==================== p2s_rr_sched_flat
==> p2s_rr_sched_flat/final_congestion.png <==
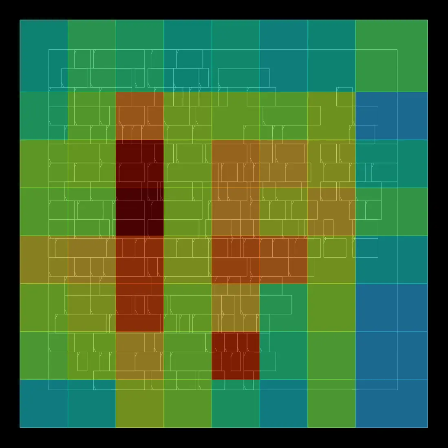

**src/rtl/p2s_rr_sched_if.sv**
```systemverilog
// Bundle for p2s_rr_sched: producer handshakes on one side, the serializer
// load/data strobe plus status on the other.
interface p2s_rr_sched_if #(
  parameter int NREQ  = 4,
  parameter int WIDTH = 4,
  parameter int IDW   = 2
);
  logic [NREQ-1:0]       req_valid;
  logic [NREQ*WIDTH-1:0] req_data;
  logic [NREQ-1:0]       req_ready;
  logic                  ser_load;
  logic [WIDTH-1:0]      ser_data;
  logic [IDW-1:0]        grant_id;
  logic                  busy;

  modport master (
    output req_valid,
    output req_data,
    input  req_ready,
    input  ser_load,
    input  ser_data,
    input  grant_id,
    input  busy
  );

  modport slave (
    input  req_valid,
    input  req_data,
    output req_ready,
    output ser_load,
    output ser_data,
    output grant_id,
    output busy
  );
endinterface

```
**src/rtl/p2s_rr_sched.sv**
```systemverilog
// Round-robin scheduler sharing one parallel-to-serial shifter among NREQ producers.
// Define P2S_ARB_GAP_EN to insert a one-cycle GAP state (idle serial bit) between frames.
module p2s_rr_sched #(
  parameter int NREQ  = 4,
  parameter int WIDTH = 4,
  parameter int IDW   = 2
) (
  input logic           clk,
  input logic           rst,
  p2s_rr_sched_if.slave bus
);
  localparam int CW = $clog2(WIDTH);

  localparam logic [1:0] S_IDLE  = 2'd0;
  localparam logic [1:0] S_LOAD  = 2'd1;
  localparam logic [1:0] S_SHIFT = 2'd2;
`ifdef P2S_ARB_GAP_EN
  localparam logic [1:0] S_GAP   = 2'd3;
`endif

  localparam logic [IDW-1:0] LAST_IDX = IDW'(NREQ - 1);
  localparam logic [CW-1:0]  LAST_CNT = CW'(WIDTH - 2);

  logic [1:0]       state_q,     state_d;
  logic [CW-1:0]    bit_cnt_q,   bit_cnt_d;
  logic [IDW-1:0]   rr_ptr_q,    rr_ptr_d;
  logic             ser_load_q,  ser_load_d;
  logic [WIDTH-1:0] ser_data_q,  ser_data_d;
  logic [IDW-1:0]   grant_id_q,  grant_id_d;
  logic [NREQ-1:0]  req_ready_q, req_ready_d;
  logic             busy_q,      busy_d;

  logic             any_valid_s;
  logic [IDW-1:0]   win_s;
  logic [WIDTH-1:0] win_data_s;
  logic             arb_s;

  // Pointer advance wraps by compare so non-power-of-2 NREQ works.
  function automatic logic [IDW-1:0] wrap_inc(input logic [IDW-1:0] idx);
    logic [IDW-1:0] nxt;
    nxt = (idx == LAST_IDX) ? {IDW{1'b0}} : idx + IDW'(1);
    return nxt;
  endfunction

  // Round-robin search: first valid requester starting at rr_ptr.
  always_comb begin
    logic [IDW-1:0] cand;
    logic           hit;
    cand        = rr_ptr_q;
    hit         = 1'b0;
    win_s       = rr_ptr_q;
    any_valid_s = 1'b0;
    for (int i = 0; i < NREQ; i++) begin
      hit         = !any_valid_s && bus.req_valid[cand];
      win_s       = hit ? cand : win_s;
      any_valid_s = any_valid_s | hit;
      cand        = wrap_inc(cand);
    end
  end

  // Winner's word, selected with constant slices.
  always_comb begin
    win_data_s = {WIDTH{1'b0}};
    for (int k = 0; k < NREQ; k++) begin
      win_data_s = (win_s == IDW'(k)) ? bus.req_data[k*WIDTH +: WIDTH] : win_data_s;
    end
  end

  // Frame sequencing; arb_s marks the edges on which a new LOAD may start.
  always_comb begin
    state_d     = state_q;
    bit_cnt_d   = bit_cnt_q;
    rr_ptr_d    = rr_ptr_q;
    ser_load_d  = 1'b0;
    ser_data_d  = ser_data_q;
    grant_id_d  = grant_id_q;
    req_ready_d = {NREQ{1'b0}};
    arb_s       = 1'b0;

    case (state_q)
      S_IDLE: begin
        arb_s = 1'b1;
      end
      S_LOAD: begin
        state_d   = S_SHIFT;
        bit_cnt_d = {CW{1'b0}};
      end
      S_SHIFT: begin
        if (bit_cnt_q == LAST_CNT) begin
`ifdef P2S_ARB_GAP_EN
          state_d = S_GAP;
`else
          state_d = S_IDLE;
          arb_s   = 1'b1;
`endif
        end else begin
          bit_cnt_d = bit_cnt_q + CW'(1);
        end
      end
`ifdef P2S_ARB_GAP_EN
      S_GAP: begin
        state_d = S_IDLE;
        arb_s   = 1'b1;
      end
`endif
      default: begin
        state_d = S_IDLE;
      end
    endcase

    if (arb_s && any_valid_s) begin
      state_d    = S_LOAD;
      ser_load_d = 1'b1;
      ser_data_d = win_data_s;
      grant_id_d = win_s;
      rr_ptr_d   = wrap_inc(win_s);
      for (int k = 0; k < NREQ; k++) begin
        req_ready_d[k] = (win_s == IDW'(k));
      end
    end else begin
      ser_load_d = 1'b0;
    end

    busy_d = (state_d != S_IDLE);
  end

  // State and registered outputs; rst abandons any frame in flight.
  always_ff @(posedge clk) begin
    if (rst) begin
      state_q     <= S_IDLE;
      bit_cnt_q   <= {CW{1'b0}};
      rr_ptr_q    <= {IDW{1'b0}};
      ser_load_q  <= 1'b0;
      ser_data_q  <= {WIDTH{1'b0}};
      grant_id_q  <= {IDW{1'b0}};
      req_ready_q <= {NREQ{1'b0}};
      busy_q      <= 1'b0;
    end else begin
      state_q     <= state_d;
      bit_cnt_q   <= bit_cnt_d;
      rr_ptr_q    <= rr_ptr_d;
      ser_load_q  <= ser_load_d;
      ser_data_q  <= ser_data_d;
      grant_id_q  <= grant_id_d;
      req_ready_q <= req_ready_d;
      busy_q      <= busy_d;
    end
  end

  assign bus.ser_load  = ser_load_q;
  assign bus.ser_data  = ser_data_q;
  assign bus.grant_id  = grant_id_q;
  assign bus.req_ready = req_ready_q;
  assign bus.busy      = busy_q;

endmodule

```
**src/flat_wrapper.sv**
```systemverilog
// flat-port wrapper written by rule: the top's interface ports become plain ports
module p2s_rr_sched_flat 
#(
  parameter int NREQ  = 4,
  parameter int WIDTH = 4,
  parameter int IDW   = 2
)
  (clk, rst, bus_req_valid, bus_req_data, bus_req_ready, bus_ser_load, bus_ser_data, bus_grant_id, bus_busy);
  p2s_rr_sched_if #(.NREQ(NREQ), .WIDTH(WIDTH), .IDW(IDW)) bus_i ();
  input logic clk;
  input logic rst;
  input wire logic [$bits(bus_i.req_valid)-1:0] bus_req_valid;
  input wire logic [$bits(bus_i.req_data)-1:0] bus_req_data;
  output wire logic [$bits(bus_i.req_ready)-1:0] bus_req_ready;
  output wire logic [$bits(bus_i.ser_load)-1:0] bus_ser_load;
  output wire logic [$bits(bus_i.ser_data)-1:0] bus_ser_data;
  output wire logic [$bits(bus_i.grant_id)-1:0] bus_grant_id;
  output wire logic [$bits(bus_i.busy)-1:0] bus_busy;
  assign bus_i.req_valid = bus_req_valid;
  assign bus_i.req_data = bus_req_data;
  assign bus_req_ready = bus_i.req_ready;
  assign bus_ser_load = bus_i.ser_load;
  assign bus_ser_data = bus_i.ser_data;
  assign bus_grant_id = bus_i.grant_id;
  assign bus_busy = bus_i.busy;
  p2s_rr_sched #(.NREQ(NREQ), .WIDTH(WIDTH), .IDW(IDW)) u_core (.clk(clk), .rst(rst), .bus(bus_i));
endmodule
```
**config.mk**
```make
export PLATFORM = sky130hd
export DESIGN_NAME = p2s_rr_sched_flat
export DESIGN_NICKNAME = d
export VERILOG_FILES = /design/src/rtl/p2s_rr_sched_if.sv /design/src/rtl/p2s_rr_sched.sv /design/src/flat_wrapper.sv
export SDC_FILE = /design/constraint.sdc
export NUM_CORES = 1
export LEC_CHECK = 0
export CORE_MARGIN = 4
export CORE_UTILIZATION = 50
export CTS_BUF_LIST = sky130_fd_sc_hd__clkbuf_4
export CTS_CLUSTER_DIAMETER = 150
export CTS_CLUSTER_SIZE = 20
export DETAILED_ROUTE_END_ITERATION = 12
export GPL_ROUTABILITY_DRIVEN = 0
export PLACE_DENSITY = 0.93
export SKIP_CTS_REPAIR_TIMING = 1
export SLEW_MARGIN = 5
export SYNTH_ARGS = -nofsm -noshare
export SYNTH_HDL_FRONTEND = slang
export SYNTH_SLANG_ARGS = --single-unit
```
**constraint.sdc**
```tcl
create_clock -name clk -period 5.7 [get_ports clk]
set_input_delay 1.14 -clock clk [delete_from_list [all_inputs] [get_ports clk]]
set_output_delay 1.14 -clock clk [all_outputs]
set_load 0.005 [all_outputs]
```
==================== waxwing_debug_capture
==> src/rtl/waxwing_debug_capture.sv <==
// waxwing_debug_capture: samples the waxwing CPU debug bus into a record FIFO and streams each
// record off-chip as a framed 8N1 UART byte sequence. Define WAXWING_DBG_TIMESTAMP_EN to append a cycle stamp.
module waxwing_debug_capture #(
  parameter int         DEPTH        = 16,
  parameter int         CLKS_PER_BIT = 868,
  parameter logic [7:0] SYNC_BYTE    = 8'hA5
) (
  input  logic                      Clk,
  input  logic                      Reset_n,
  input  logic                      capture_en,
  input  logic                      clear_overflow,
  input  logic                      debug_enable,
  input  logic [2:0]                debug_state,
  input  logic [7:0]                debug_opcode,
  input  logic [7:0]                debug_mode,
  input  logic [7:0]                debug_reg0,
  input  logic [7:0]                debug_reg1,
  input  logic [31:0]               debug_raw2,
  output logic                      tx,
  output logic                      busy,
  output logic                      overflow,
  output logic [$clog2(DEPTH):0]    fifo_count
);

  localparam int AW = $clog2(DEPTH);
  localparam int CW = $clog2(CLKS_PER_BIT);
`ifdef WAXWING_DBG_TIMESTAMP_EN
  localparam int TSW    = 16;
  localparam int NBYTES = 12;
`else
  localparam int TSW    = 0;
  localparam int NBYTES = 10;
`endif
  localparam int RW = 67 + TSW;

  localparam logic [AW:0]   DEPTH_C     = (AW+1)'(DEPTH);
  localparam logic [AW:0]   CNT_ZERO    = (AW+1)'(0);
  localparam logic [AW:0]   CNT_ONE     = (AW+1)'(1);
  localparam logic [AW-1:0] PTR_ONE     = AW'(1);
  localparam logic [CW-1:0] CLK_ZERO    = CW'(0);
  localparam logic [CW-1:0] CLK_ONE     = CW'(1);
  localparam logic [CW-1:0] BIT_LAST    = CW'(CLKS_PER_BIT - 1);
  localparam logic [CW-1:0] BIT_PRELAST = CW'(CLKS_PER_BIT - 2);
  localparam logic [3:0]    BYTE_LAST   = 4'(NBYTES - 1);

  typedef enum logic [2:0] {
    ST_IDLE  = 3'd0,
    ST_LOAD  = 3'd1,
    ST_START = 3'd2,
    ST_DATA  = 3'd3,
    ST_STOP  = 3'd4
  } state_t;

  logic [1:0]    rst_sync_r;
  logic          rst_n_s;

  logic [RW-1:0] rec_in_s;
  logic [RW-1:0] mem_r [DEPTH];
  logic [AW-1:0] wr_ptr_r;
  logic [AW-1:0] rd_ptr_r;
  logic [AW:0]   count_r;
  logic [AW:0]   count_next_s;
  logic          push_req_s;
  logic          push_ok_s;
  logic          drop_s;
  logic          pop_s;

  state_t        state_r;
  state_t        state_next_s;
  logic [CW-1:0] clk_cnt_r;
  logic [CW-1:0] clk_cnt_next_s;
  logic [2:0]    bit_idx_r;
  logic [2:0]    bit_idx_next_s;
  logic [3:0]    byte_idx_r;
  logic [3:0]    byte_idx_next_s;
  logic          bit_end_s;
  logic          last_byte_s;
  logic          fifo_has_s;

  logic [RW-1:0] frame_r;
  logic [7:0]    cur_byte_s;
  logic          tx_next_s;
  logic          busy_next_s;
  logic          tx_r;
  logic          busy_r;
  logic          overflow_r;

  // Reset synchronizer: assertion is immediate, release is aligned to Clk two edges later.
  always_ff @(posedge Clk or negedge Reset_n) begin
    if (!Reset_n) begin
      rst_sync_r <= 2'b00;
    end else begin
      rst_sync_r <= {rst_sync_r[0], 1'b1};
    end
  end

  assign rst_n_s = rst_sync_r[1];

`ifdef WAXWING_DBG_TIMESTAMP_EN
  logic [15:0] ts_r;

  // Free-running cycle stamp, wraps from 16'hFFFF to zero.
  always_ff @(posedge Clk or negedge rst_n_s) begin
    if (!rst_n_s) begin
      ts_r <= 16'h0000;
    end else begin
      ts_r <= ts_r + 16'h0001;
    end
  end

  assign rec_in_s = {debug_state, debug_opcode, debug_mode, debug_reg0, debug_reg1, debug_raw2, ts_r};
`else
  assign rec_in_s = {debug_state, debug_opcode, debug_mode, debug_reg0, debug_reg1, debug_raw2};
`endif

  // Byte k of the outgoing frame; record fields are packed MSB-first in frame order.
  function automatic logic [7:0] frame_byte(input logic [RW-1:0] rec, input logic [3:0] idx);
    logic [7:0] b;
    b = 8'h00;
    case (idx)
      4'd0:    b = SYNC_BYTE;
      4'd1:    b = {5'b00000, rec[RW-1 -: 3]};
      4'd2:    b = rec[RW-4 -: 8];
      4'd3:    b = rec[RW-12 -: 8];
      4'd4:    b = rec[RW-20 -: 8];
      4'd5:    b = rec[RW-28 -: 8];
      4'd6:    b = rec[RW-36 -: 8];
      4'd7:    b = rec[RW-44 -: 8];
      4'd8:    b = rec[RW-52 -: 8];
      4'd9:    b = rec[RW-60 -: 8];
`ifdef WAXWING_DBG_TIMESTAMP_EN
      4'd10:   b = rec[15:8];
      4'd11:   b = rec[7:0];
`endif
      default: b = 8'hFF;
    endcase
    return b;
  endfunction

  assign push_req_s = capture_en & debug_enable;
  assign push_ok_s  = push_req_s & ((count_r < DEPTH_C) | pop_s);
  assign drop_s     = push_req_s & ~push_ok_s;
  assign pop_s      = (state_next_s == ST_LOAD);
  assign fifo_has_s = (count_r != CNT_ZERO);

  // FIFO occupancy after this edge.
  always_comb begin
    count_next_s = count_r;
    if (push_ok_s && !pop_s) begin
      count_next_s = count_r + CNT_ONE;
    end else if (pop_s && !push_ok_s) begin
      count_next_s = count_r - CNT_ONE;
    end else begin
      count_next_s = count_r;
    end
  end

  // Record storage; contents need no reset since occupancy is tracked by the pointers.
  always_ff @(posedge Clk) begin
    if (push_ok_s) begin
      mem_r[wr_ptr_r] <= rec_in_s;
    end
  end

  // FIFO pointers, occupancy, overflow flag and the frame being serialized.
  always_ff @(posedge Clk or negedge rst_n_s) begin
    if (!rst_n_s) begin
      wr_ptr_r   <= {AW{1'b0}};
      rd_ptr_r   <= {AW{1'b0}};
      count_r    <= CNT_ZERO;
      overflow_r <= 1'b0;
      frame_r    <= {RW{1'b0}};
    end else begin
      count_r <= count_next_s;
      if (push_ok_s) begin
        wr_ptr_r <= wr_ptr_r + PTR_ONE;
      end
      if (pop_s) begin
        rd_ptr_r <= rd_ptr_r + PTR_ONE;
        frame_r  <= mem_r[rd_ptr_r];
      end
      if (drop_s) begin
        overflow_r <= 1'b1;
      end else if (clear_overflow) begin
        overflow_r <= 1'b0;
      end
    end
  end

  assign bit_end_s   = (clk_cnt_r == BIT_LAST);
  assign last_byte_s = (byte_idx_r == BYTE_LAST);

  // Serializer state register.
  always_ff @(posedge Clk or negedge rst_n_s) begin
    if (!rst_n_s) begin
      state_r    <= ST_IDLE;
      clk_cnt_r  <= CLK_ZERO;
      bit_idx_r  <= 3'd0;
      byte_idx_r <= 4'd0;
    end else begin
      state_r    <= state_next_s;
      clk_cnt_r  <= clk_cnt_next_s;
      bit_idx_r  <= bit_idx_next_s;
      byte_idx_r <= byte_idx_next_s;
    end
  end

  // Serializer next state. A follow-on frame is popped one cycle before the final stop bit ends,
  // so the LOAD cycle supplies the last stop-bit cycle and frames stay back-to-back.
  always_comb begin
    state_next_s    = state_r;
    clk_cnt_next_s  = clk_cnt_r;
    bit_idx_next_s  = bit_idx_r;
    byte_idx_next_s = byte_idx_r;
    case (state_r)
      ST_IDLE: begin
        clk_cnt_next_s = CLK_ZERO;
        if (fifo_has_s) begin
          state_next_s    = ST_LOAD;
          byte_idx_next_s = 4'd0;
        end else begin
          state_next_s = ST_IDLE;
        end
      end
      ST_LOAD: begin
        state_next_s   = ST_START;
        clk_cnt_next_s = CLK_ZERO;
      end
      ST_START: begin
        if (bit_end_s) begin
          state_next_s   = ST_DATA;
          clk_cnt_next_s = CLK_ZERO;
          bit_idx_next_s = 3'd0;
        end else begin
          clk_cnt_next_s = clk_cnt_r + CLK_ONE;
        end
      end
      ST_DATA: begin
        if (bit_end_s) begin
          clk_cnt_next_s = CLK_ZERO;
          if (bit_idx_r == 3'd7) begin
            state_next_s = ST_STOP;
          end else begin
            bit_idx_next_s = bit_idx_r + 3'd1;
          end
        end else begin
          clk_cnt_next_s = clk_cnt_r + CLK_ONE;
        end
      end
      ST_STOP: begin
        if (last_byte_s && (clk_cnt_r == BIT_PRELAST) && fifo_has_s) begin
          state_next_s    = ST_LOAD;
          byte_idx_next_s = 4'd0;
        end else if (bit_end_s) begin
          clk_cnt_next_s = CLK_ZERO;
          if (!last_byte_s) begin
            state_next_s    = ST_START;
            byte_idx_next_s = byte_idx_r + 4'd1;
          end else if (fifo_has_s) begin
            state_next_s    = ST_LOAD;
            byte_idx_next_s = 4'd0;
          end else begin
            state_next_s = ST_IDLE;
          end
        end else begin
          clk_cnt_next_s = clk_cnt_r + CLK_ONE;
        end
      end
      default: begin
        state_next_s = ST_IDLE;
      end
    endcase
  end

  // Serializer outputs, computed from the next state so tx and busy can be registered.
  always_comb begin
    cur_byte_s = frame_byte(frame_r, byte_idx_r);
    case (state_next_s)
      ST_START: tx_next_s = 1'b0;
      ST_DATA:  tx_next_s = cur_byte_s[bit_idx_next_s];
      default:  tx_next_s = 1'b1;
    endcase
    busy_next_s = (state_next_s != ST_IDLE) || (count_next_s != CNT_ZERO);
  end

  // Output registers; tx idles high.
  always_ff @(posedge Clk or negedge rst_n_s) begin
    if (!rst_n_s) begin
      tx_r   <= 1'b1;
      busy_r <= 1'b0;
    end else begin
      tx_r   <= tx_next_s;
      busy_r <= busy_next_s;
    end
  end

  assign tx         = tx_r;
  assign busy       = busy_r;
  assign overflow   = overflow_r;
  assign fifo_count = count_r;

endmodule

==> config.mk <==
export PLATFORM = sky130hd
export DESIGN_NAME = waxwing_debug_capture
export DESIGN_NICKNAME = d
export VERILOG_FILES = /design/src/rtl/waxwing_debug_capture.sv
export SDC_FILE = /design/constraint.sdc
export NUM_CORES = 1
export LEC_CHECK = 0
export ABC_AREA = 1
export ABC_CLOCK_PERIOD_IN_PS = 4000
export CORE_ASPECT_RATIO = 1.25
export CORE_UTILIZATION = 55
export DETAILED_ROUTE_END_ITERATION = 8
export PLACE_DENSITY = 0.75
export SKIP_CTS_REPAIR_TIMING = 1
export SLEW_MARGIN = 20
export SYNTH_ARGS = -nofsm -noshare
export SYNTH_HDL_FRONTEND = slang
export SYNTH_SLANG_ARGS = --single-unit
==> constraint.sdc <==
create_clock -name Clk -period 4 [get_ports Clk]
set_input_delay 0.8 -clock Clk [delete_from_list [all_inputs] [get_ports Clk]]
set_output_delay 0.8 -clock Clk [all_outputs]
set_load 0.02 [all_outputs]
==> p2s_rr_sched_flat/clock_map.png <==
Bar = 20 um.
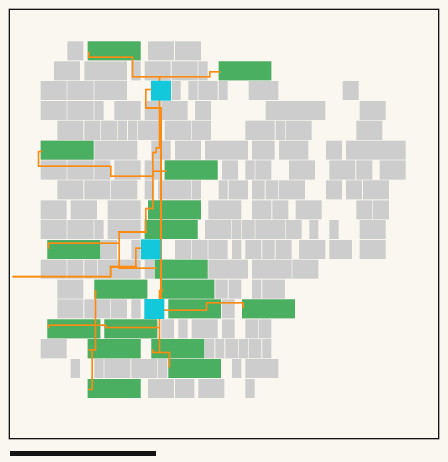
- cyan: cells driving clock nets (count 3)
- green: flip-flops (count 18)
- orange: clock wires (length 208 um)
- routed clock nets: 4

==> p2s_rr_sched_flat/metal_stack.png <==
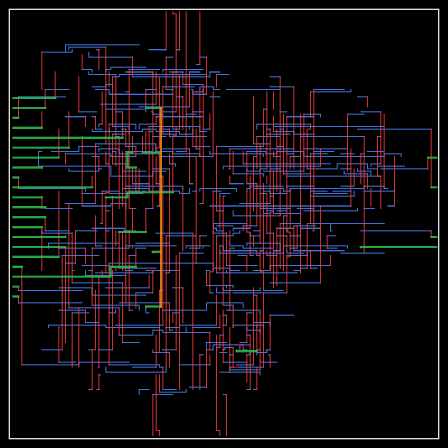
- red: met2 (wire length 1480 um)
- blue: met1 (wire length 1350 um)
- green: met3 (wire length 157 um)
- orange: met4 (wire length 27.2 um)
detailed-route wire length: 3.01 mm
per-cell routed wire length: 15.1 um
vias: 1134
GR Util All Layers: 18.4%

## Picture notes: p2s_rr_sched_flat/final_congestion.png
Top Usage Layer GRT: met2
M1 GR Usage: 22.4%
Final Util: 65.0%
grt met3 use: 2.85%

==> results.sh, p2s_rr_sched_flat <==
# flow metrics
export IMPL_status="completed"
export IMPL_die_height_um=58.6
export IMPL_remaining_drc_errors=0
export IMPL_via_per_inst=5.70
export IMPL_insertedDiodeCount=0
export IMPL_path_delay_family="AND-OR/OR-AND gates"
export IMPL_synthTopCellsByCount="dfxtp_1 (18), nor2_1 (13), inv_1 (10), nor2b_1 (10), mux2i_1 (9)"
export IMPL_min_period_ns=4.00
export IMPL_place_area_mm2=0.00157
export IMPL_grt_pass1_wl_mm=5.10
export IMPL_hold_viol=0
export IMPL_routed_wl_met3_um=157
export IMPL_signal_buffers=33
export IMPL_crit_arrival_ns=4.21
export IMPL_ys_sh_adder_pct=2.93
export IMPL_total_power_w=0.000827
export IMPL_setup_ws_ns=1.70
export IMPL_relSlewSlack_pct=31.0
export IMPL_final_max_slew_viol_count=0
export IMPL_rows=18
export IMPL_crit_chain="clkdlybuf4s50_1, mux2i_1, mux2_2, and3_1, a221oi_2, nand2b_1, o32ai_1"
export IMPL_nonClkBufAreaFrac_pct=20.7
export IMPL_routed_top_layer="met4"
export IMPL_crit_type="in -> reg"
export IMPL_grt_pass1_vias=1156
export IMPL_combPwrFrac_pct=67.2
export IMPL_yosys_area_top_type="dfxtp_1"
export IMPL_dieWidth_um=58.6
export IMPL_p_clk_w=0.0000667
export IMPL_yosys_cells=144
export IMPL_cts_sinks=18
export IMPL_flop_count=18
export IMPL_cp_start_kind="primary input"
export IMPL_dieArea_mm2=0.00344
export IMPL_cts_made_buffers=3
export IMPL_root_buffer="clkbuf_4"
export IMPL_edf_count=0
export IMPL_endpoint="u_core.bus.ser_data[1]$_SDFFE_PP0P_"
export IMPL_muxShareOfSynthArea_pct=13.2
export IMPL_worstMarginPinSlew_ns=1.03
export IMPL_fp_nets=169
export IMPL_vdd_drop_max_v=0.000327
export IMPL_yosysWarnings=0
export IMPL_p_comb_w=0.000556
export IMPL_syn_cell_area_mm2=0.00128
export IMPL_p_sw_w=0.000368
export IMPL_worstSetupEndpointType="flip-flop"
export IMPL_power_frac_seq_pct=24.7
export IMPL_drtIter0Drc=35
export IMPL_rsz0062_at_grt="no"
export IMPL_logic_area_um2=800
export IMPL_intPower_w=0.000459
export IMPL_hold_path_depth=2
export IMPL_synthTopLogicFamily="AND-OR/OR-AND gates"
export IMPL_ff2ff_path_depth=7
export IMPL_port_buffers=33
-- p2s_rr_sched_flat: state kept, by name, indices dropped and copies added, names as in the netlist --
register              flops
u_core.rr_ptr_q           2
u_core.state_q            2
u_core.bus.ser_load       1
u_core.bus.ser_data       4
u_core.bit_cnt_q          2
u_core.bus.busy           1
u_core.bus.req_ready      4
u_core.bus.grant_id       2
-- p2s_rr_sched_flat: metrics by stage --
step           instances  hold WS [ns]
6_report             199         0.511
5_1_grt              199         0.531
4_1_cts              199         0.512
3_5_place_dp         195         0.494
3_3_place_gp         195         0.481
2_1_floorplan        144         0.481
==> waxwing_debug_capture/metal_stack.png <==
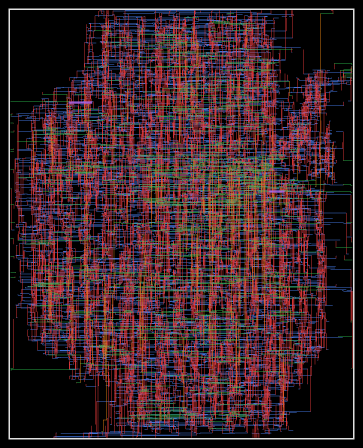
- green: met3 (wire length 11100 um)
- blue: met1 (wire length 45.0 mm)
- red: met2 (wire length 57.7 mm)
- orange: met4 (wire length 4290 um)
- purple: met5 (wire length 26.7 um)
per-cell routed wire length: 25.1 um
vias: 30100
detailed-route wire length: 118 mm

==> waxwing_debug_capture/final_congestion.png <==
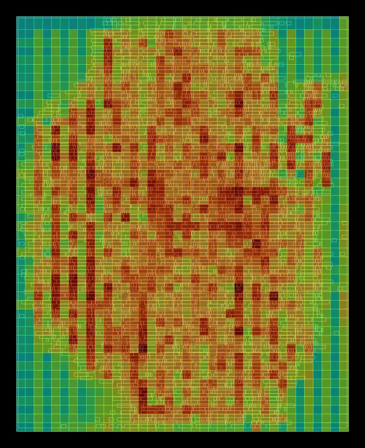
Final Util: 62.5%
M1 GR Usage: 36.6%
grt met3 use: 4.14%
GR Util All Layers: 27.4%

==> results.sh, waxwing_debug_capture <==
# flow metrics
export IMPL_status="completed"
export IMPL_h_tree_depth=3
export IMPL_nets=3606
export IMPL_initCoreUtil_pct=55.5
export IMPL_core_area_mm2=0.0841
export IMPL_period_used_pct=94.6
export IMPL_m1WireLength_mm=45.0
export IMPL_dp_hpwl_mm=66.9
export IMPL_synth_async_reset_ratio_pct=8.92
export IMPL_yosys_area_top_type="edfxtp_1"
export IMPL_grt_pass1_wl_mm=178
export IMPL_crit_cells=15
export IMPL_dp_cells=4498
export IMPL_hold_viol=0
export IMPL_warning_count=45
export IMPL_ff2ff_path_depth=15
export IMPL_ys_sh_adder_pct=0.402
export IMPL_combPwrFrac_pct=30.1
export IMPL_worstSetupEndpointType="flip-flop"
export IMPL_clock_power_share_pct=28.1
export IMPL_hold_path_class="in -> async"
export IMPL_syn_avg_cell_area_um2=13.4
export IMPL_yosysWarnings=0
export IMPL_drtIter0Drc=3905
export IMPL_crit_chain="inv_1, ha_1, nand3_2, inv_2, nand2_2, inv_2, nand2_2, nand2_2, nor2_2, nor2_4, nand3_4, a21oi_4, nand2_1, nor2_4, buf_4"
export IMPL_hold_slack_ns=0.292
export IMPL_busiest_layer="met2"
export IMPL_dp_slack_ns=0.247
export IMPL_ys_chip_area_mm2=0.0467
export IMPL_met2WireLength_mm=57.7
export IMPL_reg2reg_to="mem_r[5][39]$_DFFE_PP_"
export IMPL_power_frac_seq_pct=41.8
export IMPL_die_height_um=328
export IMPL_final_setup_viol_count=0
export IMPL_vdd_drop_max_v=0.000585
export IMPL_fp_nets=3574
export IMPL_path_common_cell="nand2_2"
export IMPL_ys_seq_elements=1177
export IMPL_place_congestion=0.902
export IMPL_intPower_w=0.0231
export IMPL_muxShareOfSynthArea_pct=0
export IMPL_most_common_cell="edfxtp_1"
export IMPL_top_cell_area_share_pct=69.0
export IMPL_via_per_inst=6.41
export IMPL_pwr_density_cell_mw_per_mm2=679
export IMPL_critPathMaxFanout=12
export IMPL_relSlewSlack_pct=23.8
export IMPL_final_max_slew_viol_count=0
export IMPL_clk_pin_slew_ns=0.06
export IMPL_p_comb_w=0.0107
export IMPL_reg2reg_slack_ns=0.22
export IMPL_synthTopCellsByCount="edfxtp_1 (1072), nor2_1 (587), o21ai_0 (547)"
export IMPL_final_cell_area_mm2=0.0526
## waxwing_debug_capture: sequential cells by signal, summed over array words and instances (netlist names), 4 cells and up
register	flops
rd_ptr_r	4
clk_cnt_r	10
fifo_count	5
mem_r	1072
byte_idx_r	4
wr_ptr_r	4
frame_r	67
## waxwing_debug_capture: cell type report
type                       count  area (um2)  area share, %
antenna                        1        2.50        0.00476
clock buffer                 145        2950           5.62
clock inverter                58         504          0.959
inverter                      86         342          0.649
multi-input combinational   1981       10600           20.2
sequential                  1177       34800           66.2
tap                         1089        1360           2.59
timing repair buffer         165        1970           3.75

## Gallery

Placed cells, one color a class.
shot_01.png
Bar = 100 um.
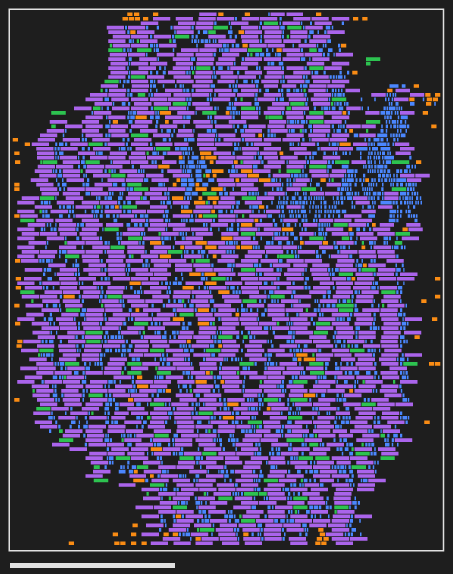
shot_02.png
Bar = 20 um.
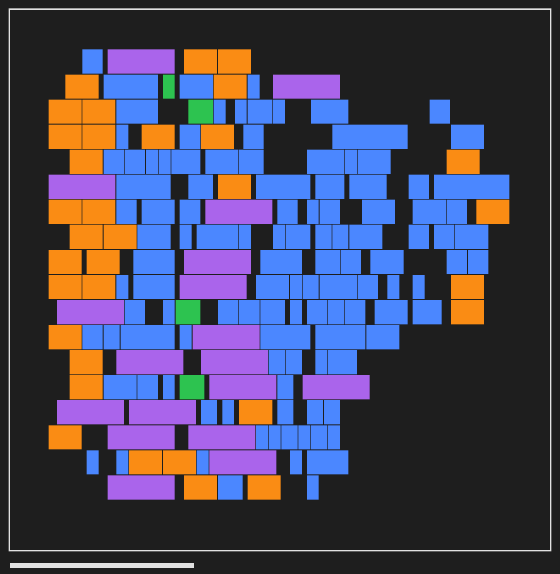
p2s_rr_sched_flat is shot_02.png.
waxwing_debug_capture is shot_01.png.


==================== truth_table_sweeper_flat
==> truth_table_sweeper_flat/cell_classes.png <==
Bar = 20 um.
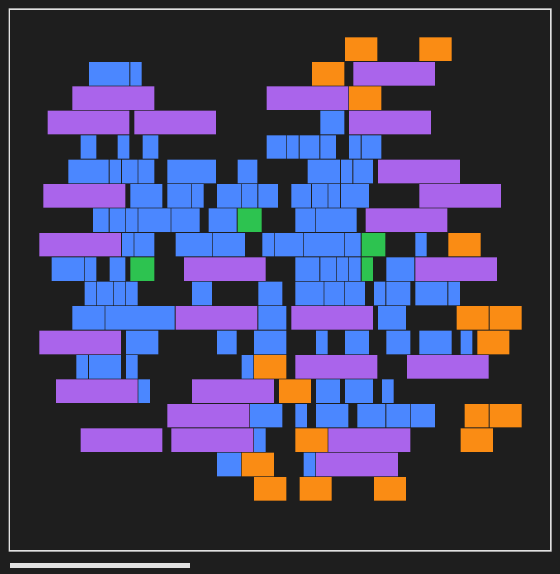

File: config.mk
export PLATFORM = sky130hd
export DESIGN_NAME = truth_table_sweeper_flat
export DESIGN_NICKNAME = d
export VERILOG_FILES = /design/src/rtl/truth_table_sweeper_if.sv /design/src/rtl/truth_table_sweeper.sv /design/src/flat_wrapper.sv
export SDC_FILE = /design/constraint.sdc
export NUM_CORES = 1
export LEC_CHECK = 0
export CORE_MARGIN = 3
export CORE_UTILIZATION = 45
export CTS_CLUSTER_DIAMETER = 120
export DETAILED_ROUTE_END_ITERATION = 10
export PLACE_DENSITY = 0.76
export SYNTH_ARGS = -nofsm -noshare
export SYNTH_HDL_FRONTEND = slang
export SYNTH_SLANG_ARGS = --single-unit
File: constraint.sdc
create_clock -name clk -period 3.2 [get_ports clk]
set_input_delay 0.48 -clock clk [delete_from_list [all_inputs] [get_ports clk]]
set_output_delay 0.48 -clock clk [all_outputs]
set_load 0.02 [all_outputs]
File: src/rtl/truth_table_sweeper_if.sv
// Bundle between truth_table_sweeper and its gate-block environment.
// Optional checker signals exist only when TT_CHECK_EN is defined.
interface truth_table_sweeper_if #(
  parameter int unsigned N_IN = 3
);
  localparam int unsigned TT_W = 1 << N_IN;

  logic            start;
  logic            dut_out;
  logic [N_IN-1:0] in_vec;
  logic            busy;
  logic            done;
  logic [TT_W-1:0] tt;
  logic            tt_valid;
`ifdef TT_CHECK_EN
  logic [TT_W-1:0] exp_tt;
  logic            mismatch;
  logic [N_IN-1:0] mismatch_idx;

  // Sweeper side
  modport slave (
    input  start, dut_out, exp_tt,
    output in_vec, busy, done, tt, tt_valid, mismatch, mismatch_idx
  );
  // Environment side: requests sweeps, models the gate
  modport master (
    output start, dut_out, exp_tt,
    input  in_vec, busy, done, tt, tt_valid, mismatch, mismatch_idx
  );
`else
  // Sweeper side
  modport slave (
    input  start, dut_out,
    output in_vec, busy, done, tt, tt_valid
  );
  // Environment side: requests sweeps, models the gate
  modport master (
    output start, dut_out,
    input  in_vec, busy, done, tt, tt_valid
  );
`endif
endinterface

File: src/rtl/truth_table_sweeper.sv
// truth_table_sweeper: drives every input combination onto a gate block in
// ascending order, waits SETTLE_CYCLES per combination, samples the gate
// output and packs the results into a truth-table word.
// Optional macro TT_CHECK_EN adds a compare against an expected table and
// reports the first failing index.
module truth_table_sweeper #(
  parameter int unsigned N_IN          = 3,
  parameter int unsigned SETTLE_CYCLES = 4
) (
  input logic                  clk,
  input logic                  rst_n,
  truth_table_sweeper_if.slave sw
);
  localparam int unsigned     TT_W       = 1 << N_IN;
  localparam logic [7:0]      CNT_RELOAD = 8'(SETTLE_CYCLES - 1);
  localparam logic [N_IN-1:0] IDX_LAST   = '1;
  localparam logic [N_IN-1:0] IDX_STEP   = N_IN'(1);

  typedef enum logic [1:0] {
    S_IDLE,
    S_SETTLE,
    S_SAMPLE,
    S_DONE
  } state_t;

  state_t          r_state;
  state_t          w_state_next;
  logic [N_IN-1:0] r_idx;
  logic [N_IN-1:0] r_in_vec;
  logic [7:0]      r_cnt;
  logic [TT_W-1:0] r_tt;
  logic            r_tt_valid;
`ifdef TT_CHECK_EN
  logic            r_mismatch;
  logic [N_IN-1:0] r_mismatch_idx;
`endif

  // State register
  always_ff @(posedge clk or negedge rst_n) begin
    if (!rst_n) r_state <= S_IDLE;
    else        r_state <= w_state_next;
  end

  // Next-state decode; start is only looked at in IDLE
  always_comb begin
    w_state_next = r_state;
    case (r_state)
      S_IDLE:   if (sw.start) w_state_next = S_SETTLE;
      S_SETTLE: if (r_cnt == '0) w_state_next = S_SAMPLE;
      S_SAMPLE: w_state_next = (r_idx == IDX_LAST) ? S_DONE : S_SETTLE;
      S_DONE:   w_state_next = S_IDLE;
      default:  w_state_next = S_IDLE;
    endcase
  end

  // Sweep datapath: index, gate drive, settle counter, captured table
  always_ff @(posedge clk or negedge rst_n) begin
    if (!rst_n) begin
      r_idx          <= '0;
      r_in_vec       <= '0;
      r_cnt          <= '0;
      r_tt           <= '0;
      r_tt_valid     <= 1'b0;
`ifdef TT_CHECK_EN
      r_mismatch     <= 1'b0;
      r_mismatch_idx <= '0;
`endif
    end else begin
      case (r_state)
        S_IDLE: begin
          if (sw.start) begin
            r_idx          <= '0;
            r_in_vec       <= '0;
            r_cnt          <= CNT_RELOAD;
            r_tt           <= '0;
            r_tt_valid     <= 1'b0;
`ifdef TT_CHECK_EN
            r_mismatch     <= 1'b0;
            r_mismatch_idx <= '0;
`endif
          end
        end
        S_SETTLE: begin
          if (r_cnt != '0) r_cnt <= r_cnt - 8'd1;
        end
        S_SAMPLE: begin
          r_tt[r_idx] <= sw.dut_out;
`ifdef TT_CHECK_EN
          // Keep the first failing index only
          if ((sw.dut_out != sw.exp_tt[r_idx]) && !r_mismatch) begin
            r_mismatch     <= 1'b1;
            r_mismatch_idx <= r_idx;
          end
`endif
          if (r_idx != IDX_LAST) begin
            r_idx    <= r_idx + IDX_STEP;
            r_in_vec <= r_idx + IDX_STEP;
            r_cnt    <= CNT_RELOAD;
          end
        end
        S_DONE: begin
          r_tt_valid <= 1'b1;
          r_in_vec   <= '0;
        end
        default: ;
      endcase
    end
  end

  assign sw.in_vec   = r_in_vec;
  assign sw.busy     = (r_state != S_IDLE);
  assign sw.done     = (r_state == S_DONE);
  assign sw.tt       = r_tt;
  assign sw.tt_valid = r_tt_valid;
`ifdef TT_CHECK_EN
  assign sw.mismatch     = r_mismatch;
  assign sw.mismatch_idx = r_mismatch_idx;
`endif

endmodule
File: src/flat_wrapper.sv
// flat-port wrapper written by rule: the top's interface ports become plain ports
module truth_table_sweeper_flat 
#(
  parameter int unsigned N_IN          = 3,
  parameter int unsigned SETTLE_CYCLES = 4
)
  (clk, rst_n, sw_start, sw_dut_out, sw_in_vec, sw_busy, sw_done, sw_tt, sw_tt_valid);
  truth_table_sweeper_if #(.N_IN(N_IN)) sw_i ();
  input logic clk;
  input logic rst_n;
  input wire logic [$bits(sw_i.start)-1:0] sw_start;
  input wire logic [$bits(sw_i.dut_out)-1:0] sw_dut_out;
  output wire logic [$bits(sw_i.in_vec)-1:0] sw_in_vec;
  output wire logic [$bits(sw_i.busy)-1:0] sw_busy;
  output wire logic [$bits(sw_i.done)-1:0] sw_done;
  output wire logic [$bits(sw_i.tt)-1:0] sw_tt;
  output wire logic [$bits(sw_i.tt_valid)-1:0] sw_tt_valid;
  assign sw_i.start = sw_start;
  assign sw_i.dut_out = sw_dut_out;
  assign sw_in_vec = sw_i.in_vec;
  assign sw_busy = sw_i.busy;
  assign sw_done = sw_i.done;
  assign sw_tt = sw_i.tt;
  assign sw_tt_valid = sw_i.tt_valid;
  truth_table_sweeper #(.N_IN(N_IN), .SETTLE_CYCLES(SETTLE_CYCLES)) u_core (.clk(clk), .rst_n(rst_n), .sw(sw_i));
endmodule
==================== crc_input_buffer
<file path="src/rtl/crc_pkg.sv">
// Shared types and helpers for the CRC input buffer: bus/reversal encodings,
// serializer states and the push-time bit reversal.
package crc_pkg;

  typedef enum logic [1:0] {BYTE = 2'b00, HALF = 2'b01, WORD = 2'b10} bus_size_e;
  typedef enum logic [1:0] {REV_NONE, REV_BYTE, REV_HALF, REV_WORD} rev_type_e;
  typedef enum logic [1:0] {IDLE, SHIFT, FLUSH} inbuf_state_e;

  // FIFO entry: {32-bit data, index of the word's final byte}
  localparam int ENTRY_W = 34;

  function automatic logic [31:0] bit_reverse(input logic [31:0] data, input rev_type_e rev_type);
    logic [31:0] r;
    r = data;
    case (rev_type)
      REV_BYTE: for (int i = 0; i < 32; i++) r[i] = data[(i & ~7) + 7 - (i & 7)];
      REV_HALF: for (int i = 0; i < 32; i++) r[i] = data[(i & ~15) + 15 - (i & 15)];
      REV_WORD: for (int i = 0; i < 32; i++) r[i] = data[31 - i];
      default:  r = data;
    endcase
    return r;
  endfunction

  // Size 2'b11 is treated as a full word.
  function automatic logic [1:0] last_index(input logic [1:0] size);
    case (size)
      BYTE:    return 2'd0;
      HALF:    return 2'd1;
      default: return 2'd3;
    endcase
  endfunction

  function automatic logic [31:0] keep_mask(input logic [1:0] last_idx);
    case (last_idx)
      2'd0:    return 32'h0000_00ff;
      2'd1:    return 32'h0000_ffff;
      default: return 32'hffff_ffff;
    endcase
  endfunction

endpackage

</file>
<file path="src/rtl/crc_word_fifo.sv">
// Synchronous DEPTH-entry word FIFO with flush; head entry is visible on dout
// whenever the FIFO is non-empty.
module crc_word_fifo
  import crc_pkg::*;
#(
  parameter int DEPTH = 2,
  parameter int W     = ENTRY_W
) (
  input  logic                   clk,
  input  logic                   rst,
  input  logic                   push,
  input  logic                   pop,
  input  logic                   flush,
  input  logic [W-1:0]           din,
  output logic [W-1:0]           dout,
  output logic [$clog2(DEPTH):0] count,
  output logic                   full,
  output logic                   empty
);

  localparam int PW = $clog2(DEPTH);
  localparam int CW = PW + 1;

  logic [W-1:0]  mem [DEPTH];
  logic [PW-1:0] wr_ptr;
  logic [PW-1:0] rd_ptr;
  logic          push_ok;
  logic          pop_ok;

  assign full    = (count == CW'(DEPTH));
  assign empty   = (count == '0);
  assign push_ok = push && !full;
  assign pop_ok  = pop && !empty;
  assign dout    = mem[rd_ptr];

  always_ff @(posedge clk) begin
    if (rst || flush) begin
      wr_ptr <= '0;
      rd_ptr <= '0;
      count  <= '0;
    end else begin
      if (push_ok) begin
        mem[wr_ptr] <= din;
        wr_ptr      <= wr_ptr + 1'b1;
      end
      if (pop_ok) rd_ptr <= rd_ptr + 1'b1;
      case ({push_ok, pop_ok})
        2'b10:   count <= count + 1'b1;
        2'b01:   count <= count - 1'b1;
        default: count <= count;
      endcase
    end
  end

endmodule

</file>
<file path="src/rtl/crc_input_buffer.sv">
// CRC_DR write buffer and byte serializer feeding the CRC compute unit.
// Define CRC_INBUF_OVF_EN to get the sticky overflow flag on dropped writes.
module crc_input_buffer
  import crc_pkg::*;
#(
  parameter int DEPTH  = 2,
  parameter int DATA_W = 32
) (
  input  logic              HCLK,
  input  logic              HRESET,
  input  logic [DATA_W-1:0] bus_wr,
  input  logic [1:0]        bus_size,
  input  logic [1:0]        rev_in_type,
  input  logic              buffer_write_en,
  input  logic              reset_chain,
  input  logic              byte_ready,
  output logic              buffer_full,
  output logic              read_wait,
  output logic              reset_pending,
  output logic [7:0]        crc_byte,
  output logic              byte_valid,
  output logic              byte_last,
  output logic              crc_clear,
  output logic              overflow,
  output logic [1:0]        dbg_state
);

  inbuf_state_e          state;
  logic [31:0]           shift;
  logic [1:0]            byte_cnt;
  logic [1:0]            last_idx;
  logic [ENTRY_W-1:0]    push_entry;
  logic [ENTRY_W-1:0]    head;
  logic [$clog2(DEPTH):0] count;
  logic                  fifo_empty;
  logic                  push;
  logic                  pop;
  logic                  word_done;

  assign last_idx   = last_index(bus_size);
  assign push_entry = {bit_reverse(bus_wr, rev_type_e'(rev_in_type)) & keep_mask(last_idx), last_idx};
  // Flush wins over a simultaneous write; a full FIFO rejects even if it pops this cycle.
  assign push       = buffer_write_en && !buffer_full && !reset_chain;
  assign word_done  = (state == SHIFT) && byte_ready && (byte_cnt == 2'd0);
  assign pop        = !reset_chain && !fifo_empty && ((state == IDLE) || word_done);

  crc_word_fifo #(.DEPTH(DEPTH), .W(ENTRY_W)) u_fifo (
    .clk   (HCLK),
    .rst   (HRESET),
    .push  (push),
    .pop   (pop),
    .flush (reset_chain),
    .din   (push_entry),
    .dout  (head),
    .count (count),
    .full  (buffer_full),
    .empty (fifo_empty)
  );

  // Byte stream handshake: a byte moves when byte_valid && byte_ready at a rising
  // edge; crc_byte/byte_last hold stable while byte_valid is high and byte_ready low.
  always_ff @(posedge HCLK) begin
    if (HRESET) begin
      state    <= IDLE;
      shift    <= '0;
      byte_cnt <= '0;
    end else if (reset_chain) begin
      state    <= FLUSH;
      shift    <= '0;
      byte_cnt <= '0;
    end else begin
      case (state)
        IDLE: begin
          if (pop) begin
            shift    <= head[ENTRY_W-1:2];
            byte_cnt <= head[1:0];
            state    <= SHIFT;
          end
        end
        SHIFT: begin
          if (byte_ready) begin
            if (pop) begin
              shift    <= head[ENTRY_W-1:2];
              byte_cnt <= head[1:0];
            end else begin
              shift    <= shift >> 8;
              byte_cnt <= (byte_cnt == 2'd0) ? 2'd0 : byte_cnt - 2'd1;
              if (byte_cnt == 2'd0) state <= IDLE;
            end
          end
        end
        FLUSH:   state <= IDLE;
        default: state <= IDLE;
      endcase
    end
  end

  assign crc_byte      = shift[7:0];
  assign byte_valid    = (state == SHIFT);
  assign byte_last     = byte_valid && (byte_cnt == 2'd0);
  assign reset_pending = (state == FLUSH);
  assign crc_clear     = (state == FLUSH);
  assign read_wait     = (count != '0) || (state != IDLE);
  assign dbg_state     = state;

`ifdef CRC_INBUF_OVF_EN
  always_ff @(posedge HCLK) begin
    if (HRESET || reset_chain) overflow <= 1'b0;
    else if (buffer_write_en && buffer_full) overflow <= 1'b1;
  end
`else
  assign overflow = 1'b0;
`endif

endmodule
</file>
<file path="config.mk">
export PLATFORM = sky130hd
export DESIGN_NAME = crc_input_buffer
export DESIGN_NICKNAME = d
export VERILOG_FILES = /design/src/rtl/crc_pkg.sv /design/src/rtl/crc_word_fifo.sv /design/src/rtl/crc_input_buffer.sv
export SDC_FILE = /design/constraint.sdc
export NUM_CORES = 1
export LEC_CHECK = 0
export CORE_AREA = 2 2 122 154
export DETAILED_ROUTE_END_ITERATION = 6
export DIE_AREA = 0 0 124 156
export PLACE_DENSITY = 0.45
export SLEW_MARGIN = 20
export SYNTH_ARGS = -nofsm -noshare
export SYNTH_HDL_FRONTEND = slang
export SYNTH_SLANG_ARGS = --single-unit
</file>
<file path="constraint.sdc">
create_clock -name HCLK -period 5 [get_ports HCLK]
set_clock_uncertainty 0.2 [all_clocks]
set_input_delay 0.75 -clock HCLK [delete_from_list [all_inputs] [get_ports HCLK]]
set_output_delay 0.75 -clock HCLK [all_outputs]
set_load 0.05 [all_outputs]
</file>
==================== vector_recorder
[src/rtl/vector_recorder_pkg.sv]
// -----------------------------------------------------------------------------
// vector_recorder_pkg
// Shared types and constants for the vector recorder.
//   - state_e     : recorder FSM states (IDLE, CAPTURE, DRAIN)
//   - VR_VW       : default vector width
//   - VR_DEPTH    : default buffer depth (power of 2, >= 2)
//   - vr_ptr_w()  : pointer width for a given depth
//   - VR_PTR_W    : pointer width for the default depth
// -----------------------------------------------------------------------------
package vector_recorder_pkg;

    typedef enum logic [1:0] {
        ST_IDLE    = 2'd0,
        ST_CAPTURE = 2'd1,
        ST_DRAIN   = 2'd2
    } state_e;

    localparam int VR_VW    = 4;
    localparam int VR_DEPTH = 16;

    // Address width needed to index DEPTH entries; never below one bit.
    function automatic int vr_ptr_w(input int depth);
        return (depth > 1) ? $clog2(depth) : 1;
    endfunction

    localparam int VR_PTR_W = vr_ptr_w(VR_DEPTH);

endpackage : vector_recorder_pkg

[src/rtl/vr_mem.sv]
// -----------------------------------------------------------------------------
// vr_mem
// One-write / one-read register array holding the recorded vectors.
// Contents are not reset; write is synchronous, read is combinational.
// Ports:
//   clk      in   clock
//   we       in   write enable
//   waddr    in   write address
//   wdata    in   write data
//   raddr    in   read address
//   rdata    out  read data (mem[raddr], combinational)
// -----------------------------------------------------------------------------
module vr_mem
    import vector_recorder_pkg::*;
#(
    parameter int VW    = VR_VW,
    parameter int DEPTH = VR_DEPTH,
    parameter int AW    = vr_ptr_w(DEPTH)
) (
    input  logic          clk,
    input  logic          we,
    input  logic [AW-1:0] waddr,
    input  logic [VW-1:0] wdata,
    input  logic [AW-1:0] raddr,
    output logic [VW-1:0] rdata
);

    logic [VW-1:0] mem_q [DEPTH];

    always_ff @(posedge clk) begin
        if (we) begin
            mem_q[waddr] <= wdata;
        end
    end

    assign rdata = mem_q[raddr];

endmodule : vr_mem

[src/rtl/vector_recorder.sv]
// -----------------------------------------------------------------------------
// vector_recorder
// Records qualified DUT vectors into a buffer, then plays them back over a
// valid/ready stream with a last-word marker.
// Ports:
//   clk        in   clock, rising edge
//   reset      in   asynchronous active-low reset
//   arm        in   start a new capture (IDLE only)
//   stop       in   end capture and begin playback (CAPTURE only)
//   sample_en  in   qualifies vec_in this cycle
//   vec_in     in   vector to record
//   rd_valid   out  playback word available
//   rd_ready   in   consumer accepts word
//   rd_data    out  playback word (0 when rd_valid is low)
//   rd_last    out  final playback word marker
//   count      out  entries captured in current/last run (saturates at DEPTH)
//   overflow   out  sticky: a sample was dropped on a full buffer
//   done       out  one-cycle pulse when playback completes
// -----------------------------------------------------------------------------
module vector_recorder
    import vector_recorder_pkg::*;
#(
    parameter int VW    = VR_VW,
    parameter int DEPTH = VR_DEPTH
) (
    input  logic                   clk,
    input  logic                   reset,
    input  logic                   arm,
    input  logic                   stop,
    input  logic                   sample_en,
    input  logic [VW-1:0]          vec_in,
    output logic                   rd_valid,
    input  logic                   rd_ready,
    output logic [VW-1:0]          rd_data,
    output logic                   rd_last,
    output logic [$clog2(DEPTH):0] count,
    output logic                   overflow,
    output logic                   done
);

    localparam int              PTR_W   = vr_ptr_w(DEPTH);
    localparam logic [PTR_W:0]  DEPTH_C = (PTR_W + 1)'(DEPTH);
    localparam logic [PTR_W:0]  ONE_C   = (PTR_W + 1)'(1);

    state_e              state_q, state_d;
    logic [PTR_W:0]      count_q, count_d;
    logic [PTR_W-1:0]    rd_ptr_q, rd_ptr_d;
    logic                overflow_q, overflow_d;
    logic                done_q, done_d;

    logic                full;
    logic                wr_en;
    logic [PTR_W:0]      count_after_wr;
    logic                is_last;
    logic                handshake;
    logic [VW-1:0]       mem_rdata;

    // While count < DEPTH its low bits are exactly the next free slot.
    assign full           = (count_q == DEPTH_C);
    assign wr_en          = (state_q == ST_CAPTURE) && sample_en && !full;
    assign count_after_wr = count_q + {{PTR_W{1'b0}}, wr_en};
    assign is_last        = ({1'b0, rd_ptr_q} == (count_q - ONE_C));
    assign handshake      = rd_valid && rd_ready;

    vr_mem #(
        .VW    (VW),
        .DEPTH (DEPTH),
        .AW    (PTR_W)
    ) u_mem (
        .clk   (clk),
        .we    (wr_en),
        .waddr (count_q[PTR_W-1:0]),
        .wdata (vec_in),
        .raddr (rd_ptr_q),
        .rdata (mem_rdata)
    );

    always_comb begin
        state_d    = state_q;
        count_d    = count_q;
        rd_ptr_d   = rd_ptr_q;
        overflow_d = overflow_q;
        done_d     = 1'b0;

        case (state_q)
            ST_IDLE: begin
                if (arm) begin
                    state_d    = ST_CAPTURE;
                    count_d    = '0;
                    rd_ptr_d   = '0;
                    overflow_d = 1'b0;
                end
            end

            ST_CAPTURE: begin
                count_d = count_after_wr;
                if (sample_en && full) begin
                    overflow_d = 1'b1;
                end
                // A sample in the same cycle as stop is already included
                // in count_after_wr, so it decides drain vs. empty.
                if (stop) begin
                    rd_ptr_d = '0;
                    if (count_after_wr != '0) begin
                        state_d = ST_DRAIN;
                    end else begin
                        state_d = ST_IDLE;
                        done_d  = 1'b1;
                    end
                end
            end

            ST_DRAIN: begin
                if (handshake) begin
                    if (is_last) begin
                        state_d = ST_IDLE;
                        done_d  = 1'b1;
                    end else begin
                        rd_ptr_d = rd_ptr_q + 1'b1;
                    end
                end
            end

            default: begin
                state_d = ST_IDLE;
            end
        endcase
    end

    always_ff @(posedge clk or negedge reset) begin
        if (!reset) begin
            state_q    <= ST_IDLE;
            count_q    <= '0;
            rd_ptr_q   <= '0;
            overflow_q <= 1'b0;
            done_q     <= 1'b0;
        end else begin
            state_q    <= state_d;
            count_q    <= count_d;
            rd_ptr_q   <= rd_ptr_d;
            overflow_q <= overflow_d;
            done_q     <= done_d;
        end
    end

    // Outputs derive from registered state only, so an asynchronous reset
    // clears them at once without waiting for a clock edge.
    assign rd_valid = (state_q == ST_DRAIN);
    assign rd_data  = rd_valid ? mem_rdata : '0;
    assign rd_last  = rd_valid && is_last;
    assign count    = count_q;
    assign overflow = overflow_q;
    assign done     = done_q;

endmodule : vector_recorder
[config.mk]
export PLATFORM = sky130hd
export DESIGN_NAME = vector_recorder
export DESIGN_NICKNAME = d
export VERILOG_FILES = /design/src/rtl/vector_recorder_pkg.sv /design/src/rtl/vr_mem.sv /design/src/rtl/vector_recorder.sv
export SDC_FILE = /design/constraint.sdc
export NUM_CORES = 1
export LEC_CHECK = 0
export CAP_MARGIN = 20
export CORE_MARGIN = 4
export CORE_UTILIZATION = 25
export CTS_CLUSTER_SIZE = 24
export DETAILED_ROUTE_END_ITERATION = 7
export PLACE_DENSITY = 0.51
export SYNTH_ARGS = -nofsm -noshare
export SYNTH_HDL_FRONTEND = slang
export SYNTH_SLANG_ARGS = --single-unit
[constraint.sdc]
create_clock -name clk -period 8 [get_ports clk]
set_input_delay 1.2 -clock clk [delete_from_list [all_inputs] [get_ports clk]]
set_output_delay 1.2 -clock clk [all_outputs]
set_load 0.005 [all_outputs]
==================== micro_sequencer
### config.mk
export PLATFORM = sky130hd
export DESIGN_NAME = micro_sequencer
export DESIGN_NICKNAME = d
export VERILOG_FILES = /design/src/rtl/micro_seq_pkg.sv /design/src/rtl/micro_rotate.sv /design/src/rtl/micro_sequencer.sv
export SDC_FILE = /design/constraint.sdc
export NUM_CORES = 1
export LEC_CHECK = 0
export ABC_AREA = 0
export CORE_UTILIZATION = 58
export CTS_BUF_LIST = sky130_fd_sc_hd__clkbuf_4
export DETAILED_ROUTE_END_ITERATION = 7
export PLACE_DENSITY = 0.84
export SYNTH_ARGS = -nofsm -noshare
export SYNTH_HDL_FRONTEND = slang
export SYNTH_HIERARCHICAL = 1
export SYNTH_SLANG_ARGS = --single-unit
### constraint.sdc
create_clock -name clk -period 6.7 [get_ports clk]
set_clock_uncertainty 0.1 [all_clocks]
set_input_delay 2.01 -clock clk [delete_from_list [all_inputs] [get_ports clk]]
set_output_delay 2.01 -clock clk [all_outputs]
set_load 0.05 [all_outputs]
### src/rtl/micro_seq_pkg.sv
// Shared types and instruction-field constants for the operate-instruction micro-sequencer.
package micro_seq_pkg;

  localparam int unsigned WORD_W_DEF = 12;
  localparam int unsigned IR_W       = 9;

  typedef logic [WORD_W_DEF-1:0] word_t;

  typedef enum logic [3:0] {
    S_IDLE,
    S_G1_CLR,
    S_G1_CMP,
    S_G1_INC,
    S_G1_ROTA,
    S_G1_ROTB,
    S_G2_EVAL,
    S_G3_EXEC,
    S_DONE
  } state_e;

  typedef enum logic [1:0] {
    GRP_NONE = 2'b00,
    GRP_G1   = 2'b01,
    GRP_G2   = 2'b10,
    GRP_G3   = 2'b11
  } group_e;

  typedef enum logic [1:0] {
    ROP_NONE,
    ROP_LEFT,
    ROP_RIGHT,
    ROP_BSW
  } rot_op_e;

  // Group decode bits
  localparam int unsigned IR_GRP = 8;
  localparam int unsigned IR_G3  = 0;
  localparam int unsigned IR_CLA = 7;

  // Group 1
  localparam int unsigned IR_CLL    = 6;
  localparam int unsigned IR_CMA    = 5;
  localparam int unsigned IR_CML    = 4;
  localparam int unsigned IR_ROT_HI = 3;
  localparam int unsigned IR_ROT_LO = 1;
  localparam int unsigned IR_IAC    = 0;

  // Group 2
  localparam int unsigned IR_SMA = 6;
  localparam int unsigned IR_SZA = 5;
  localparam int unsigned IR_SNL = 4;
  localparam int unsigned IR_AND = 3;
  localparam int unsigned IR_OSR = 2;
  localparam int unsigned IR_HLT = 1;

  // Group 3
  localparam int unsigned IR_MQA = 6;
  localparam int unsigned IR_MQL = 4;

  // {RAR,RAL,BSW} rotate codes
  localparam logic [2:0] ROT_BSW = 3'b001;
  localparam logic [2:0] ROT_RAL = 3'b010;
  localparam logic [2:0] ROT_RTL = 3'b011;
  localparam logic [2:0] ROT_RAR = 3'b100;
  localparam logic [2:0] ROT_RTR = 3'b101;

endpackage

### src/rtl/micro_rotate.sv
// Single-step rotate of the {L,AC} ring, or AC half swap.
module micro_rotate
  import micro_seq_pkg::*;
#(
  parameter int unsigned WORD_W = 12
) (
  input  logic [WORD_W-1:0] ac_i,
  input  logic              link_i,
  input  rot_op_e           op_i,
  output logic [WORD_W-1:0] ac_o,
  output logic              link_o
);

  localparam int unsigned HALF_W = WORD_W / 2;

  always_comb begin
    ac_o   = ac_i;
    link_o = link_i;
    case (op_i)
      ROP_LEFT: begin
        link_o = ac_i[WORD_W-1];
        ac_o   = {ac_i[WORD_W-2:0], link_i};
      end
      ROP_RIGHT: begin
        link_o = ac_i[0];
        ac_o   = {link_i, ac_i[WORD_W-1:1]};
      end
      ROP_BSW: ac_o = {ac_i[HALF_W-1:0], ac_i[WORD_W-1:HALF_W]};
      default: ;
    endcase
  end

endmodule

### src/rtl/micro_sequencer.sv
// Multi-cycle executor for operate-class instructions (groups 1, 2 and 3) with
// valid/ready request and result handshakes and a persistent MQ register.
module micro_sequencer
  import micro_seq_pkg::*;
#(
  parameter int unsigned WORD_W = 12
) (
  input  logic              clk,
  input  logic              rst_n,
  input  logic              in_valid,
  output logic              in_ready,
  input  logic [IR_W-1:0]   in_ir,
  input  logic [WORD_W-1:0] in_ac,
  input  logic              in_link,
  input  logic [WORD_W-1:0] in_sr,
  output logic              out_valid,
  input  logic              out_ready,
  output logic [WORD_W-1:0] out_ac,
  output logic              out_link,
  output logic              out_skip,
  output logic              out_halt,
  output logic [1:0]        out_group,
  output logic [WORD_W-1:0] mq
);

  state_e              state_q, state_d;
  logic [7:0]          ir_q, ir_d;
  logic [WORD_W-1:0]   ac_q, ac_d;
  logic [WORD_W-1:0]   sr_q, sr_d;
  logic [WORD_W-1:0]   mq_q, mq_d;
  logic                link_q, link_d;
  logic                skip_q, skip_d;
  logic                halt_q, halt_d;
  group_e              grp_q, grp_d;
  logic                ready_q, ready_d;
  logic                valid_q, valid_d;

  logic [WORD_W-1:0]   inc_sum;
  logic                inc_carry;
  logic [WORD_W-1:0]   ac_cla;
  logic [2:0]          rot_code;
  logic                or_skip;
  rot_op_e             rot_op;
  logic [WORD_W-1:0]   rot_ac;
  logic                rot_link;

  assign {inc_carry, inc_sum} = {1'b0, ac_q} + (WORD_W+1)'(1);
  assign ac_cla   = ir_q[IR_CLA] ? '0 : ac_q;
  assign rot_code = ir_q[IR_ROT_HI:IR_ROT_LO];
  // Skip test uses the AC/L as accepted, ahead of any clear
  assign or_skip  = (ir_q[IR_SMA] & ac_q[WORD_W-1])
                  | (ir_q[IR_SZA] & (ac_q == '0))
                  | (ir_q[IR_SNL] & link_q);

  // RTL/RTR take one step in each rotate state; the rest only in ROTA
  always_comb begin
    rot_op = ROP_NONE;
    if (state_q == S_G1_ROTA) begin
      case (rot_code)
        ROT_RAL, ROT_RTL: rot_op = ROP_LEFT;
        ROT_RAR, ROT_RTR: rot_op = ROP_RIGHT;
        ROT_BSW:          rot_op = ROP_BSW;
        default:          rot_op = ROP_NONE;
      endcase
    end else if (state_q == S_G1_ROTB) begin
      case (rot_code)
        ROT_RTL: rot_op = ROP_LEFT;
        ROT_RTR: rot_op = ROP_RIGHT;
        default: rot_op = ROP_NONE;
      endcase
    end
  end

  micro_rotate #(
    .WORD_W (WORD_W)
  ) u_rotate (
    .ac_i   (ac_q),
    .link_i (link_q),
    .op_i   (rot_op),
    .ac_o   (rot_ac),
    .link_o (rot_link)
  );

  always_comb begin
    state_d = state_q;
    ir_d    = ir_q;
    ac_d    = ac_q;
    sr_d    = sr_q;
    mq_d    = mq_q;
    link_d  = link_q;
    skip_d  = skip_q;
    halt_d  = halt_q;
    grp_d   = grp_q;

    case (state_q)
      S_IDLE: begin
        if (in_valid) begin
          ir_d   = in_ir[7:0];
          ac_d   = in_ac;
          link_d = in_link;
          sr_d   = in_sr;
          skip_d = 1'b0;
          halt_d = 1'b0;
          if (!in_ir[IR_GRP]) begin
            grp_d   = GRP_G1;
            state_d = S_G1_CLR;
          end else if (!in_ir[IR_G3]) begin
            grp_d   = GRP_G2;
            state_d = S_G2_EVAL;
          end else begin
            grp_d   = GRP_G3;
            state_d = S_G3_EXEC;
          end
        end
      end
      S_G1_CLR: begin
        if (ir_q[IR_CLA]) ac_d = '0;
        if (ir_q[IR_CLL]) link_d = 1'b0;
        state_d = S_G1_CMP;
      end
      S_G1_CMP: begin
        if (ir_q[IR_CMA]) ac_d = ~ac_q;
        if (ir_q[IR_CML]) link_d = ~link_q;
        state_d = S_G1_INC;
      end
      S_G1_INC: begin
        if (ir_q[IR_IAC]) begin
          ac_d   = inc_sum;
          link_d = link_q ^ inc_carry;
        end
        state_d = S_G1_ROTA;
      end
      S_G1_ROTA: begin
        ac_d    = rot_ac;
        link_d  = rot_link;
        state_d = S_G1_ROTB;
      end
      S_G1_ROTB: begin
        ac_d    = rot_ac;
        link_d  = rot_link;
        state_d = S_DONE;
      end
      S_G2_EVAL: begin
        skip_d  = ir_q[IR_AND] ? ~or_skip : or_skip;
        ac_d    = ac_cla | (ir_q[IR_OSR] ? sr_q : '0);
        halt_d  = ir_q[IR_HLT];
        state_d = S_DONE;
      end
      S_G3_EXEC: begin
        case ({ir_q[IR_MQA], ir_q[IR_MQL]})
          2'b10: ac_d = ac_cla | mq_q;
          2'b01: begin
            mq_d = ac_cla;
            ac_d = '0;
          end
          2'b11: begin
            mq_d = ac_cla;
            ac_d = mq_q;
          end
          default: ac_d = ac_cla;
        endcase
        state_d = S_DONE;
      end
      S_DONE: begin
        if (out_ready) state_d = S_IDLE;
      end
      default: state_d = S_IDLE;
    endcase

    ready_d = (state_d == S_IDLE);
    valid_d = (state_d == S_DONE);
  end

  always_ff @(posedge clk or negedge rst_n) begin
    if (!rst_n) begin
      state_q <= S_IDLE;
      ir_q    <= '0;
      ac_q    <= '0;
      sr_q    <= '0;
      mq_q    <= '0;
      link_q  <= 1'b0;
      skip_q  <= 1'b0;
      halt_q  <= 1'b0;
      grp_q   <= GRP_NONE;
      ready_q <= 1'b1;
      valid_q <= 1'b0;
    end else begin
      state_q <= state_d;
      ir_q    <= ir_d;
      ac_q    <= ac_d;
      sr_q    <= sr_d;
      mq_q    <= mq_d;
      link_q  <= link_d;
      skip_q  <= skip_d;
      halt_q  <= halt_d;
      grp_q   <= grp_d;
      ready_q <= ready_d;
      valid_q <= valid_d;
    end
  end

  assign in_ready  = ready_q;
  assign out_valid = valid_q;
  assign out_ac    = ac_q;
  assign out_link  = link_q;
  assign out_skip  = skip_q;
  assign out_halt  = halt_q;
  assign out_group = grp_q;
  assign mq        = mq_q;

endmodule

==> truth_table_sweeper_flat/pdn.png <==
Bar = 20 um. Pins as bars on the die edge.
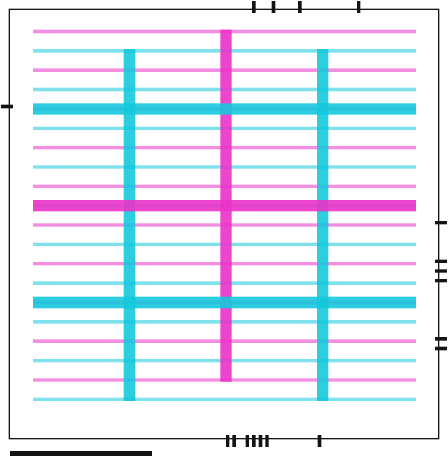
- cyan: VSS
- magenta: VDD
- met5 straps: 3
- signal pins: 18
- met1 rails: 20
- rows: 19
Die H: 60.1 um
CORE AREA: 0.00278 mm2
VDD IR max: 0.000462 V
Die Wd: 60.1 um

About truth_table_sweeper_flat/cell_classes.png:
- orange: other buffers and delay cells (cells 18; share of their area 12%)
- green: clock drivers and dummy loads (cells 4; share of their area 1.8%)
- blue: all other logic (cells 98; share of their area 44%)
- purple: flip-flops (cells 25; share of their area 42%)
Final Util: 55.1%
design area: 0.00153 mm2
fraction of area in registers: 40.8%

==> results.sh, truth_table_sweeper_flat <==
# flow metrics
export IMPL_cp_start_kind="flip-flop"
export IMPL_h_tree_depth=1
export IMPL_max_freq_mhz=454
export IMPL_nets=154
export IMPL_yosysWarnings=0
export IMPL_final_max_slew_viol_count=0
export IMPL_whs_endpoint="u_core.sw.tt_valid$_DFFE_PN0P_"
export IMPL_hold_path_depth=1
export IMPL_dp_hpwl_mm=1.80
export IMPL_syn_avg_cell_area_um2=10.2
export IMPL_p_leak_nw=0.697
export IMPL_dieArea_mm2=0.00362
export IMPL_met2WireLength_mm=1.24
export IMPL_power_frac_seq_pct=47.4
export IMPL_fin_cells=176
export IMPL_final_setup_viol_count=0
export IMPL_reg2reg_slack_ns=1.23
export IMPL_relSlewSlack_pct=74.0
export IMPL_combPwrFrac_pct=39.8
export IMPL_grt_max_degree=26
export IMPL_cts_sinks=25
export IMPL_routed_wl_met3_um=98
export IMPL_drtPass1Iterations=4
export IMPL_ys_seq_share_pct=47.4
export IMPL_most_common_cell="dfrtp_1"
export IMPL_total_power_w=0.00105
export IMPL_cts_made_buffers=3
export IMPL_simple_gate_area_share_pct=21.3
export IMPL_yosys_area_top_type="dfrtp_1"
export IMPL_clkLatencyLatePin_ns=0.31
export IMPL_grtUsageMet1_pct=18.0
export IMPL_path_buffers=1
export IMPL_cts_tree="done"
export IMPL_track_usage_pct=14.7
export IMPL_period_used_pct=68.9
export IMPL_io_pins=18
export IMPL_endpoint="sw_done"
export IMPL_p_comb_w=0.000416
export IMPL_muxShareOfSynthArea_pct=7.59
export IMPL_place_congestion=0.750
export IMPL_insertedDiodeCount=0
export IMPL_min_period_ns=2.20
export IMPL_finClkSkew_ns=0.00205
export IMPL_post_cts_buffers=0
export IMPL_totalWireLength_mm=2.33
export IMPL_crit_chain="and2_1, clkdlybuf4s50_1"
export IMPL_yosys_cells=129
export IMPL_intPower_w=0.000634
export IMPL_status="completed"
export IMPL_ys_types=37
export IMPL_top_cell_area_share_pct=47.4
## truth_table_sweeper_flat: worst reg2reg max path: cells and delay by family (launching register included)
kind            cells  cell delay (ns)
simple gates        1             0.18
compound gates      3             0.61
flops               1             0.53
fa+ha+maj           2             0.60
## truth_table_sweeper_flat: final cells by class
class,instances,area (um2),share of cell area [%]
sequential,25,626,40.8
clock buffer,4,26.3,1.71
multi-input combinational,93,646,42.1
inverter,5,18.8,1.22
timing repair buffer,18,178,11.6
tap,31,38.8,2.53
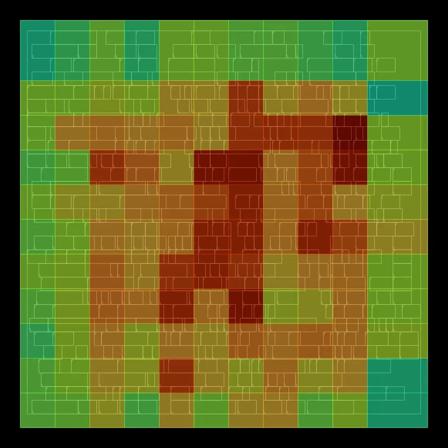
(micro_sequencer/final_congestion.png)
GR Util All Layers: 33.5%
grt met3 use: 4.27%

==> results.sh, micro_sequencer <==
# flow metrics
export IMPL_status="completed"
export IMPL_grt_antenna_before_repair=0
export IMPL_reg2reg_to="out_ac[5]$_DFFE_PN0P_"
export IMPL_totalWireLength_mm=10.3
export IMPL_cts_sinks=55
export IMPL_synthCells=390
export IMPL_routed_top_layer="met4"
export IMPL_largest_class="logic gates"
export IMPL_min_from="out_group[1]$_DFFE_PN0P_"
export IMPL_grt_max_degree=56
export IMPL_worstMarginPinSlew_ns=1.04
export IMPL_grt_pass1_wl_mm=16.6
export IMPL_period_used_pct=62.2
export IMPL_ys_chip_area_mm2=0.00362
export IMPL_comb_share_pct=46.6
export IMPL_ys_seq_share_pct=38.1
export IMPL_final_cell_area_mm2=0.00428
export IMPL_min_period_ns=4.16
export IMPL_remaining_drc_errors=0
export IMPL_edf_count=0
export IMPL_antenna_left=0
export IMPL_grt_overflow_total=0
export IMPL_post_cts_buffers=0
export IMPL_cts_buffer_depth=2
export IMPL_insertedDiodeCount=0
export IMPL_max_freq_mhz=240
export IMPL_syn_cell_area_mm2=0.00362
export IMPL_initCoreUtil_pct=60.7
export IMPL_drtIter0Drc=508
export IMPL_root_buffer="clkbuf_4"
export IMPL_endpoint="out_ac[7]"
export IMPL_via_per_inst=6.69
export IMPL_critPathSlowestCell="clkdlybuf4s50_1"
export IMPL_cts_tree="done"
export IMPL_clock_power_share_pct=6.7
export IMPL_hold_path_class="reg -> reg"
export IMPL_crit_arrival_ns=2.05
export IMPL_warning_count=30
export IMPL_power_frac_seq_pct=34.9
export IMPL_p_clk_w=0.000158
export IMPL_area_growth_pct=18.5
export IMPL_setup_ws_ns=2.54
export IMPL_p_leak_nw=1.74
export IMPL_fp_nets=434
export IMPL_clock_buffers=6
export IMPL_reg2reg_from="state_q[2]$_DFF_PN0_"
export IMPL_hold_path_depth=1
export IMPL_rsz0062_at_grt="no"
export IMPL_yosys_cells=390
export IMPL_path_delay_family="buffers and inverters"
export IMPL_h_tree_depth=2
export IMPL_nets=479
export IMPL_place_congestion=0.980
export IMPL_dp_slack_ns=2.56
-- micro_sequencer: cell families (layout without fill, tap and decap cells) --
| group | Yosys count | count (layout) | share of synthesized area, % |
|---|---|---|---|
| AND/OR/NAND/NOR | 127 | 127 | 18.8 |
| AND-OR/OR-AND | 113 | 113 | 22.7 |
| buffers and inverters | 49 | 95 | 6.68 |
| XOR/XNOR | 5 | 5 | 1.21 |
| adder cells (fa/ha/maj) | 6 | 6 | 2.08 |
| flip-flops | 55 | 55 | 38.1 |
| multiplexers | 35 | 35 | 10.4 |
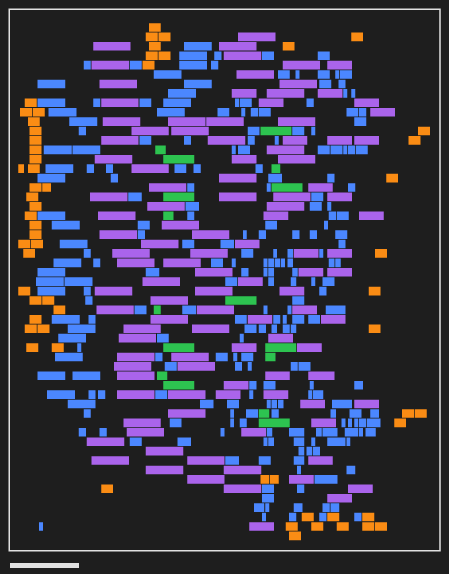
(crc_input_buffer/cell_classes.png)
Bar = 20 um.
- blue: all other logic (cells 233; share of their area 37%)
- purple: flip-flops (cells 109; share of their area 49%)
- green: clock drivers and dummy loads (cells 16; share of their area 4.8%)
- orange: other buffers and delay cells (cells 59; share of their area 9.8%)

==> results.sh, crc_input_buffer <==
# flow metrics
export IMPL_status="completed"
export IMPL_ff_type="edfxtp_1"
export IMPL_area_growth_pct=17.3
export IMPL_critPathSlowestCell="clkdlybuf4s50_1"
export IMPL_cts_made_buffers=9
export IMPL_vdd_drop_max_v=0.000160
export IMPL_met2WireLength_mm=5.16
export IMPL_min_period_ns=3.24
export IMPL_fin_cells=645
export IMPL_clock_buffers=9
export IMPL_die_height_um=156
export IMPL_remaining_drc_errors=0
export IMPL_place_area_mm2=0.00589
export IMPL_setup_ws_ns=1.76
export IMPL_logic_area_mm2=0.00216
export IMPL_hold_path_class="reg -> reg"
export IMPL_max_freq_mhz=309
export IMPL_synthTopLogicFamily="multiplexers"
-- crc_input_buffer: final timing paths --
kind / endpoint / depth (start not counted)
setup / recovery: byte_last / 3
hold / removal: shift[9]$_SDFFE_PP0P_ / 1
setup reg to reg: u_fifo.count[1]$_SDFFE_PP0P_ / 5
hold reg to reg: shift[9]$_SDFFE_PP0P_ / 1
-- crc_input_buffer: sequential cells by signal, indices dropped and copies added (netlist names), named ones only --
register and cells:
dbg_state 2, u_fifo.wr_ptr 1, u_fifo.rd_ptr 1, u_fifo.mem 68
u_fifo.count 2, shift 32, byte_cnt 2
==> vector_recorder/cell_classes.png <==
Bar = 50 um.
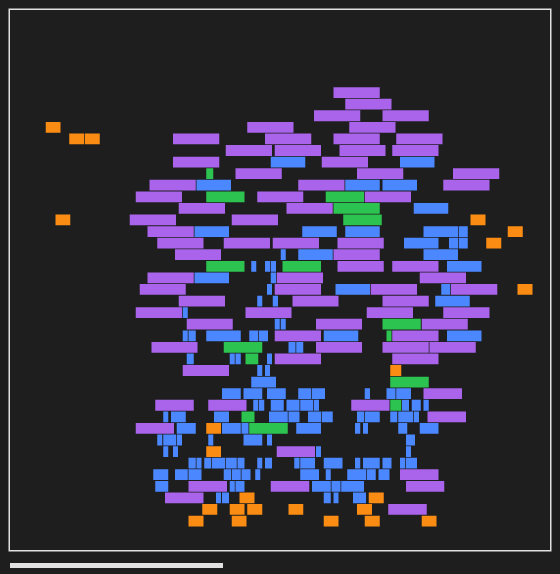
- purple: flip-flops (cells 77; share of their area 57%)
- orange: other buffers and delay cells (cells 23; share of their area 5.7%)
- green: clock drivers and dummy loads (cells 15; share of their area 7.3%)
- blue: all other logic (cells 135; share of their area 30%)

==> results.sh, vector_recorder <==
# flow metrics
export IMPL_status="completed"
export IMPL_regMostFlops="u_mem.mem_q"
export IMPL_dieArea_mm2=0.0161
export IMPL_xor_share_pct=2.20
export IMPL_critPathMaxFanout=21
export IMPL_fp_nets=248
export IMPL_final_setup_viol_count=0
export IMPL_reg2reg_from="rd_ptr_q[2]$_DFFE_PN0P_"
export IMPL_layout_cells_most_common="edfxtp_1"
export IMPL_drive_above_1_share_pct=15.6
export IMPL_signal_buffers=23
export IMPL_drtIter0Drc=162
export IMPL_nets=268
export IMPL_syn_cell_area_mm2=0.00353
export IMPL_period_used_pct=53.1
[vector_recorder: stage by stage]
stage	worst slack, ns	util [%]	area (um2)
after floorplan	4.71	-	3530
after global placement	4.12	28.2	3910
after detailed placement	4.09	28.2	3910
after CTS	3.74	30.3	4200
after global routing	3.60	30.3	4200
final	3.75	30.3	4200
[vector_recorder: synth_stat cells, types with 4 or more instances]
cell	instances	area, um2
nor3_1	6	30.0
inv_1	5	18.8
clkbuf_1	8	30.0
edfxtp_1	64	1920
xor2_1	4	35.0
nor2_1	22	82.6
dfrtp_1	13	325
nand2_1	17	63.8
mux4_2	20	450
ha_1	12	150
and2_1	4	25.0

==================== instr_fetch_flat
==> instr_fetch_flat/cell_classes.png <==
Bar = 50 um.
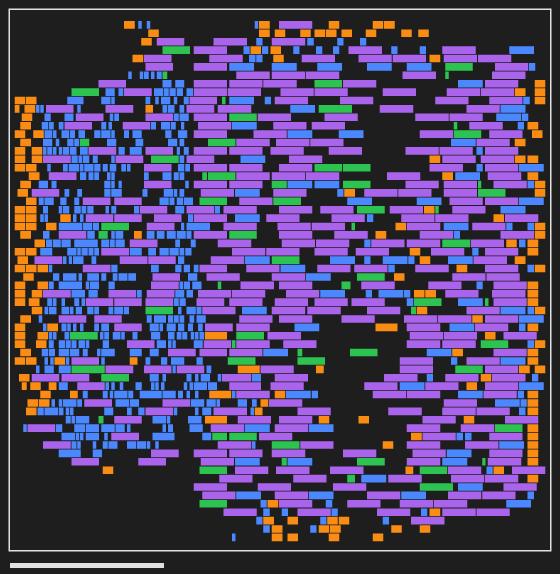

===== src/rtl/instr_fetch_if.sv =====
// Signal bundle between the fetch stage and its environment: instruction-memory
// request/response channels, the core-facing instruction handshake and redirects.
interface instr_fetch_if;
    logic        imem_req_valid;
    logic        imem_req_ready;
    logic [31:0] imem_req_addr;
    logic        imem_rsp_valid;
    logic [31:0] imem_rsp_data;
    logic        instr_valid;
    logic        instr_ready;
    logic [31:0] instr;
    logic [31:0] instr_pc;
    logic        redirect_valid;
    logic [31:0] redirect_pc;

    modport master (
        output imem_req_valid, imem_req_addr, instr_valid, instr, instr_pc,
        input  imem_req_ready, imem_rsp_valid, imem_rsp_data, instr_ready,
               redirect_valid, redirect_pc
    );

    modport slave (
        input  imem_req_valid, imem_req_addr, instr_valid, instr, instr_pc,
        output imem_req_ready, imem_rsp_valid, imem_rsp_data, instr_ready,
               redirect_valid, redirect_pc
    );
endinterface


===== src/rtl/instr_fetch.sv =====
// Instruction fetch stage: issues in-order word fetches, buffers returned words in a
// small FIFO for the core, and flushes/discards stale work on control-flow redirects.
module instr_fetch #(
    parameter logic [31:0] RESET_PC = 32'h0000_0000,
    parameter int          DEPTH    = 4
) (
    input  logic          clk,
    input  logic          rst_n,
    instr_fetch_if.master bus
);
    localparam int              PTR_W   = $clog2(DEPTH);
    localparam int              CNT_W   = $clog2(DEPTH + 1);
    localparam logic [CNT_W:0]  DEPTH_W = (CNT_W + 1)'(DEPTH);
    localparam logic [31:0]     NOP     = 32'h0000_0013;

    logic [31:0]      fetchPc_q, fetchPc_d;
    logic [31:0]      rspPc_q, rspPc_d;
    logic [PTR_W-1:0] wrPtr_q, wrPtr_d;
    logic [PTR_W-1:0] rdPtr_q, rdPtr_d;
    logic [CNT_W-1:0] count_q, count_d;
    logic [CNT_W-1:0] outstanding_q, outstanding_d;
    logic [CNT_W-1:0] discard_q, discard_d;
    logic             running_q;
    logic [31:0]      dataMem_q [DEPTH];
    logic [31:0]      pcMem_q [DEPTH];

    logic [CNT_W:0]   inUse;
    logic [CNT_W-1:0] rspDec;
    logic [31:0]      redirectTarget;
    logic             reqValid;
    logic             accept;
    logic             fifoValid;
    logic             push;
    logic             pop;

    // Credit check: buffered words plus in-flight requests may never exceed the FIFO.
    assign inUse          = {1'b0, count_q} + {1'b0, outstanding_q};
    assign reqValid       = running_q && !bus.redirect_valid && (inUse < DEPTH_W);
    assign accept         = reqValid && bus.imem_req_ready;
    assign fifoValid      = (count_q != '0);
    assign push           = bus.imem_rsp_valid && (discard_q == '0) && !bus.redirect_valid;
    assign pop            = fifoValid && bus.instr_ready && !bus.redirect_valid;
    assign rspDec         = CNT_W'(bus.imem_rsp_valid);
    assign redirectTarget = bus.redirect_pc & 32'hFFFF_FFFC;

    always_comb begin
        fetchPc_d     = fetchPc_q;
        rspPc_d       = rspPc_q;
        wrPtr_d       = wrPtr_q;
        rdPtr_d       = rdPtr_q;
        count_d       = count_q;
        outstanding_d = outstanding_q;
        discard_d     = discard_q;
        if (bus.redirect_valid) begin
            // Everything still in flight is stale; a response landing now is already dropped.
            fetchPc_d     = redirectTarget;
            rspPc_d       = redirectTarget;
            wrPtr_d       = '0;
            rdPtr_d       = '0;
            count_d       = '0;
            outstanding_d = outstanding_q - rspDec;
            discard_d     = outstanding_q - rspDec;
        end else begin
            if (accept) begin
                fetchPc_d = fetchPc_q + 32'd4;
            end
            if (push) begin
                wrPtr_d = wrPtr_q + PTR_W'(1);
                rspPc_d = rspPc_q + 32'd4;
            end
            if (pop) begin
                rdPtr_d = rdPtr_q + PTR_W'(1);
            end
            count_d       = count_q + CNT_W'(push) - CNT_W'(pop);
            outstanding_d = outstanding_q + CNT_W'(accept) - rspDec;
            if (bus.imem_rsp_valid && (discard_q != '0)) begin
                discard_d = discard_q - CNT_W'(1);
            end
        end
    end

    always_ff @(posedge clk or negedge rst_n) begin
        if (!rst_n) begin
            fetchPc_q     <= RESET_PC;
            rspPc_q       <= RESET_PC;
            wrPtr_q       <= '0;
            rdPtr_q       <= '0;
            count_q       <= '0;
            outstanding_q <= '0;
            discard_q     <= '0;
            running_q     <= 1'b0;
        end else begin
            fetchPc_q     <= fetchPc_d;
            rspPc_q       <= rspPc_d;
            wrPtr_q       <= wrPtr_d;
            rdPtr_q       <= rdPtr_d;
            count_q       <= count_d;
            outstanding_q <= outstanding_d;
            discard_q     <= discard_d;
            running_q     <= 1'b1;
        end
    end

    always_ff @(posedge clk) begin
        if (push) begin
            dataMem_q[wrPtr_q] <= bus.imem_rsp_data;
            pcMem_q[wrPtr_q]   <= rspPc_q;
        end
    end

    assign bus.imem_req_valid = reqValid;
    assign bus.imem_req_addr  = fetchPc_q;
    assign bus.instr_valid    = fifoValid;
    assign bus.instr          = fifoValid ? dataMem_q[rdPtr_q] : NOP;
    assign bus.instr_pc       = fifoValid ? pcMem_q[rdPtr_q] : 32'h0000_0000;
endmodule


===== src/flat_wrapper.sv =====
// flat-port wrapper written by rule: the top's interface ports become plain ports
module instr_fetch_flat 
#(
    parameter logic [31:0] RESET_PC = 32'h0000_0000,
    parameter int          DEPTH    = 4
)
  (clk, rst_n, bus_imem_req_valid, bus_imem_req_addr, bus_instr_valid, bus_instr, bus_instr_pc, bus_imem_req_ready, bus_imem_rsp_valid, bus_imem_rsp_data, bus_instr_ready, bus_redirect_valid, bus_redirect_pc);
  instr_fetch_if bus_i ();
  input  logic clk;
  input  logic rst_n;
  output wire logic [$bits(bus_i.imem_req_valid)-1:0] bus_imem_req_valid;
  output wire logic [$bits(bus_i.imem_req_addr)-1:0] bus_imem_req_addr;
  output wire logic [$bits(bus_i.instr_valid)-1:0] bus_instr_valid;
  output wire logic [$bits(bus_i.instr)-1:0] bus_instr;
  output wire logic [$bits(bus_i.instr_pc)-1:0] bus_instr_pc;
  input wire logic [$bits(bus_i.imem_req_ready)-1:0] bus_imem_req_ready;
  input wire logic [$bits(bus_i.imem_rsp_valid)-1:0] bus_imem_rsp_valid;
  input wire logic [$bits(bus_i.imem_rsp_data)-1:0] bus_imem_rsp_data;
  input wire logic [$bits(bus_i.instr_ready)-1:0] bus_instr_ready;
  input wire logic [$bits(bus_i.redirect_valid)-1:0] bus_redirect_valid;
  input wire logic [$bits(bus_i.redirect_pc)-1:0] bus_redirect_pc;
  assign bus_imem_req_valid = bus_i.imem_req_valid;
  assign bus_imem_req_addr = bus_i.imem_req_addr;
  assign bus_instr_valid = bus_i.instr_valid;
  assign bus_instr = bus_i.instr;
  assign bus_instr_pc = bus_i.instr_pc;
  assign bus_i.imem_req_ready = bus_imem_req_ready;
  assign bus_i.imem_rsp_valid = bus_imem_rsp_valid;
  assign bus_i.imem_rsp_data = bus_imem_rsp_data;
  assign bus_i.instr_ready = bus_instr_ready;
  assign bus_i.redirect_valid = bus_redirect_valid;
  assign bus_i.redirect_pc = bus_redirect_pc;
  instr_fetch #(.RESET_PC(RESET_PC), .DEPTH(DEPTH)) u_core (.clk(clk), .rst_n(rst_n), .bus(bus_i));
endmodule

===== config.mk =====
export PLATFORM = sky130hd
export DESIGN_NAME = instr_fetch_flat
export DESIGN_NICKNAME = d
export VERILOG_FILES = /design/src/rtl/instr_fetch_if.sv /design/src/rtl/instr_fetch.sv /design/src/flat_wrapper.sv
export SDC_FILE = /design/constraint.sdc
export NUM_CORES = 1
export LEC_CHECK = 0
export CAP_MARGIN = 10
export CORE_UTILIZATION = 46
export CTS_CLUSTER_DIAMETER = 120
export DETAILED_ROUTE_END_ITERATION = 10
export MAX_ROUTING_LAYER = met4
export PLACE_DENSITY = 0.76
export SLEW_MARGIN = 5
export SYNTH_ARGS = -nofsm -noshare
export SYNTH_HDL_FRONTEND = slang
export SYNTH_SLANG_ARGS = --single-unit

===== constraint.sdc =====
create_clock -name clk -period 4 [get_ports clk]
set_clock_uncertainty 0.2 [all_clocks]
set_input_delay 0.4 -clock clk [delete_from_list [all_inputs] [get_ports clk]]
set_output_delay 0.4 -clock clk [all_outputs]
set_load 0.005 [all_outputs]

==================== seg_mux_scanner
==> src/rtl/seg_mux_scanner.sv <==
// seg_mux_scanner
// Time-shares one seven-segment bus across NUM_DIGITS common-anode digits.
// Each digit slot opens with a short all-anodes-off interval to suppress
// ghosting. A free-running blink generator supplies the phase used for
// per-digit blink and global flash. Output polarity is selectable.

module seg_mux_scanner #(
    parameter int NUM_DIGITS   = 4,
    parameter int REFRESH_DIV  = 100000,
    parameter int BLANK_CYCLES = 1000,
    parameter int BLINK_DIV    = 25000000,
    parameter bit ACTIVE_LOW   = 1'b1
) (
    input  logic                    clk,
    input  logic                    reset_n,
    input  logic [7*NUM_DIGITS-1:0] digit_segs,
    input  logic [NUM_DIGITS-1:0]   digit_en,
    input  logic [NUM_DIGITS-1:0]   blink_mask,
    input  logic                    flash_all,
    output logic [6:0]              seg,
    output logic [NUM_DIGITS-1:0]   anode,
    output logic                    blink_phase,
    output logic                    frame_tick
);

    localparam int SLOT_W  = (REFRESH_DIV > 1) ? $clog2(REFRESH_DIV) : 1;
    localparam int IDX_W   = (NUM_DIGITS  > 1) ? $clog2(NUM_DIGITS)  : 1;
    localparam int BLINK_W = (BLINK_DIV   > 1) ? $clog2(BLINK_DIV)   : 1;

    // Idle (all-off) pattern in output polarity; XOR with it converts
    // active-high internal values to pin polarity.
    localparam logic [6:0]            SEG_OFF   = {7{ACTIVE_LOW}};
    localparam logic [NUM_DIGITS-1:0] ANODE_OFF = {NUM_DIGITS{ACTIVE_LOW}};

    logic [SLOT_W-1:0]     slot_cnt_q,    slot_cnt_d;
    logic [IDX_W-1:0]      digit_idx_q,   digit_idx_d;
    logic [BLINK_W-1:0]    blink_cnt_q,   blink_cnt_d;
    logic                  blink_phase_q, blink_phase_d;
    logic                  frame_tick_q,  frame_tick_d;
    logic [6:0]            seg_q,         seg_d;
    logic [NUM_DIGITS-1:0] anode_q,       anode_d;

    logic                  slot_last;
    logic                  idx_last;
    logic                  blink_last;
    logic [6:0]            cur_segs;
    logic                  cur_en;
    logic                  cur_mask;
    logic                  past_blank;
    logic                  lit;
    logic                  blank;
    logic [6:0]            seg_act;
    logic [NUM_DIGITS-1:0] anode_act;

    assign slot_last  = (slot_cnt_q  == SLOT_W'(REFRESH_DIV - 1));
    assign idx_last   = (digit_idx_q == IDX_W'(NUM_DIGITS - 1));
    assign blink_last = (blink_cnt_q == BLINK_W'(BLINK_DIV - 1));

    // Scan and blink counter next-state; digit index wraps at NUM_DIGITS-1
    // so non-power-of-two digit counts never reach unused indices.
    always_comb begin
        slot_cnt_d    = slot_last ? '0 : slot_cnt_q + SLOT_W'(1);
        digit_idx_d   = digit_idx_q;
        if (slot_last) begin
            digit_idx_d = idx_last ? '0 : digit_idx_q + IDX_W'(1);
        end
        blink_cnt_d   = blink_last ? '0 : blink_cnt_q + BLINK_W'(1);
        blink_phase_d = blink_last ? ~blink_phase_q : blink_phase_q;
        frame_tick_d  = slot_last && idx_last;
    end

    // Select the pattern, enable and blink mask of the digit being scanned.
    always_comb begin
        cur_segs = '0;
        cur_en   = 1'b0;
        cur_mask = 1'b0;
        for (int k = 0; k < NUM_DIGITS; k++) begin
            if (digit_idx_q == IDX_W'(k)) begin
                cur_segs = digit_segs[7*k +: 7];
                cur_en   = digit_en[k];
                cur_mask = blink_mask[k];
            end
        end
    end

    // With no blanking interval every slot cycle is a lit cycle; the
    // compare is dropped so it does not degenerate into ">= 0".
    generate
        if (BLANK_CYCLES == 0) begin : g_no_blank
            assign past_blank = 1'b1;
        end else begin : g_blank
            assign past_blank = (slot_cnt_q >= SLOT_W'(BLANK_CYCLES));
        end
    endgenerate

    // Output decode. Blink uses the post-toggle phase so the segment
    // blanking lines up with the blink_phase output on the same edge.
    // A disabled digit keeps its anode off; a blink-blanked digit keeps
    // its anode on and only drops the segments.
    always_comb begin
        lit       = cur_en && past_blank;
        blank     = blink_phase_d && (cur_mask || flash_all);
        seg_act   = (lit && !blank) ? cur_segs : 7'h00;
        anode_act = lit ? (NUM_DIGITS'(1) << digit_idx_q) : '0;
        seg_d     = seg_act   ^ SEG_OFF;
        anode_d   = anode_act ^ ANODE_OFF;
    end

    // State and output registers; reset forces outputs idle immediately.
    always_ff @(posedge clk or negedge reset_n) begin
        if (!reset_n) begin
            slot_cnt_q    <= '0;
            digit_idx_q   <= '0;
            blink_cnt_q   <= '0;
            blink_phase_q <= 1'b0;
            frame_tick_q  <= 1'b0;
            seg_q         <= SEG_OFF;
            anode_q       <= ANODE_OFF;
        end else begin
            slot_cnt_q    <= slot_cnt_d;
            digit_idx_q   <= digit_idx_d;
            blink_cnt_q   <= blink_cnt_d;
            blink_phase_q <= blink_phase_d;
            frame_tick_q  <= frame_tick_d;
            seg_q         <= seg_d;
            anode_q       <= anode_d;
        end
    end

    assign seg         = seg_q;
    assign anode       = anode_q;
    assign blink_phase = blink_phase_q;
    assign frame_tick  = frame_tick_q;

endmodule

==> config.mk <==
export PLATFORM = sky130hd
export DESIGN_NAME = seg_mux_scanner
export DESIGN_NICKNAME = d
export VERILOG_FILES = /design/src/rtl/seg_mux_scanner.sv
export SDC_FILE = /design/constraint.sdc
export NUM_CORES = 1
export LEC_CHECK = 0
export ABC_AREA = 0
export CAP_MARGIN = 10
export CELL_PAD_IN_SITES_DETAIL_PLACEMENT = 0
export CELL_PAD_IN_SITES_GLOBAL_PLACEMENT = 1
export CORE_UTILIZATION = 44
export CTS_CLUSTER_DIAMETER = 200
export DETAILED_ROUTE_END_ITERATION = 12
export GPL_TIMING_DRIVEN = 0
export PLACE_DENSITY_LB_ADDON = 0.1
export RECOVER_POWER = 25
export SETUP_SLACK_MARGIN = 0.5
export SYNTH_ARGS = -nofsm -noshare
export SYNTH_HDL_FRONTEND = slang
export SYNTH_SLANG_ARGS = --single-unit
==> constraint.sdc <==
create_clock -name clk -period 3.6 [get_ports clk]
set_input_delay 0.72 -clock clk [delete_from_list [all_inputs] [get_ports clk]]
set_output_delay 0.72 -clock clk [all_outputs]
set_load 0.02 [all_outputs]
==================== fu_writeback_arbiter
File: config.mk
export PLATFORM = sky130hd
export DESIGN_NAME = fu_writeback_arbiter
export DESIGN_NICKNAME = d
export VERILOG_FILES = /design/src/rtl/fu_writeback_arbiter.sv
export SDC_FILE = /design/constraint.sdc
export NUM_CORES = 1
export LEC_CHECK = 0
export ABC_AREA = 0
export CAP_MARGIN = 20
export CORE_UTILIZATION = 51
export DETAILED_ROUTE_END_ITERATION = 7
export PLACE_DENSITY = 0.87
export SETUP_SLACK_MARGIN = 0.15
export SLEW_MARGIN = 15
export SYNTH_ARGS = -nofsm -noshare
export SYNTH_HDL_FRONTEND = slang
export SYNTH_SLANG_ARGS = --single-unit
File: constraint.sdc
create_clock -name CLK -period 6.44 [get_ports CLK]
set_clock_uncertainty 0.2 [all_clocks]
set_input_delay 1.288 -clock CLK [delete_from_list [all_inputs] [get_ports CLK]]
set_output_delay 1.288 -clock CLK [all_outputs]
set_load 0.01 [all_outputs]
File: src/rtl/fu_writeback_arbiter.sv
// Responder end of issue->execute: tracks in-flight FU ops, arbitrates scalar results onto
// the single regfile write port, pulses per-FU completion, and kills speculative ops on a miss.
module fu_writeback_arbiter #(
  parameter int unsigned NFU = 5,
  parameter int unsigned DW  = 32,
  parameter int unsigned RW  = 5
) (
  input  logic              CLK,
  input  logic              RST,
  input  logic [NFU-1:0]    fu_en,
  input  logic [RW-1:0]     rd,
  input  logic              spec,
  input  logic              wen_req,
  input  logic [NFU-1:0]    fu_valid,
  input  logic [NFU*DW-1:0] fu_wdat,
  input  logic              branch_miss,
  input  logic              branch_resolved,
  output logic              wb_reg_en,
  output logic [RW-1:0]     wb_reg_sel,
  output logic [DW-1:0]     wb_wdat,
  output logic [NFU-1:0]    fu_ex,
  output logic [NFU-1:0]    busy,
  output logic              proto_err
);

  localparam int unsigned NSC = 3;  // FUs 0..NSC-1 may write a scalar register

  typedef enum logic [1:0] {IDLE = 2'd0, BUSY = 2'd1, HOLD = 2'd2} fu_state_e;

  fu_state_e      state_q [NFU];
  fu_state_e      state_d [NFU];
  logic [RW-1:0]  rd_q    [NFU];
  logic [RW-1:0]  rd_d    [NFU];
  logic [DW-1:0]  data_q  [NFU];
  logic [DW-1:0]  data_d  [NFU];
  logic [NFU-1:0] wen_q, wen_d, spec_q, spec_d;

  logic           wb_en_d;
  logic [RW-1:0]  wb_sel_d;
  logic [DW-1:0]  wb_wdat_d;
  logic [NFU-1:0] fu_ex_d, busy_d;
  logic           perr_d;

  logic [NFU-1:0] kill, wr_cand, win, issue_sel, slot_free;
  logic           issue_multi;

  // Speculative kill and write-port candidacy per FU
  always_comb begin
    kill    = '0;
    wr_cand = '0;
    for (int unsigned i = 0; i < NFU; i++) begin
      kill[i] = branch_miss && spec_q[i] && (state_q[i] != IDLE);
      if ((i < NSC) && !kill[i])
        wr_cand[i] = (state_q[i] == HOLD) ||
                     ((state_q[i] == BUSY) && fu_valid[i] && wen_q[i] && (rd_q[i] != '0));
    end
  end

  // Fixed priority LD/ST > ALU > BRANCH
  always_comb begin
    win = '0;
    if (wr_cand[1])      win[1] = 1'b1;
    else if (wr_cand[0]) win[0] = 1'b1;
    else if (wr_cand[2]) win[2] = 1'b1;
  end

  assign issue_sel   = fu_en & (~fu_en + NFU'(1));
  assign issue_multi = (fu_en & (fu_en - NFU'(1))) != '0;

  // Per-FU next state, write port and completion pulses
  always_comb begin
    for (int unsigned i = 0; i < NFU; i++) begin
      state_d[i] = state_q[i];
      rd_d[i]    = rd_q[i];
      data_d[i]  = data_q[i];
    end
    wen_d     = wen_q;
    spec_d    = spec_q;
    wb_en_d   = 1'b0;
    wb_sel_d  = wb_reg_sel;
    wb_wdat_d = wb_wdat;
    fu_ex_d   = '0;
    busy_d    = '0;
    slot_free = '0;
    perr_d    = proto_err | issue_multi;

    for (int unsigned i = 0; i < NFU; i++) begin
      if (kill[i]) begin
        state_d[i]   = IDLE;
        spec_d[i]    = 1'b0;
        slot_free[i] = 1'b1;
      end else begin
        case (state_q[i])
          IDLE: begin
            slot_free[i] = 1'b1;
            if (fu_valid[i]) perr_d = 1'b1;
          end
          BUSY: begin
            if (fu_valid[i]) begin
              if (win[i]) begin
                wb_en_d      = 1'b1;
                wb_sel_d     = rd_q[i];
                wb_wdat_d    = fu_wdat[i*DW +: DW];
                fu_ex_d[i]   = 1'b1;
                state_d[i]   = IDLE;
                slot_free[i] = 1'b1;
              end else if (wr_cand[i]) begin
                data_d[i]  = fu_wdat[i*DW +: DW];
                state_d[i] = HOLD;
              end else begin
                fu_ex_d[i]   = 1'b1;
                state_d[i]   = IDLE;
                slot_free[i] = 1'b1;
              end
            end
          end
          HOLD: begin
            if (win[i]) begin
              wb_en_d      = 1'b1;
              wb_sel_d     = rd_q[i];
              wb_wdat_d    = data_q[i];
              fu_ex_d[i]   = 1'b1;
              state_d[i]   = IDLE;
              slot_free[i] = 1'b1;
            end
          end
          default: state_d[i] = IDLE;
        endcase
      end

      if (branch_resolved && !branch_miss) spec_d[i] = 1'b0;

      // A slot freed this cycle (retire, write or kill) may accept a new op
      if (issue_sel[i]) begin
        if (!slot_free[i]) begin
          perr_d = 1'b1;
        end else if (!(branch_miss && spec)) begin
          state_d[i] = BUSY;
          rd_d[i]    = rd;
          spec_d[i]  = spec && !branch_resolved;
          wen_d[i]   = wen_req && (i < NSC);
        end
      end

      busy_d[i] = (state_d[i] != IDLE);
    end
  end

  always_ff @(posedge CLK) begin
    if (RST) begin
      for (int unsigned i = 0; i < NFU; i++) begin
        state_q[i] <= IDLE;
        rd_q[i]    <= '0;
        data_q[i]  <= '0;
      end
      wen_q      <= '0;
      spec_q     <= '0;
      wb_reg_en  <= 1'b0;
      wb_reg_sel <= '0;
      wb_wdat    <= '0;
      fu_ex      <= '0;
      busy       <= '0;
      proto_err  <= 1'b0;
    end else begin
      for (int unsigned i = 0; i < NFU; i++) begin
        state_q[i] <= state_d[i];
        rd_q[i]    <= rd_d[i];
        data_q[i]  <= data_d[i];
      end
      wen_q      <= wen_d;
      spec_q     <= spec_d;
      wb_reg_en  <= wb_en_d;
      wb_reg_sel <= wb_sel_d;
      wb_wdat    <= wb_wdat_d;
      fu_ex      <= fu_ex_d;
      busy       <= busy_d;
      proto_err  <= perr_d;
    end
  end

endmodule

==================== imem_byte_fetcher
### src/rtl/imem_byte_fetcher.sv
// Byte-serial Y86-64 instruction fetcher: reads one byte at a time from PC and assembles up to 10 bytes.
// Latency: len capture cycles + 1 present cycle; backpressure: instruction held (no mem_req) until instr_ready.
module imem_byte_fetcher #(
    parameter int                ADDR_W   = 64,
    parameter logic [ADDR_W-1:0] RESET_PC = '0
) (
    input  logic              clk,
    input  logic              rst_n,
    input  logic              pc_load,
    input  logic [ADDR_W-1:0] pc_in,
    output logic              mem_req,
    output logic [ADDR_W-1:0] mem_addr,
    input  logic              mem_ack,
    input  logic [7:0]        mem_rdata,
    output logic              instr_valid,
    input  logic              instr_ready,
    output logic [79:0]       instruction,
    output logic [3:0]        icode,
    output logic [3:0]        ifun,
    output logic [3:0]        rA,
    output logic [3:0]        rB,
    output logic [63:0]       valC,
    output logic [ADDR_W-1:0] valP,
    output logic              instr_err,
    output logic              halted
);

    typedef enum logic [1:0] {
        S_FETCH0,
        S_FETCHN,
        S_PRESENT,
        S_HALTED
    } state_t;

    state_t            r_state;
    state_t            w_state_nxt;
    logic              r_armed;
    logic [ADDR_W-1:0] r_pc;
    logic [ADDR_W-1:0] r_valp;
    logic [3:0]        r_idx;
    logic [3:0]        r_len;
    logic [79:0]       r_instr;
    logic              r_err;

    logic              w_req;
    logic              w_cap;
    logic              w_accept;
    logic [3:0]        w_len0;
    logic              w_bad0;
    logic [3:0]        w_len_cap;
    logic [6:0]        w_bitpos;
    logic [3:0]        w_icode;
    logic              w_has_reg;
    logic [63:0]       w_valc;

    function automatic logic [3:0] len_of(input logic [3:0] ic);
        case (ic)
            4'h0, 4'h1, 4'h9:       return 4'd1;
            4'h2, 4'h6, 4'hA, 4'hB: return 4'd2;
            4'h7, 4'h8:             return 4'd9;
            4'h3, 4'h4, 4'h5:       return 4'd10;
            default:                return 4'd1;
        endcase
    endfunction

    // r_armed keeps mem_req low until the first edge after reset release
    assign w_req     = r_armed && ((r_state == S_FETCH0) || (r_state == S_FETCHN));
    assign w_cap     = w_req && mem_ack;
    assign w_accept  = (r_state == S_PRESENT) && instr_ready;
    assign w_len0    = len_of(mem_rdata[7:4]);
    assign w_bad0    = (mem_rdata[7:4] > 4'hB);
    assign w_len_cap = w_bad0 ? 4'd1 : w_len0;
    assign w_bitpos  = 7'd79 - {r_idx, 3'b000};
    assign w_icode   = r_instr[79:76];

    always_comb begin
        w_has_reg = 1'b0;
        w_valc    = '0;
        case (w_icode)
            4'h2, 4'h6, 4'hA, 4'hB: w_has_reg = 1'b1;
            4'h3, 4'h4, 4'h5: begin
                w_has_reg = 1'b1;
                w_valc    = r_instr[63:0];
            end
            4'h7, 4'h8:       w_valc = r_instr[71:8];
            default:          w_has_reg = 1'b0;
        endcase
    end

    always_ff @(posedge clk or negedge rst_n) begin
        if (!rst_n) begin
            r_state <= S_FETCH0;
        end else begin
            r_state <= w_state_nxt;
        end
    end

    always_comb begin
        w_state_nxt = r_state;
        if (pc_load) begin
            w_state_nxt = S_FETCH0;
        end else begin
            case (r_state)
                S_FETCH0: begin
                    if (w_cap) begin
                        w_state_nxt = (w_bad0 || (w_len0 == 4'd1)) ? S_PRESENT : S_FETCHN;
                    end
                end
                S_FETCHN: begin
                    if (w_cap && (r_idx == r_len - 4'd1)) begin
                        w_state_nxt = S_PRESENT;
                    end
                end
                S_PRESENT: begin
                    if (instr_ready) begin
                        w_state_nxt = ((w_icode == 4'h0) || r_err) ? S_HALTED : S_FETCH0;
                    end
                end
                default: w_state_nxt = S_HALTED;
            endcase
        end
    end

    always_ff @(posedge clk or negedge rst_n) begin
        if (!rst_n) begin
            r_armed <= 1'b0;
            r_pc    <= RESET_PC;
            r_valp  <= '0;
            r_idx   <= '0;
            r_len   <= 4'd1;
            r_instr <= '0;
            r_err   <= 1'b0;
        end else begin
            r_armed <= 1'b1;
            if (pc_load) begin
                r_pc    <= pc_in;
                r_idx   <= '0;
                r_instr <= '0;
                r_err   <= 1'b0;
            end else if ((r_state == S_FETCH0) && w_cap) begin
                r_instr <= {mem_rdata, 72'h0};
                r_len   <= w_len_cap;
                r_err   <= w_bad0;
                r_valp  <= r_pc + {{(ADDR_W-4){1'b0}}, w_len_cap};
                r_idx   <= 4'd1;
            end else if ((r_state == S_FETCHN) && w_cap) begin
                r_instr[w_bitpos -: 8] <= mem_rdata;
                r_idx                  <= r_idx + 4'd1;
            end else if (w_accept) begin
                r_pc  <= r_valp;
                r_err <= 1'b0;
                r_idx <= '0;
            end
        end
    end

    assign mem_req     = w_req;
    assign mem_addr    = r_pc + {{(ADDR_W-4){1'b0}}, r_idx};
    assign instr_valid = (r_state == S_PRESENT);
    assign instruction = r_instr;
    assign icode       = w_icode;
    assign ifun        = r_instr[75:72];
    assign rA          = w_has_reg ? r_instr[71:68] : 4'hF;
    assign rB          = w_has_reg ? r_instr[67:64] : 4'hF;
    assign valC        = w_valc;
    assign valP        = r_valp;
    assign instr_err   = r_err;
    assign halted      = (r_state == S_HALTED);

endmodule

### config.mk
export PLATFORM = sky130hd
export DESIGN_NAME = imem_byte_fetcher
export DESIGN_NICKNAME = d
export VERILOG_FILES = /design/src/rtl/imem_byte_fetcher.sv
export SDC_FILE = /design/constraint.sdc
export NUM_CORES = 1
export LEC_CHECK = 0
export CAP_MARGIN = 20
export CORE_UTILIZATION = 44
export DETAILED_ROUTE_END_ITERATION = 12
export HOLD_SLACK_MARGIN = 0.1
export PLACE_DENSITY_LB_ADDON = 0.12
export SYNTH_ARGS = -nofsm -noshare
export SYNTH_HDL_FRONTEND = slang
export SYNTH_SLANG_ARGS = --single-unit
export TNS_END_PERCENT = 50
### constraint.sdc
create_clock -name clk -period 3 [get_ports clk]
set_input_delay 0.6 -clock clk [delete_from_list [all_inputs] [get_ports clk]]
set_output_delay 0.6 -clock clk [all_outputs]
set_load 0.05 [all_outputs]
==> fu_writeback_arbiter/final_congestion.png <==
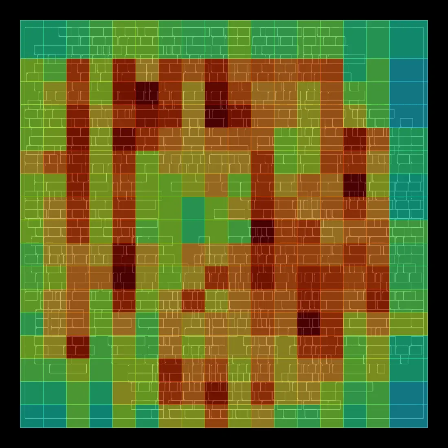
GR Util All Layers: 29.0%
Top Usage Layer GRT: met2
M1 GR Usage: 35.8%
grt met3 use: 5.85%

==> fu_writeback_arbiter/pdn.png <==
Bar = 20 um. Pins as bars on the die edge.
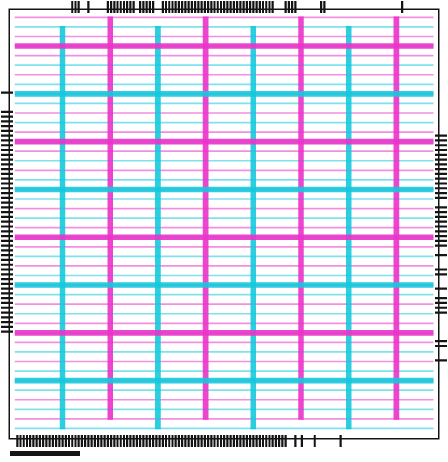
- magenta: VDD
- cyan: VSS
- rows: 43
- met5 straps: 8
Die H: 122 um
Die Wd: 122 um

==> results.sh, fu_writeback_arbiter <==
# flow metrics
export IMPL_status="completed"
export IMPL_cp_start_kind="primary input"
export IMPL_crit_cells=8
export IMPL_lay_top_cells="clkdlybuf4s50_1 (164), edfxtp_1 (79), nor2b_1 (75), dfxtp_1 (67), nor2_1 (60)"
export IMPL_grt_antenna_before_repair=0
export IMPL_fin_cells=1009
export IMPL_ff2ff_path_depth=8
export IMPL_grt_max_degree=68
export IMPL_cts_hold_buf=0
export IMPL_setup_tns_final_ns=0
export IMPL_p_clk_w=0.000916
export IMPL_wl_per_cell_um=21.1
export IMPL_path_buffers=2
export IMPL_final_setup_viol_count=0
export IMPL_synthTopCellsByCount="edfxtp_1 (79), nor2b_1 (75), dfxtp_1 (67)"
export IMPL_edf_count=79
export IMPL_cts_sinks=146
export IMPL_crit_arrival_ns=4.59
export IMPL_routed_top_layer="met4"
export IMPL_critPathMaxFanout=25
export IMPL_yosys_cells=672
export IMPL_crit_type="in -> reg"
export IMPL_core_area_mm2=0.0139
export IMPL_critPathLaunch="branch_miss"
export IMPL_largest_reg_flops=64
export IMPL_totalWireLength_mm=21.3
export IMPL_final_cell_area_mm2=0.00962
fu_writeback_arbiter: area by class of cell:
class | count | area [um2] | area share (%)
clock inverters | 8 | 62.6 | 0.650
inverters | 14 | 52.6 | 0.546
repair buffers | 175 | 1750 | 18.2
flip-flops and latches | 146 | 3710 | 38.6
well taps | 180 | 225 | 2.34
multi-input cells | 462 | 3340 | 34.7
clock buffers | 24 | 472 | 4.90
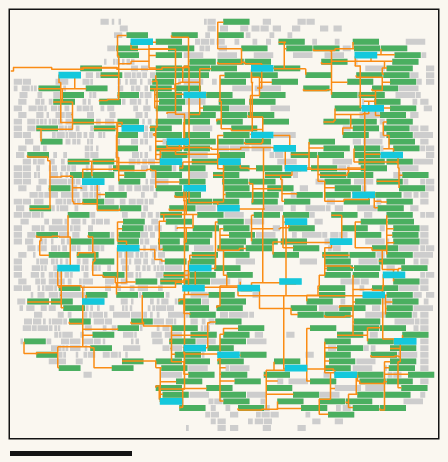
(instr_fetch_flat/clock_map.png)
Bar = 50 um.
- cyan: cells driving clock nets (count 35)
- green: flip-flops (count 322)
- orange: clock wires (length 3720 um)
- routed clock nets: 36

==> instr_fetch_flat/final_congestion.png <==
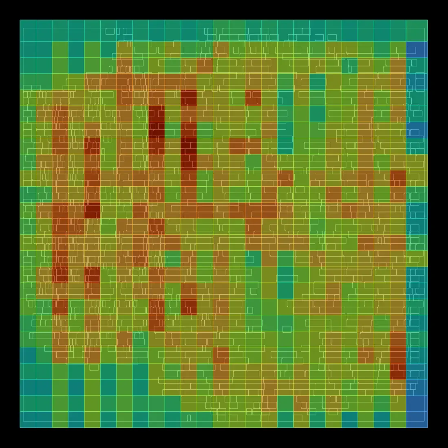
per-cell routed wire length: 19.3 um
Top Usage Layer GRT: met2
GR Util met2: 30.2%
grt met3 use: 3.20%
GR Util All Layers: 19.5%

About instr_fetch_flat/cell_classes.png:
- purple: flip-flops (cells 322; share of their area 56%)
- green: clock drivers and dummy loads (cells 63; share of their area 7.1%)
- blue: all other logic (cells 512; share of their area 26%)
- orange: other buffers and delay cells (cells 176; share of their area 11%)

==> results.sh, instr_fetch_flat <==
# flow metrics
export IMPL_cts_buffer_depth=3
export IMPL_insertedDiodeCount=0
export IMPL_warning_count=34
export IMPL_ff_type="edfxtp_1"
export IMPL_synthTopCellsByCount="edfxtp_1 (248), dfrtp_1 (74), and2_1 (66)"
export IMPL_clk_pin_slew_ns=0.06
export IMPL_seq_area_mm2=0.00930
export IMPL_signal_buffers=176
export IMPL_path_buffers=3
export IMPL_simple_gate_area_share_pct=11.7
export IMPL_synthTopLogicFamily="simple AND/OR/NAND/NOR gates"
export IMPL_setup_tns_final_ns=0
export IMPL_worstMarginPinSlew_ns=1.05
export IMPL_compound_area_share_pct=3.01
export IMPL_status="completed"
export IMPL_ys_sh_adder_pct=1.75
export IMPL_fin_cells=1457
export IMPL_crit_arrival_ns=2.87
export IMPL_drtPass1Iterations=7
export IMPL_root_buffer="clkbuf_16"
export IMPL_flop_count=322
export IMPL_synthCells=873
export IMPL_m1WireLength_mm=13.0
export IMPL_io_pins=168
export IMPL_initCoreUtil_pct=47.4
export IMPL_drive_above_1_share_pct=15.1
export IMPL_area_leaders="edfxtp_1 (54%), dfrtp_1 (13%), mux4_2 (10%)"
export IMPL_hold_path_class="in -> reg"
export IMPL_lay_top_cells="edfxtp_1 (248), clkdlybuf4s50_1 (159), dfrtp_1 (72), nand2_1 (65)"
export IMPL_yosys_cells=873
export IMPL_largest_reg_flops=128
export IMPL_crit_type="reg -> out"
export IMPL_most_common_cell="edfxtp_1"
[instr_fetch_flat: worst reg2reg max path, cell delays in order, from the launching register on]
cell and delay [ns]:
dfrtp_1 0.45, nor3_1 0.70, inv_1 0.15, nand2_1 0.15, nor2_1 0.06, ha_1 0.30, inv_1 0.06, ha_1 0.13
inv_1 0.05, fa_1 0.37, xnor2_1 0.16, nor2_1 0.05
[instr_fetch_flat: power by group]
part           switching [W]  leakage (nW)  total, W  internal, W
Clock                0.00126         0.575   0.00323      0.00196
Sequential          0.000281          3.13   0.00412      0.00384
Combinational       0.000978          2.13   0.00239      0.00141
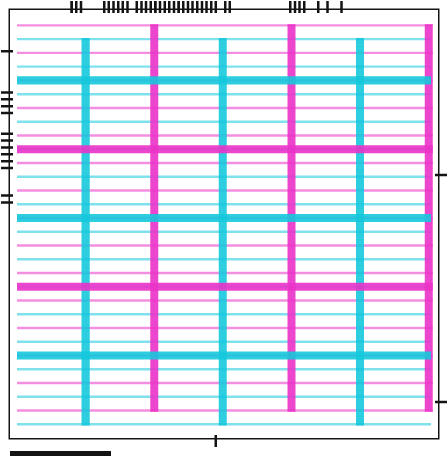
(seg_mux_scanner/pdn.png)
Bar = 20 um. Pins as bars on the die edge.
- magenta: VDD
- cyan: VSS
- met1 rails: 30
- met4 straps: 6
- met5 straps: 5
- signal pins: 52
- rows: 29

==> seg_mux_scanner/cell_classes.png <==
Bar = 20 um.
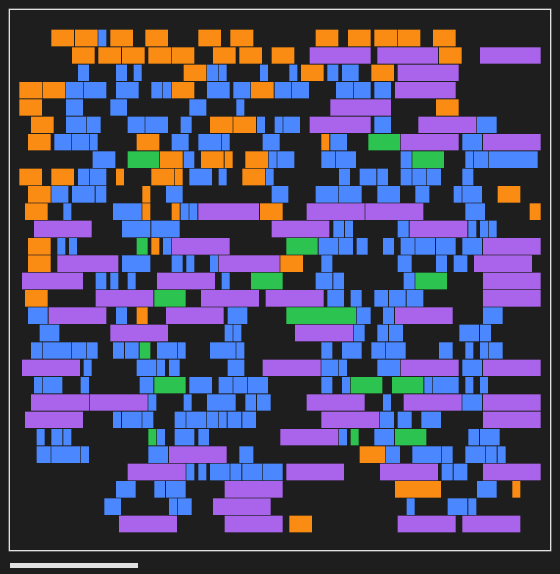
- blue: all other logic (cells 235; share of their area 41%)
- purple: flip-flops (cells 57; share of their area 39%)
- orange: other buffers and delay cells (cells 63; share of their area 15%)
- green: clock drivers and dummy loads (cells 16; share of their area 5.3%)

==> results.sh, seg_mux_scanner <==
# flow metrics
export IMPL_warning_count=31
export IMPL_synthCells=303
export IMPL_layout_cells_most_common="clkdlybuf4s50_1"
export IMPL_ff2ff_path_depth=8
export IMPL_final_cell_area_mm2=0.00382
export IMPL_setup_tns_final_ns=0
export IMPL_syn_avg_cell_area_um2=9.92
export IMPL_dp_slack_ns=1.27
export IMPL_totalWireLength_mm=6.83
export IMPL_post_cts_buffers=0
export IMPL_place_area_mm2=0.00363
export IMPL_edf_count=0
export IMPL_cts_sinks=57
export IMPL_worstSetupEndpointType="flip-flop"
export IMPL_yosys_cells=303
export IMPL_muxShareOfSynthArea_pct=0.999
export IMPL_ys_chip_area_mm2=0.00301
export IMPL_fillers=572
export IMPL_cts_hold_buf=0
export IMPL_crit_type="reg -> reg"
export IMPL_xor_share_pct=8.16
export IMPL_wl_per_cell_um=15.2
export IMPL_synthTopLogicFamily="simple AND/OR/NAND/NOR gates"
export IMPL_whs_endpoint="slot_cnt_q[6]$_DFF_PN0_"
export IMPL_vdd_drop_max_v=0.000189
export IMPL_critPathLaunch="digit_idx_q[0]$_DFFE_PN0N_"
export IMPL_cpPeakStageDelay_ns=0.41
export IMPL_pwr_density_cell_mw_per_mm2=344
export IMPL_total_power_w=0.00131
export IMPL_combPwrFrac_pct=5.3
export IMPL_clock_power_share_pct=46.0
export IMPL_area_growth_pct=27.3
export IMPL_crit_required_ns=3.84
export IMPL_yosys_area_top_type="dfrtp_1"
export IMPL_status="completed"
export IMPL_finClkSkew_ns=0.0128
export IMPL_core_area_mm2=0.00646
export IMPL_antenna_left=0
export IMPL_rsz0062_at_grt="no"
export IMPL_largest_class="logic gates"
export IMPL_path_buffers=3
export IMPL_cts_made_buffers=9
export IMPL_grtUsageMet1_pct=28.2
export IMPL_clock_buffers=13
## seg_mux_scanner: routing by layer
layer	routed length, um	vias up
li1	-	1230
met1	3310	1168
met2	3260	30
met3	176	10
met4	83	0
met5	0	-
## seg_mux_scanner: state kept, by name, summed over array words and instances, names as in the netlist
signal,cells
blink_cnt_q,25
slot_cnt_q,17
seg,7
anode,4
digit_idx_q,2
blink_phase,1
frame_tick,1
==> imem_byte_fetcher/metal_stack.png <==
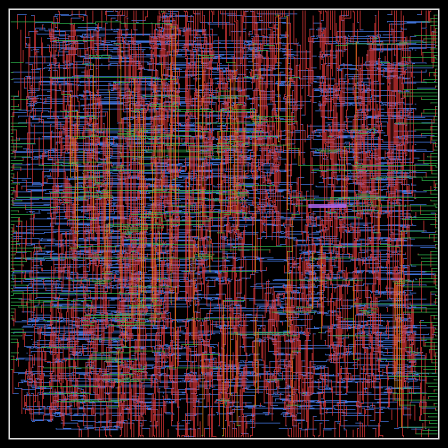
- red: met2 (wire length 26.7 mm)
- orange: met4 (wire length 2660 um)
- blue: met1 (wire length 20.4 mm)
- purple: met5 (wire length 13.8 um)
- green: met3 (wire length 3750 um)

==> results.sh, imem_byte_fetcher <==
# flow metrics
export IMPL_worstMarginPinSlew_ns=0.797
export IMPL_pwr_density_cell_mw_per_mm2=532
export IMPL_clkLatencyLatePin_ns=0.54
export IMPL_met2WireLength_mm=26.7
export IMPL_grt_antenna_before_repair=1
export IMPL_min_from="r_len[1]$_DFFE_PN0P_"
export IMPL_p_sw_share_pct=40.2
export IMPL_fillers=1941
export IMPL_synthCells=1404
export IMPL_m1WireLength_mm=20.4
export IMPL_vdd_drop_max_v=0.000500
export IMPL_cts_sinks=219
export IMPL_place_area_mm2=0.0195
export IMPL_hold_viol=0
export IMPL_final_setup_viol_count=58
export IMPL_xor_share_pct=6.99
export IMPL_root_buffer="clkbuf_16"
export IMPL_setup_ws_ns=-0.512
export IMPL_cts_made_buffers=25
export IMPL_grt_max_degree=82
export IMPL_remaining_drc_errors=0
export IMPL_drive_above_1_share_pct=30.3
export IMPL_period_used_pct=117
export IMPL_ys_chip_area_mm2=0.0128
export IMPL_status="complete, but fails checks"
export IMPL_crit_required_ns=2.40
export IMPL_syn_cell_area_mm2=0.0128
export IMPL_via_per_inst=5.95
export IMPL_rsz0062_at_grt="yes"
export IMPL_rows=62
export IMPL_p_leak_nw=9.65
export IMPL_final_cell_area_mm2=0.0219
export IMPL_syn_avg_cell_area_um2=9.10
export IMPL_endpoint="mem_addr[50]"
export IMPL_cpPeakStageDelay_ns=0.36
export IMPL_hold_path_depth=1
export IMPL_place_congestion=0.951
export IMPL_area_growth_pct=71.1
export IMPL_ys_seq_elements=219
export IMPL_path_common_cell="buf_4"
export IMPL_muxShareOfSynthArea_pct=5.77
export IMPL_synthTopLogicFamily="simple AND/OR/NAND/NOR gates"
export IMPL_warning_count=33
export IMPL_simple_gate_area_share_pct=19.2
export IMPL_layout_cells_most_common="clkdlybuf4s50_1"
export IMPL_drtIter0Drc=1304
export IMPL_violations="setup timing"
export IMPL_cts_hold_buf=1
export IMPL_busiest_layer="met2"
export IMPL_core_area_mm2=0.0286
export IMPL_critPathMaxFanout=6
export IMPL_grtUsageMet1_pct=43.2
export IMPL_grt_pass1_vias=13100
export IMPL_path_delay_family="buffers and inverters"
imem_byte_fetcher: layout make-up:
type,count,area [um2],area share (%)
clock buffer,38,744,3.40
clock inverter,6,70.1,0.320
inverter,36,135,0.618
multi-input combinational,1029,8030,36.7
sequential,219,5500,25.1
tap,384,480,2.20
timing repair buffer,598,6910,31.6
imem_byte_fetcher: per-stage QoR:
step / worst slack (ns) / TNS (ns)
final: -0.512 / -18.06
after global routing: -0.613 / -23.10
after CTS: -0.521 / -17.48
after detailed placement: -0.534 / -16.17
after global placement: -0.487 / -11.92
after floorplan: -0.158 / -1.81


==> notes/layouts.md <==
Pictures saved along the way, in no particular order.

Clock distribution.
Plate I
Bar = 20 um.
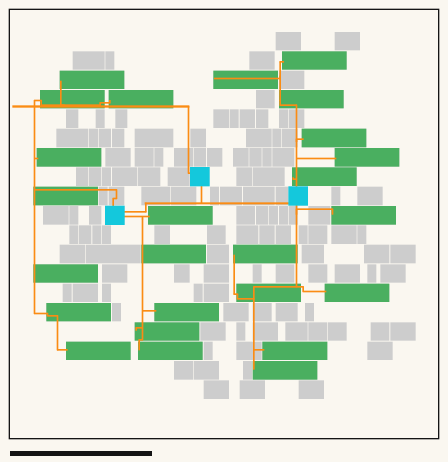
Plate II
Bar = 100 um.
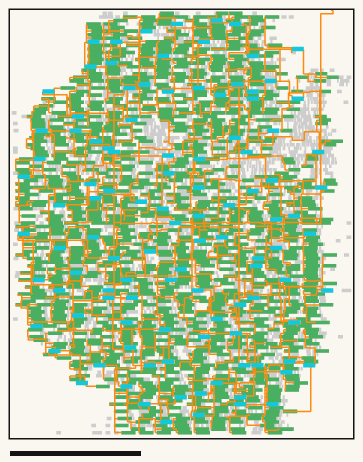
Plate III
Bar = 20 um.
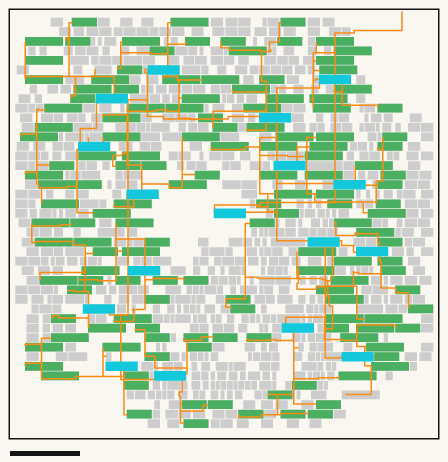
Plate IV
Bar = 20 um.
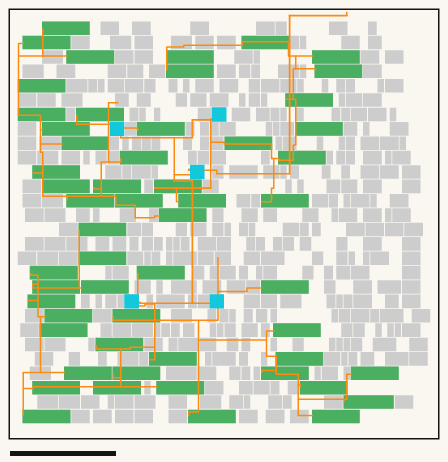
Plate V
Bar = 50 um.
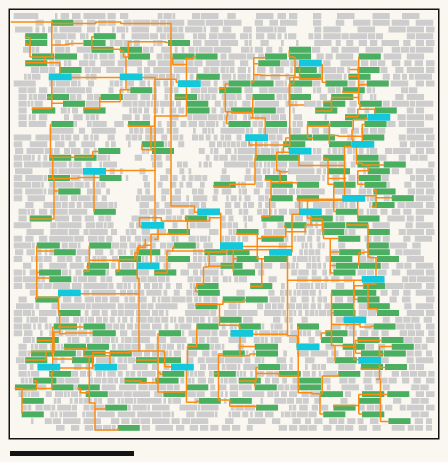
Plate VI
Bar = 50 um.
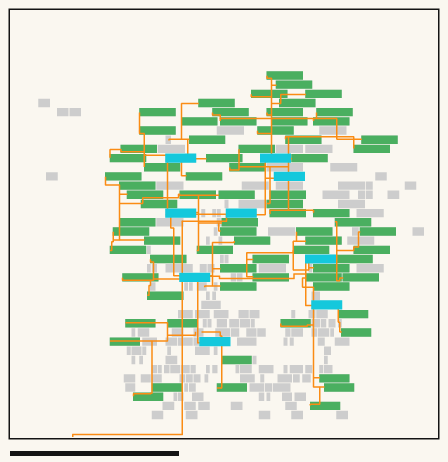
| from | picture |
|---|---|
| truth_table_sweeper_flat | Plate I |
| micro_sequencer | Plate IV |
| fu_writeback_arbiter | Plate III |
| vector_recorder | Plate VI |
| waxwing_debug_capture | Plate II |
| imem_byte_fetcher | Plate V |

Key to Plate II:
- orange: clock wires (length 12100 um)
- cyan: cells driving clock nets (count 108)
- green: flip-flops (count 1177)
- flops lie: all over the die


==> layout pictures side by side <==
Placed cells, one color a class.
panel A
Bar = 20 um.
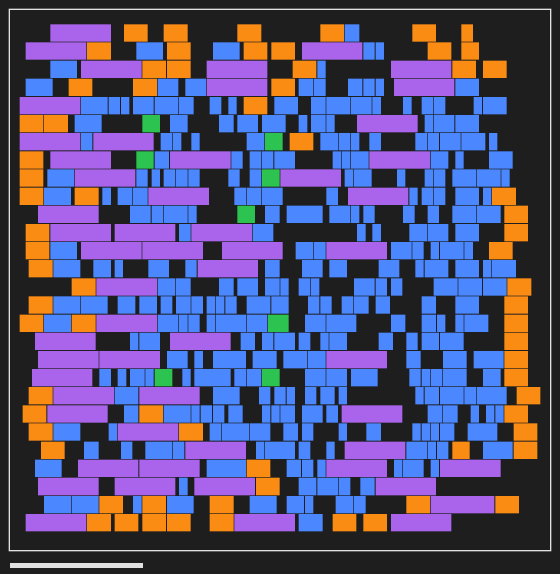
panel B
Bar = 20 um.
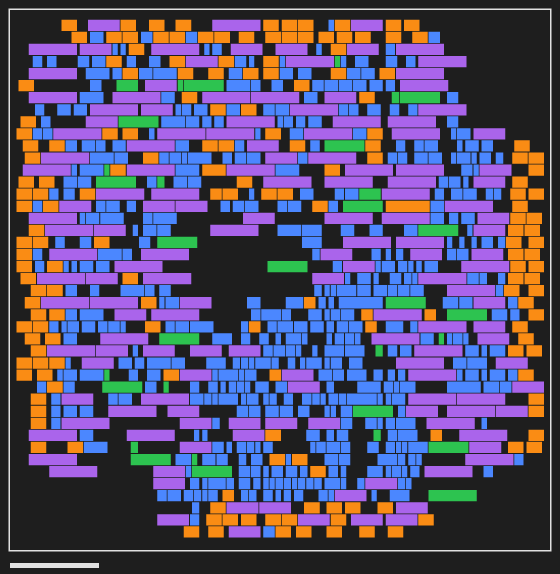
panel C
Bar = 50 um.
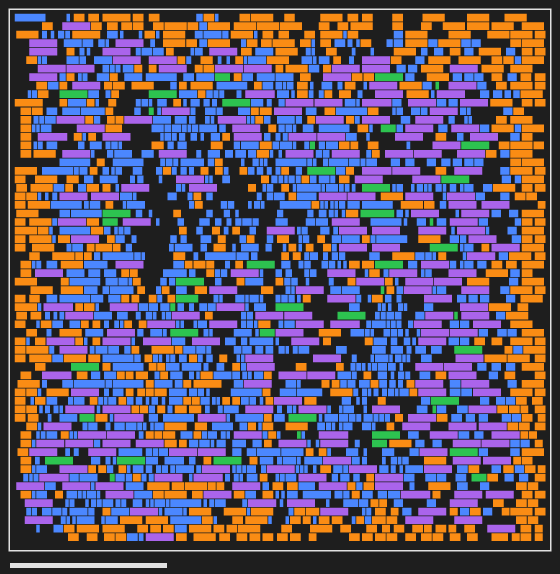
| picture | from |
|---|---|
| panel B | fu_writeback_arbiter |
| panel A | micro_sequencer |
| panel C | imem_byte_fetcher |
Of these, fewest sequential cells: panel A
Of these, fewest cells: panel A

Key to panel C:
- orange: other buffers and delay cells (cells 598; share of their area 32%)
- purple: flip-flops (cells 219; share of their area 26%)
- green: clock drivers and dummy loads (cells 44; share of their area 3.8%)
- blue: all other logic (cells 1065; share of their area 38%)

Power is estimated from default activity; no workload was simulated.
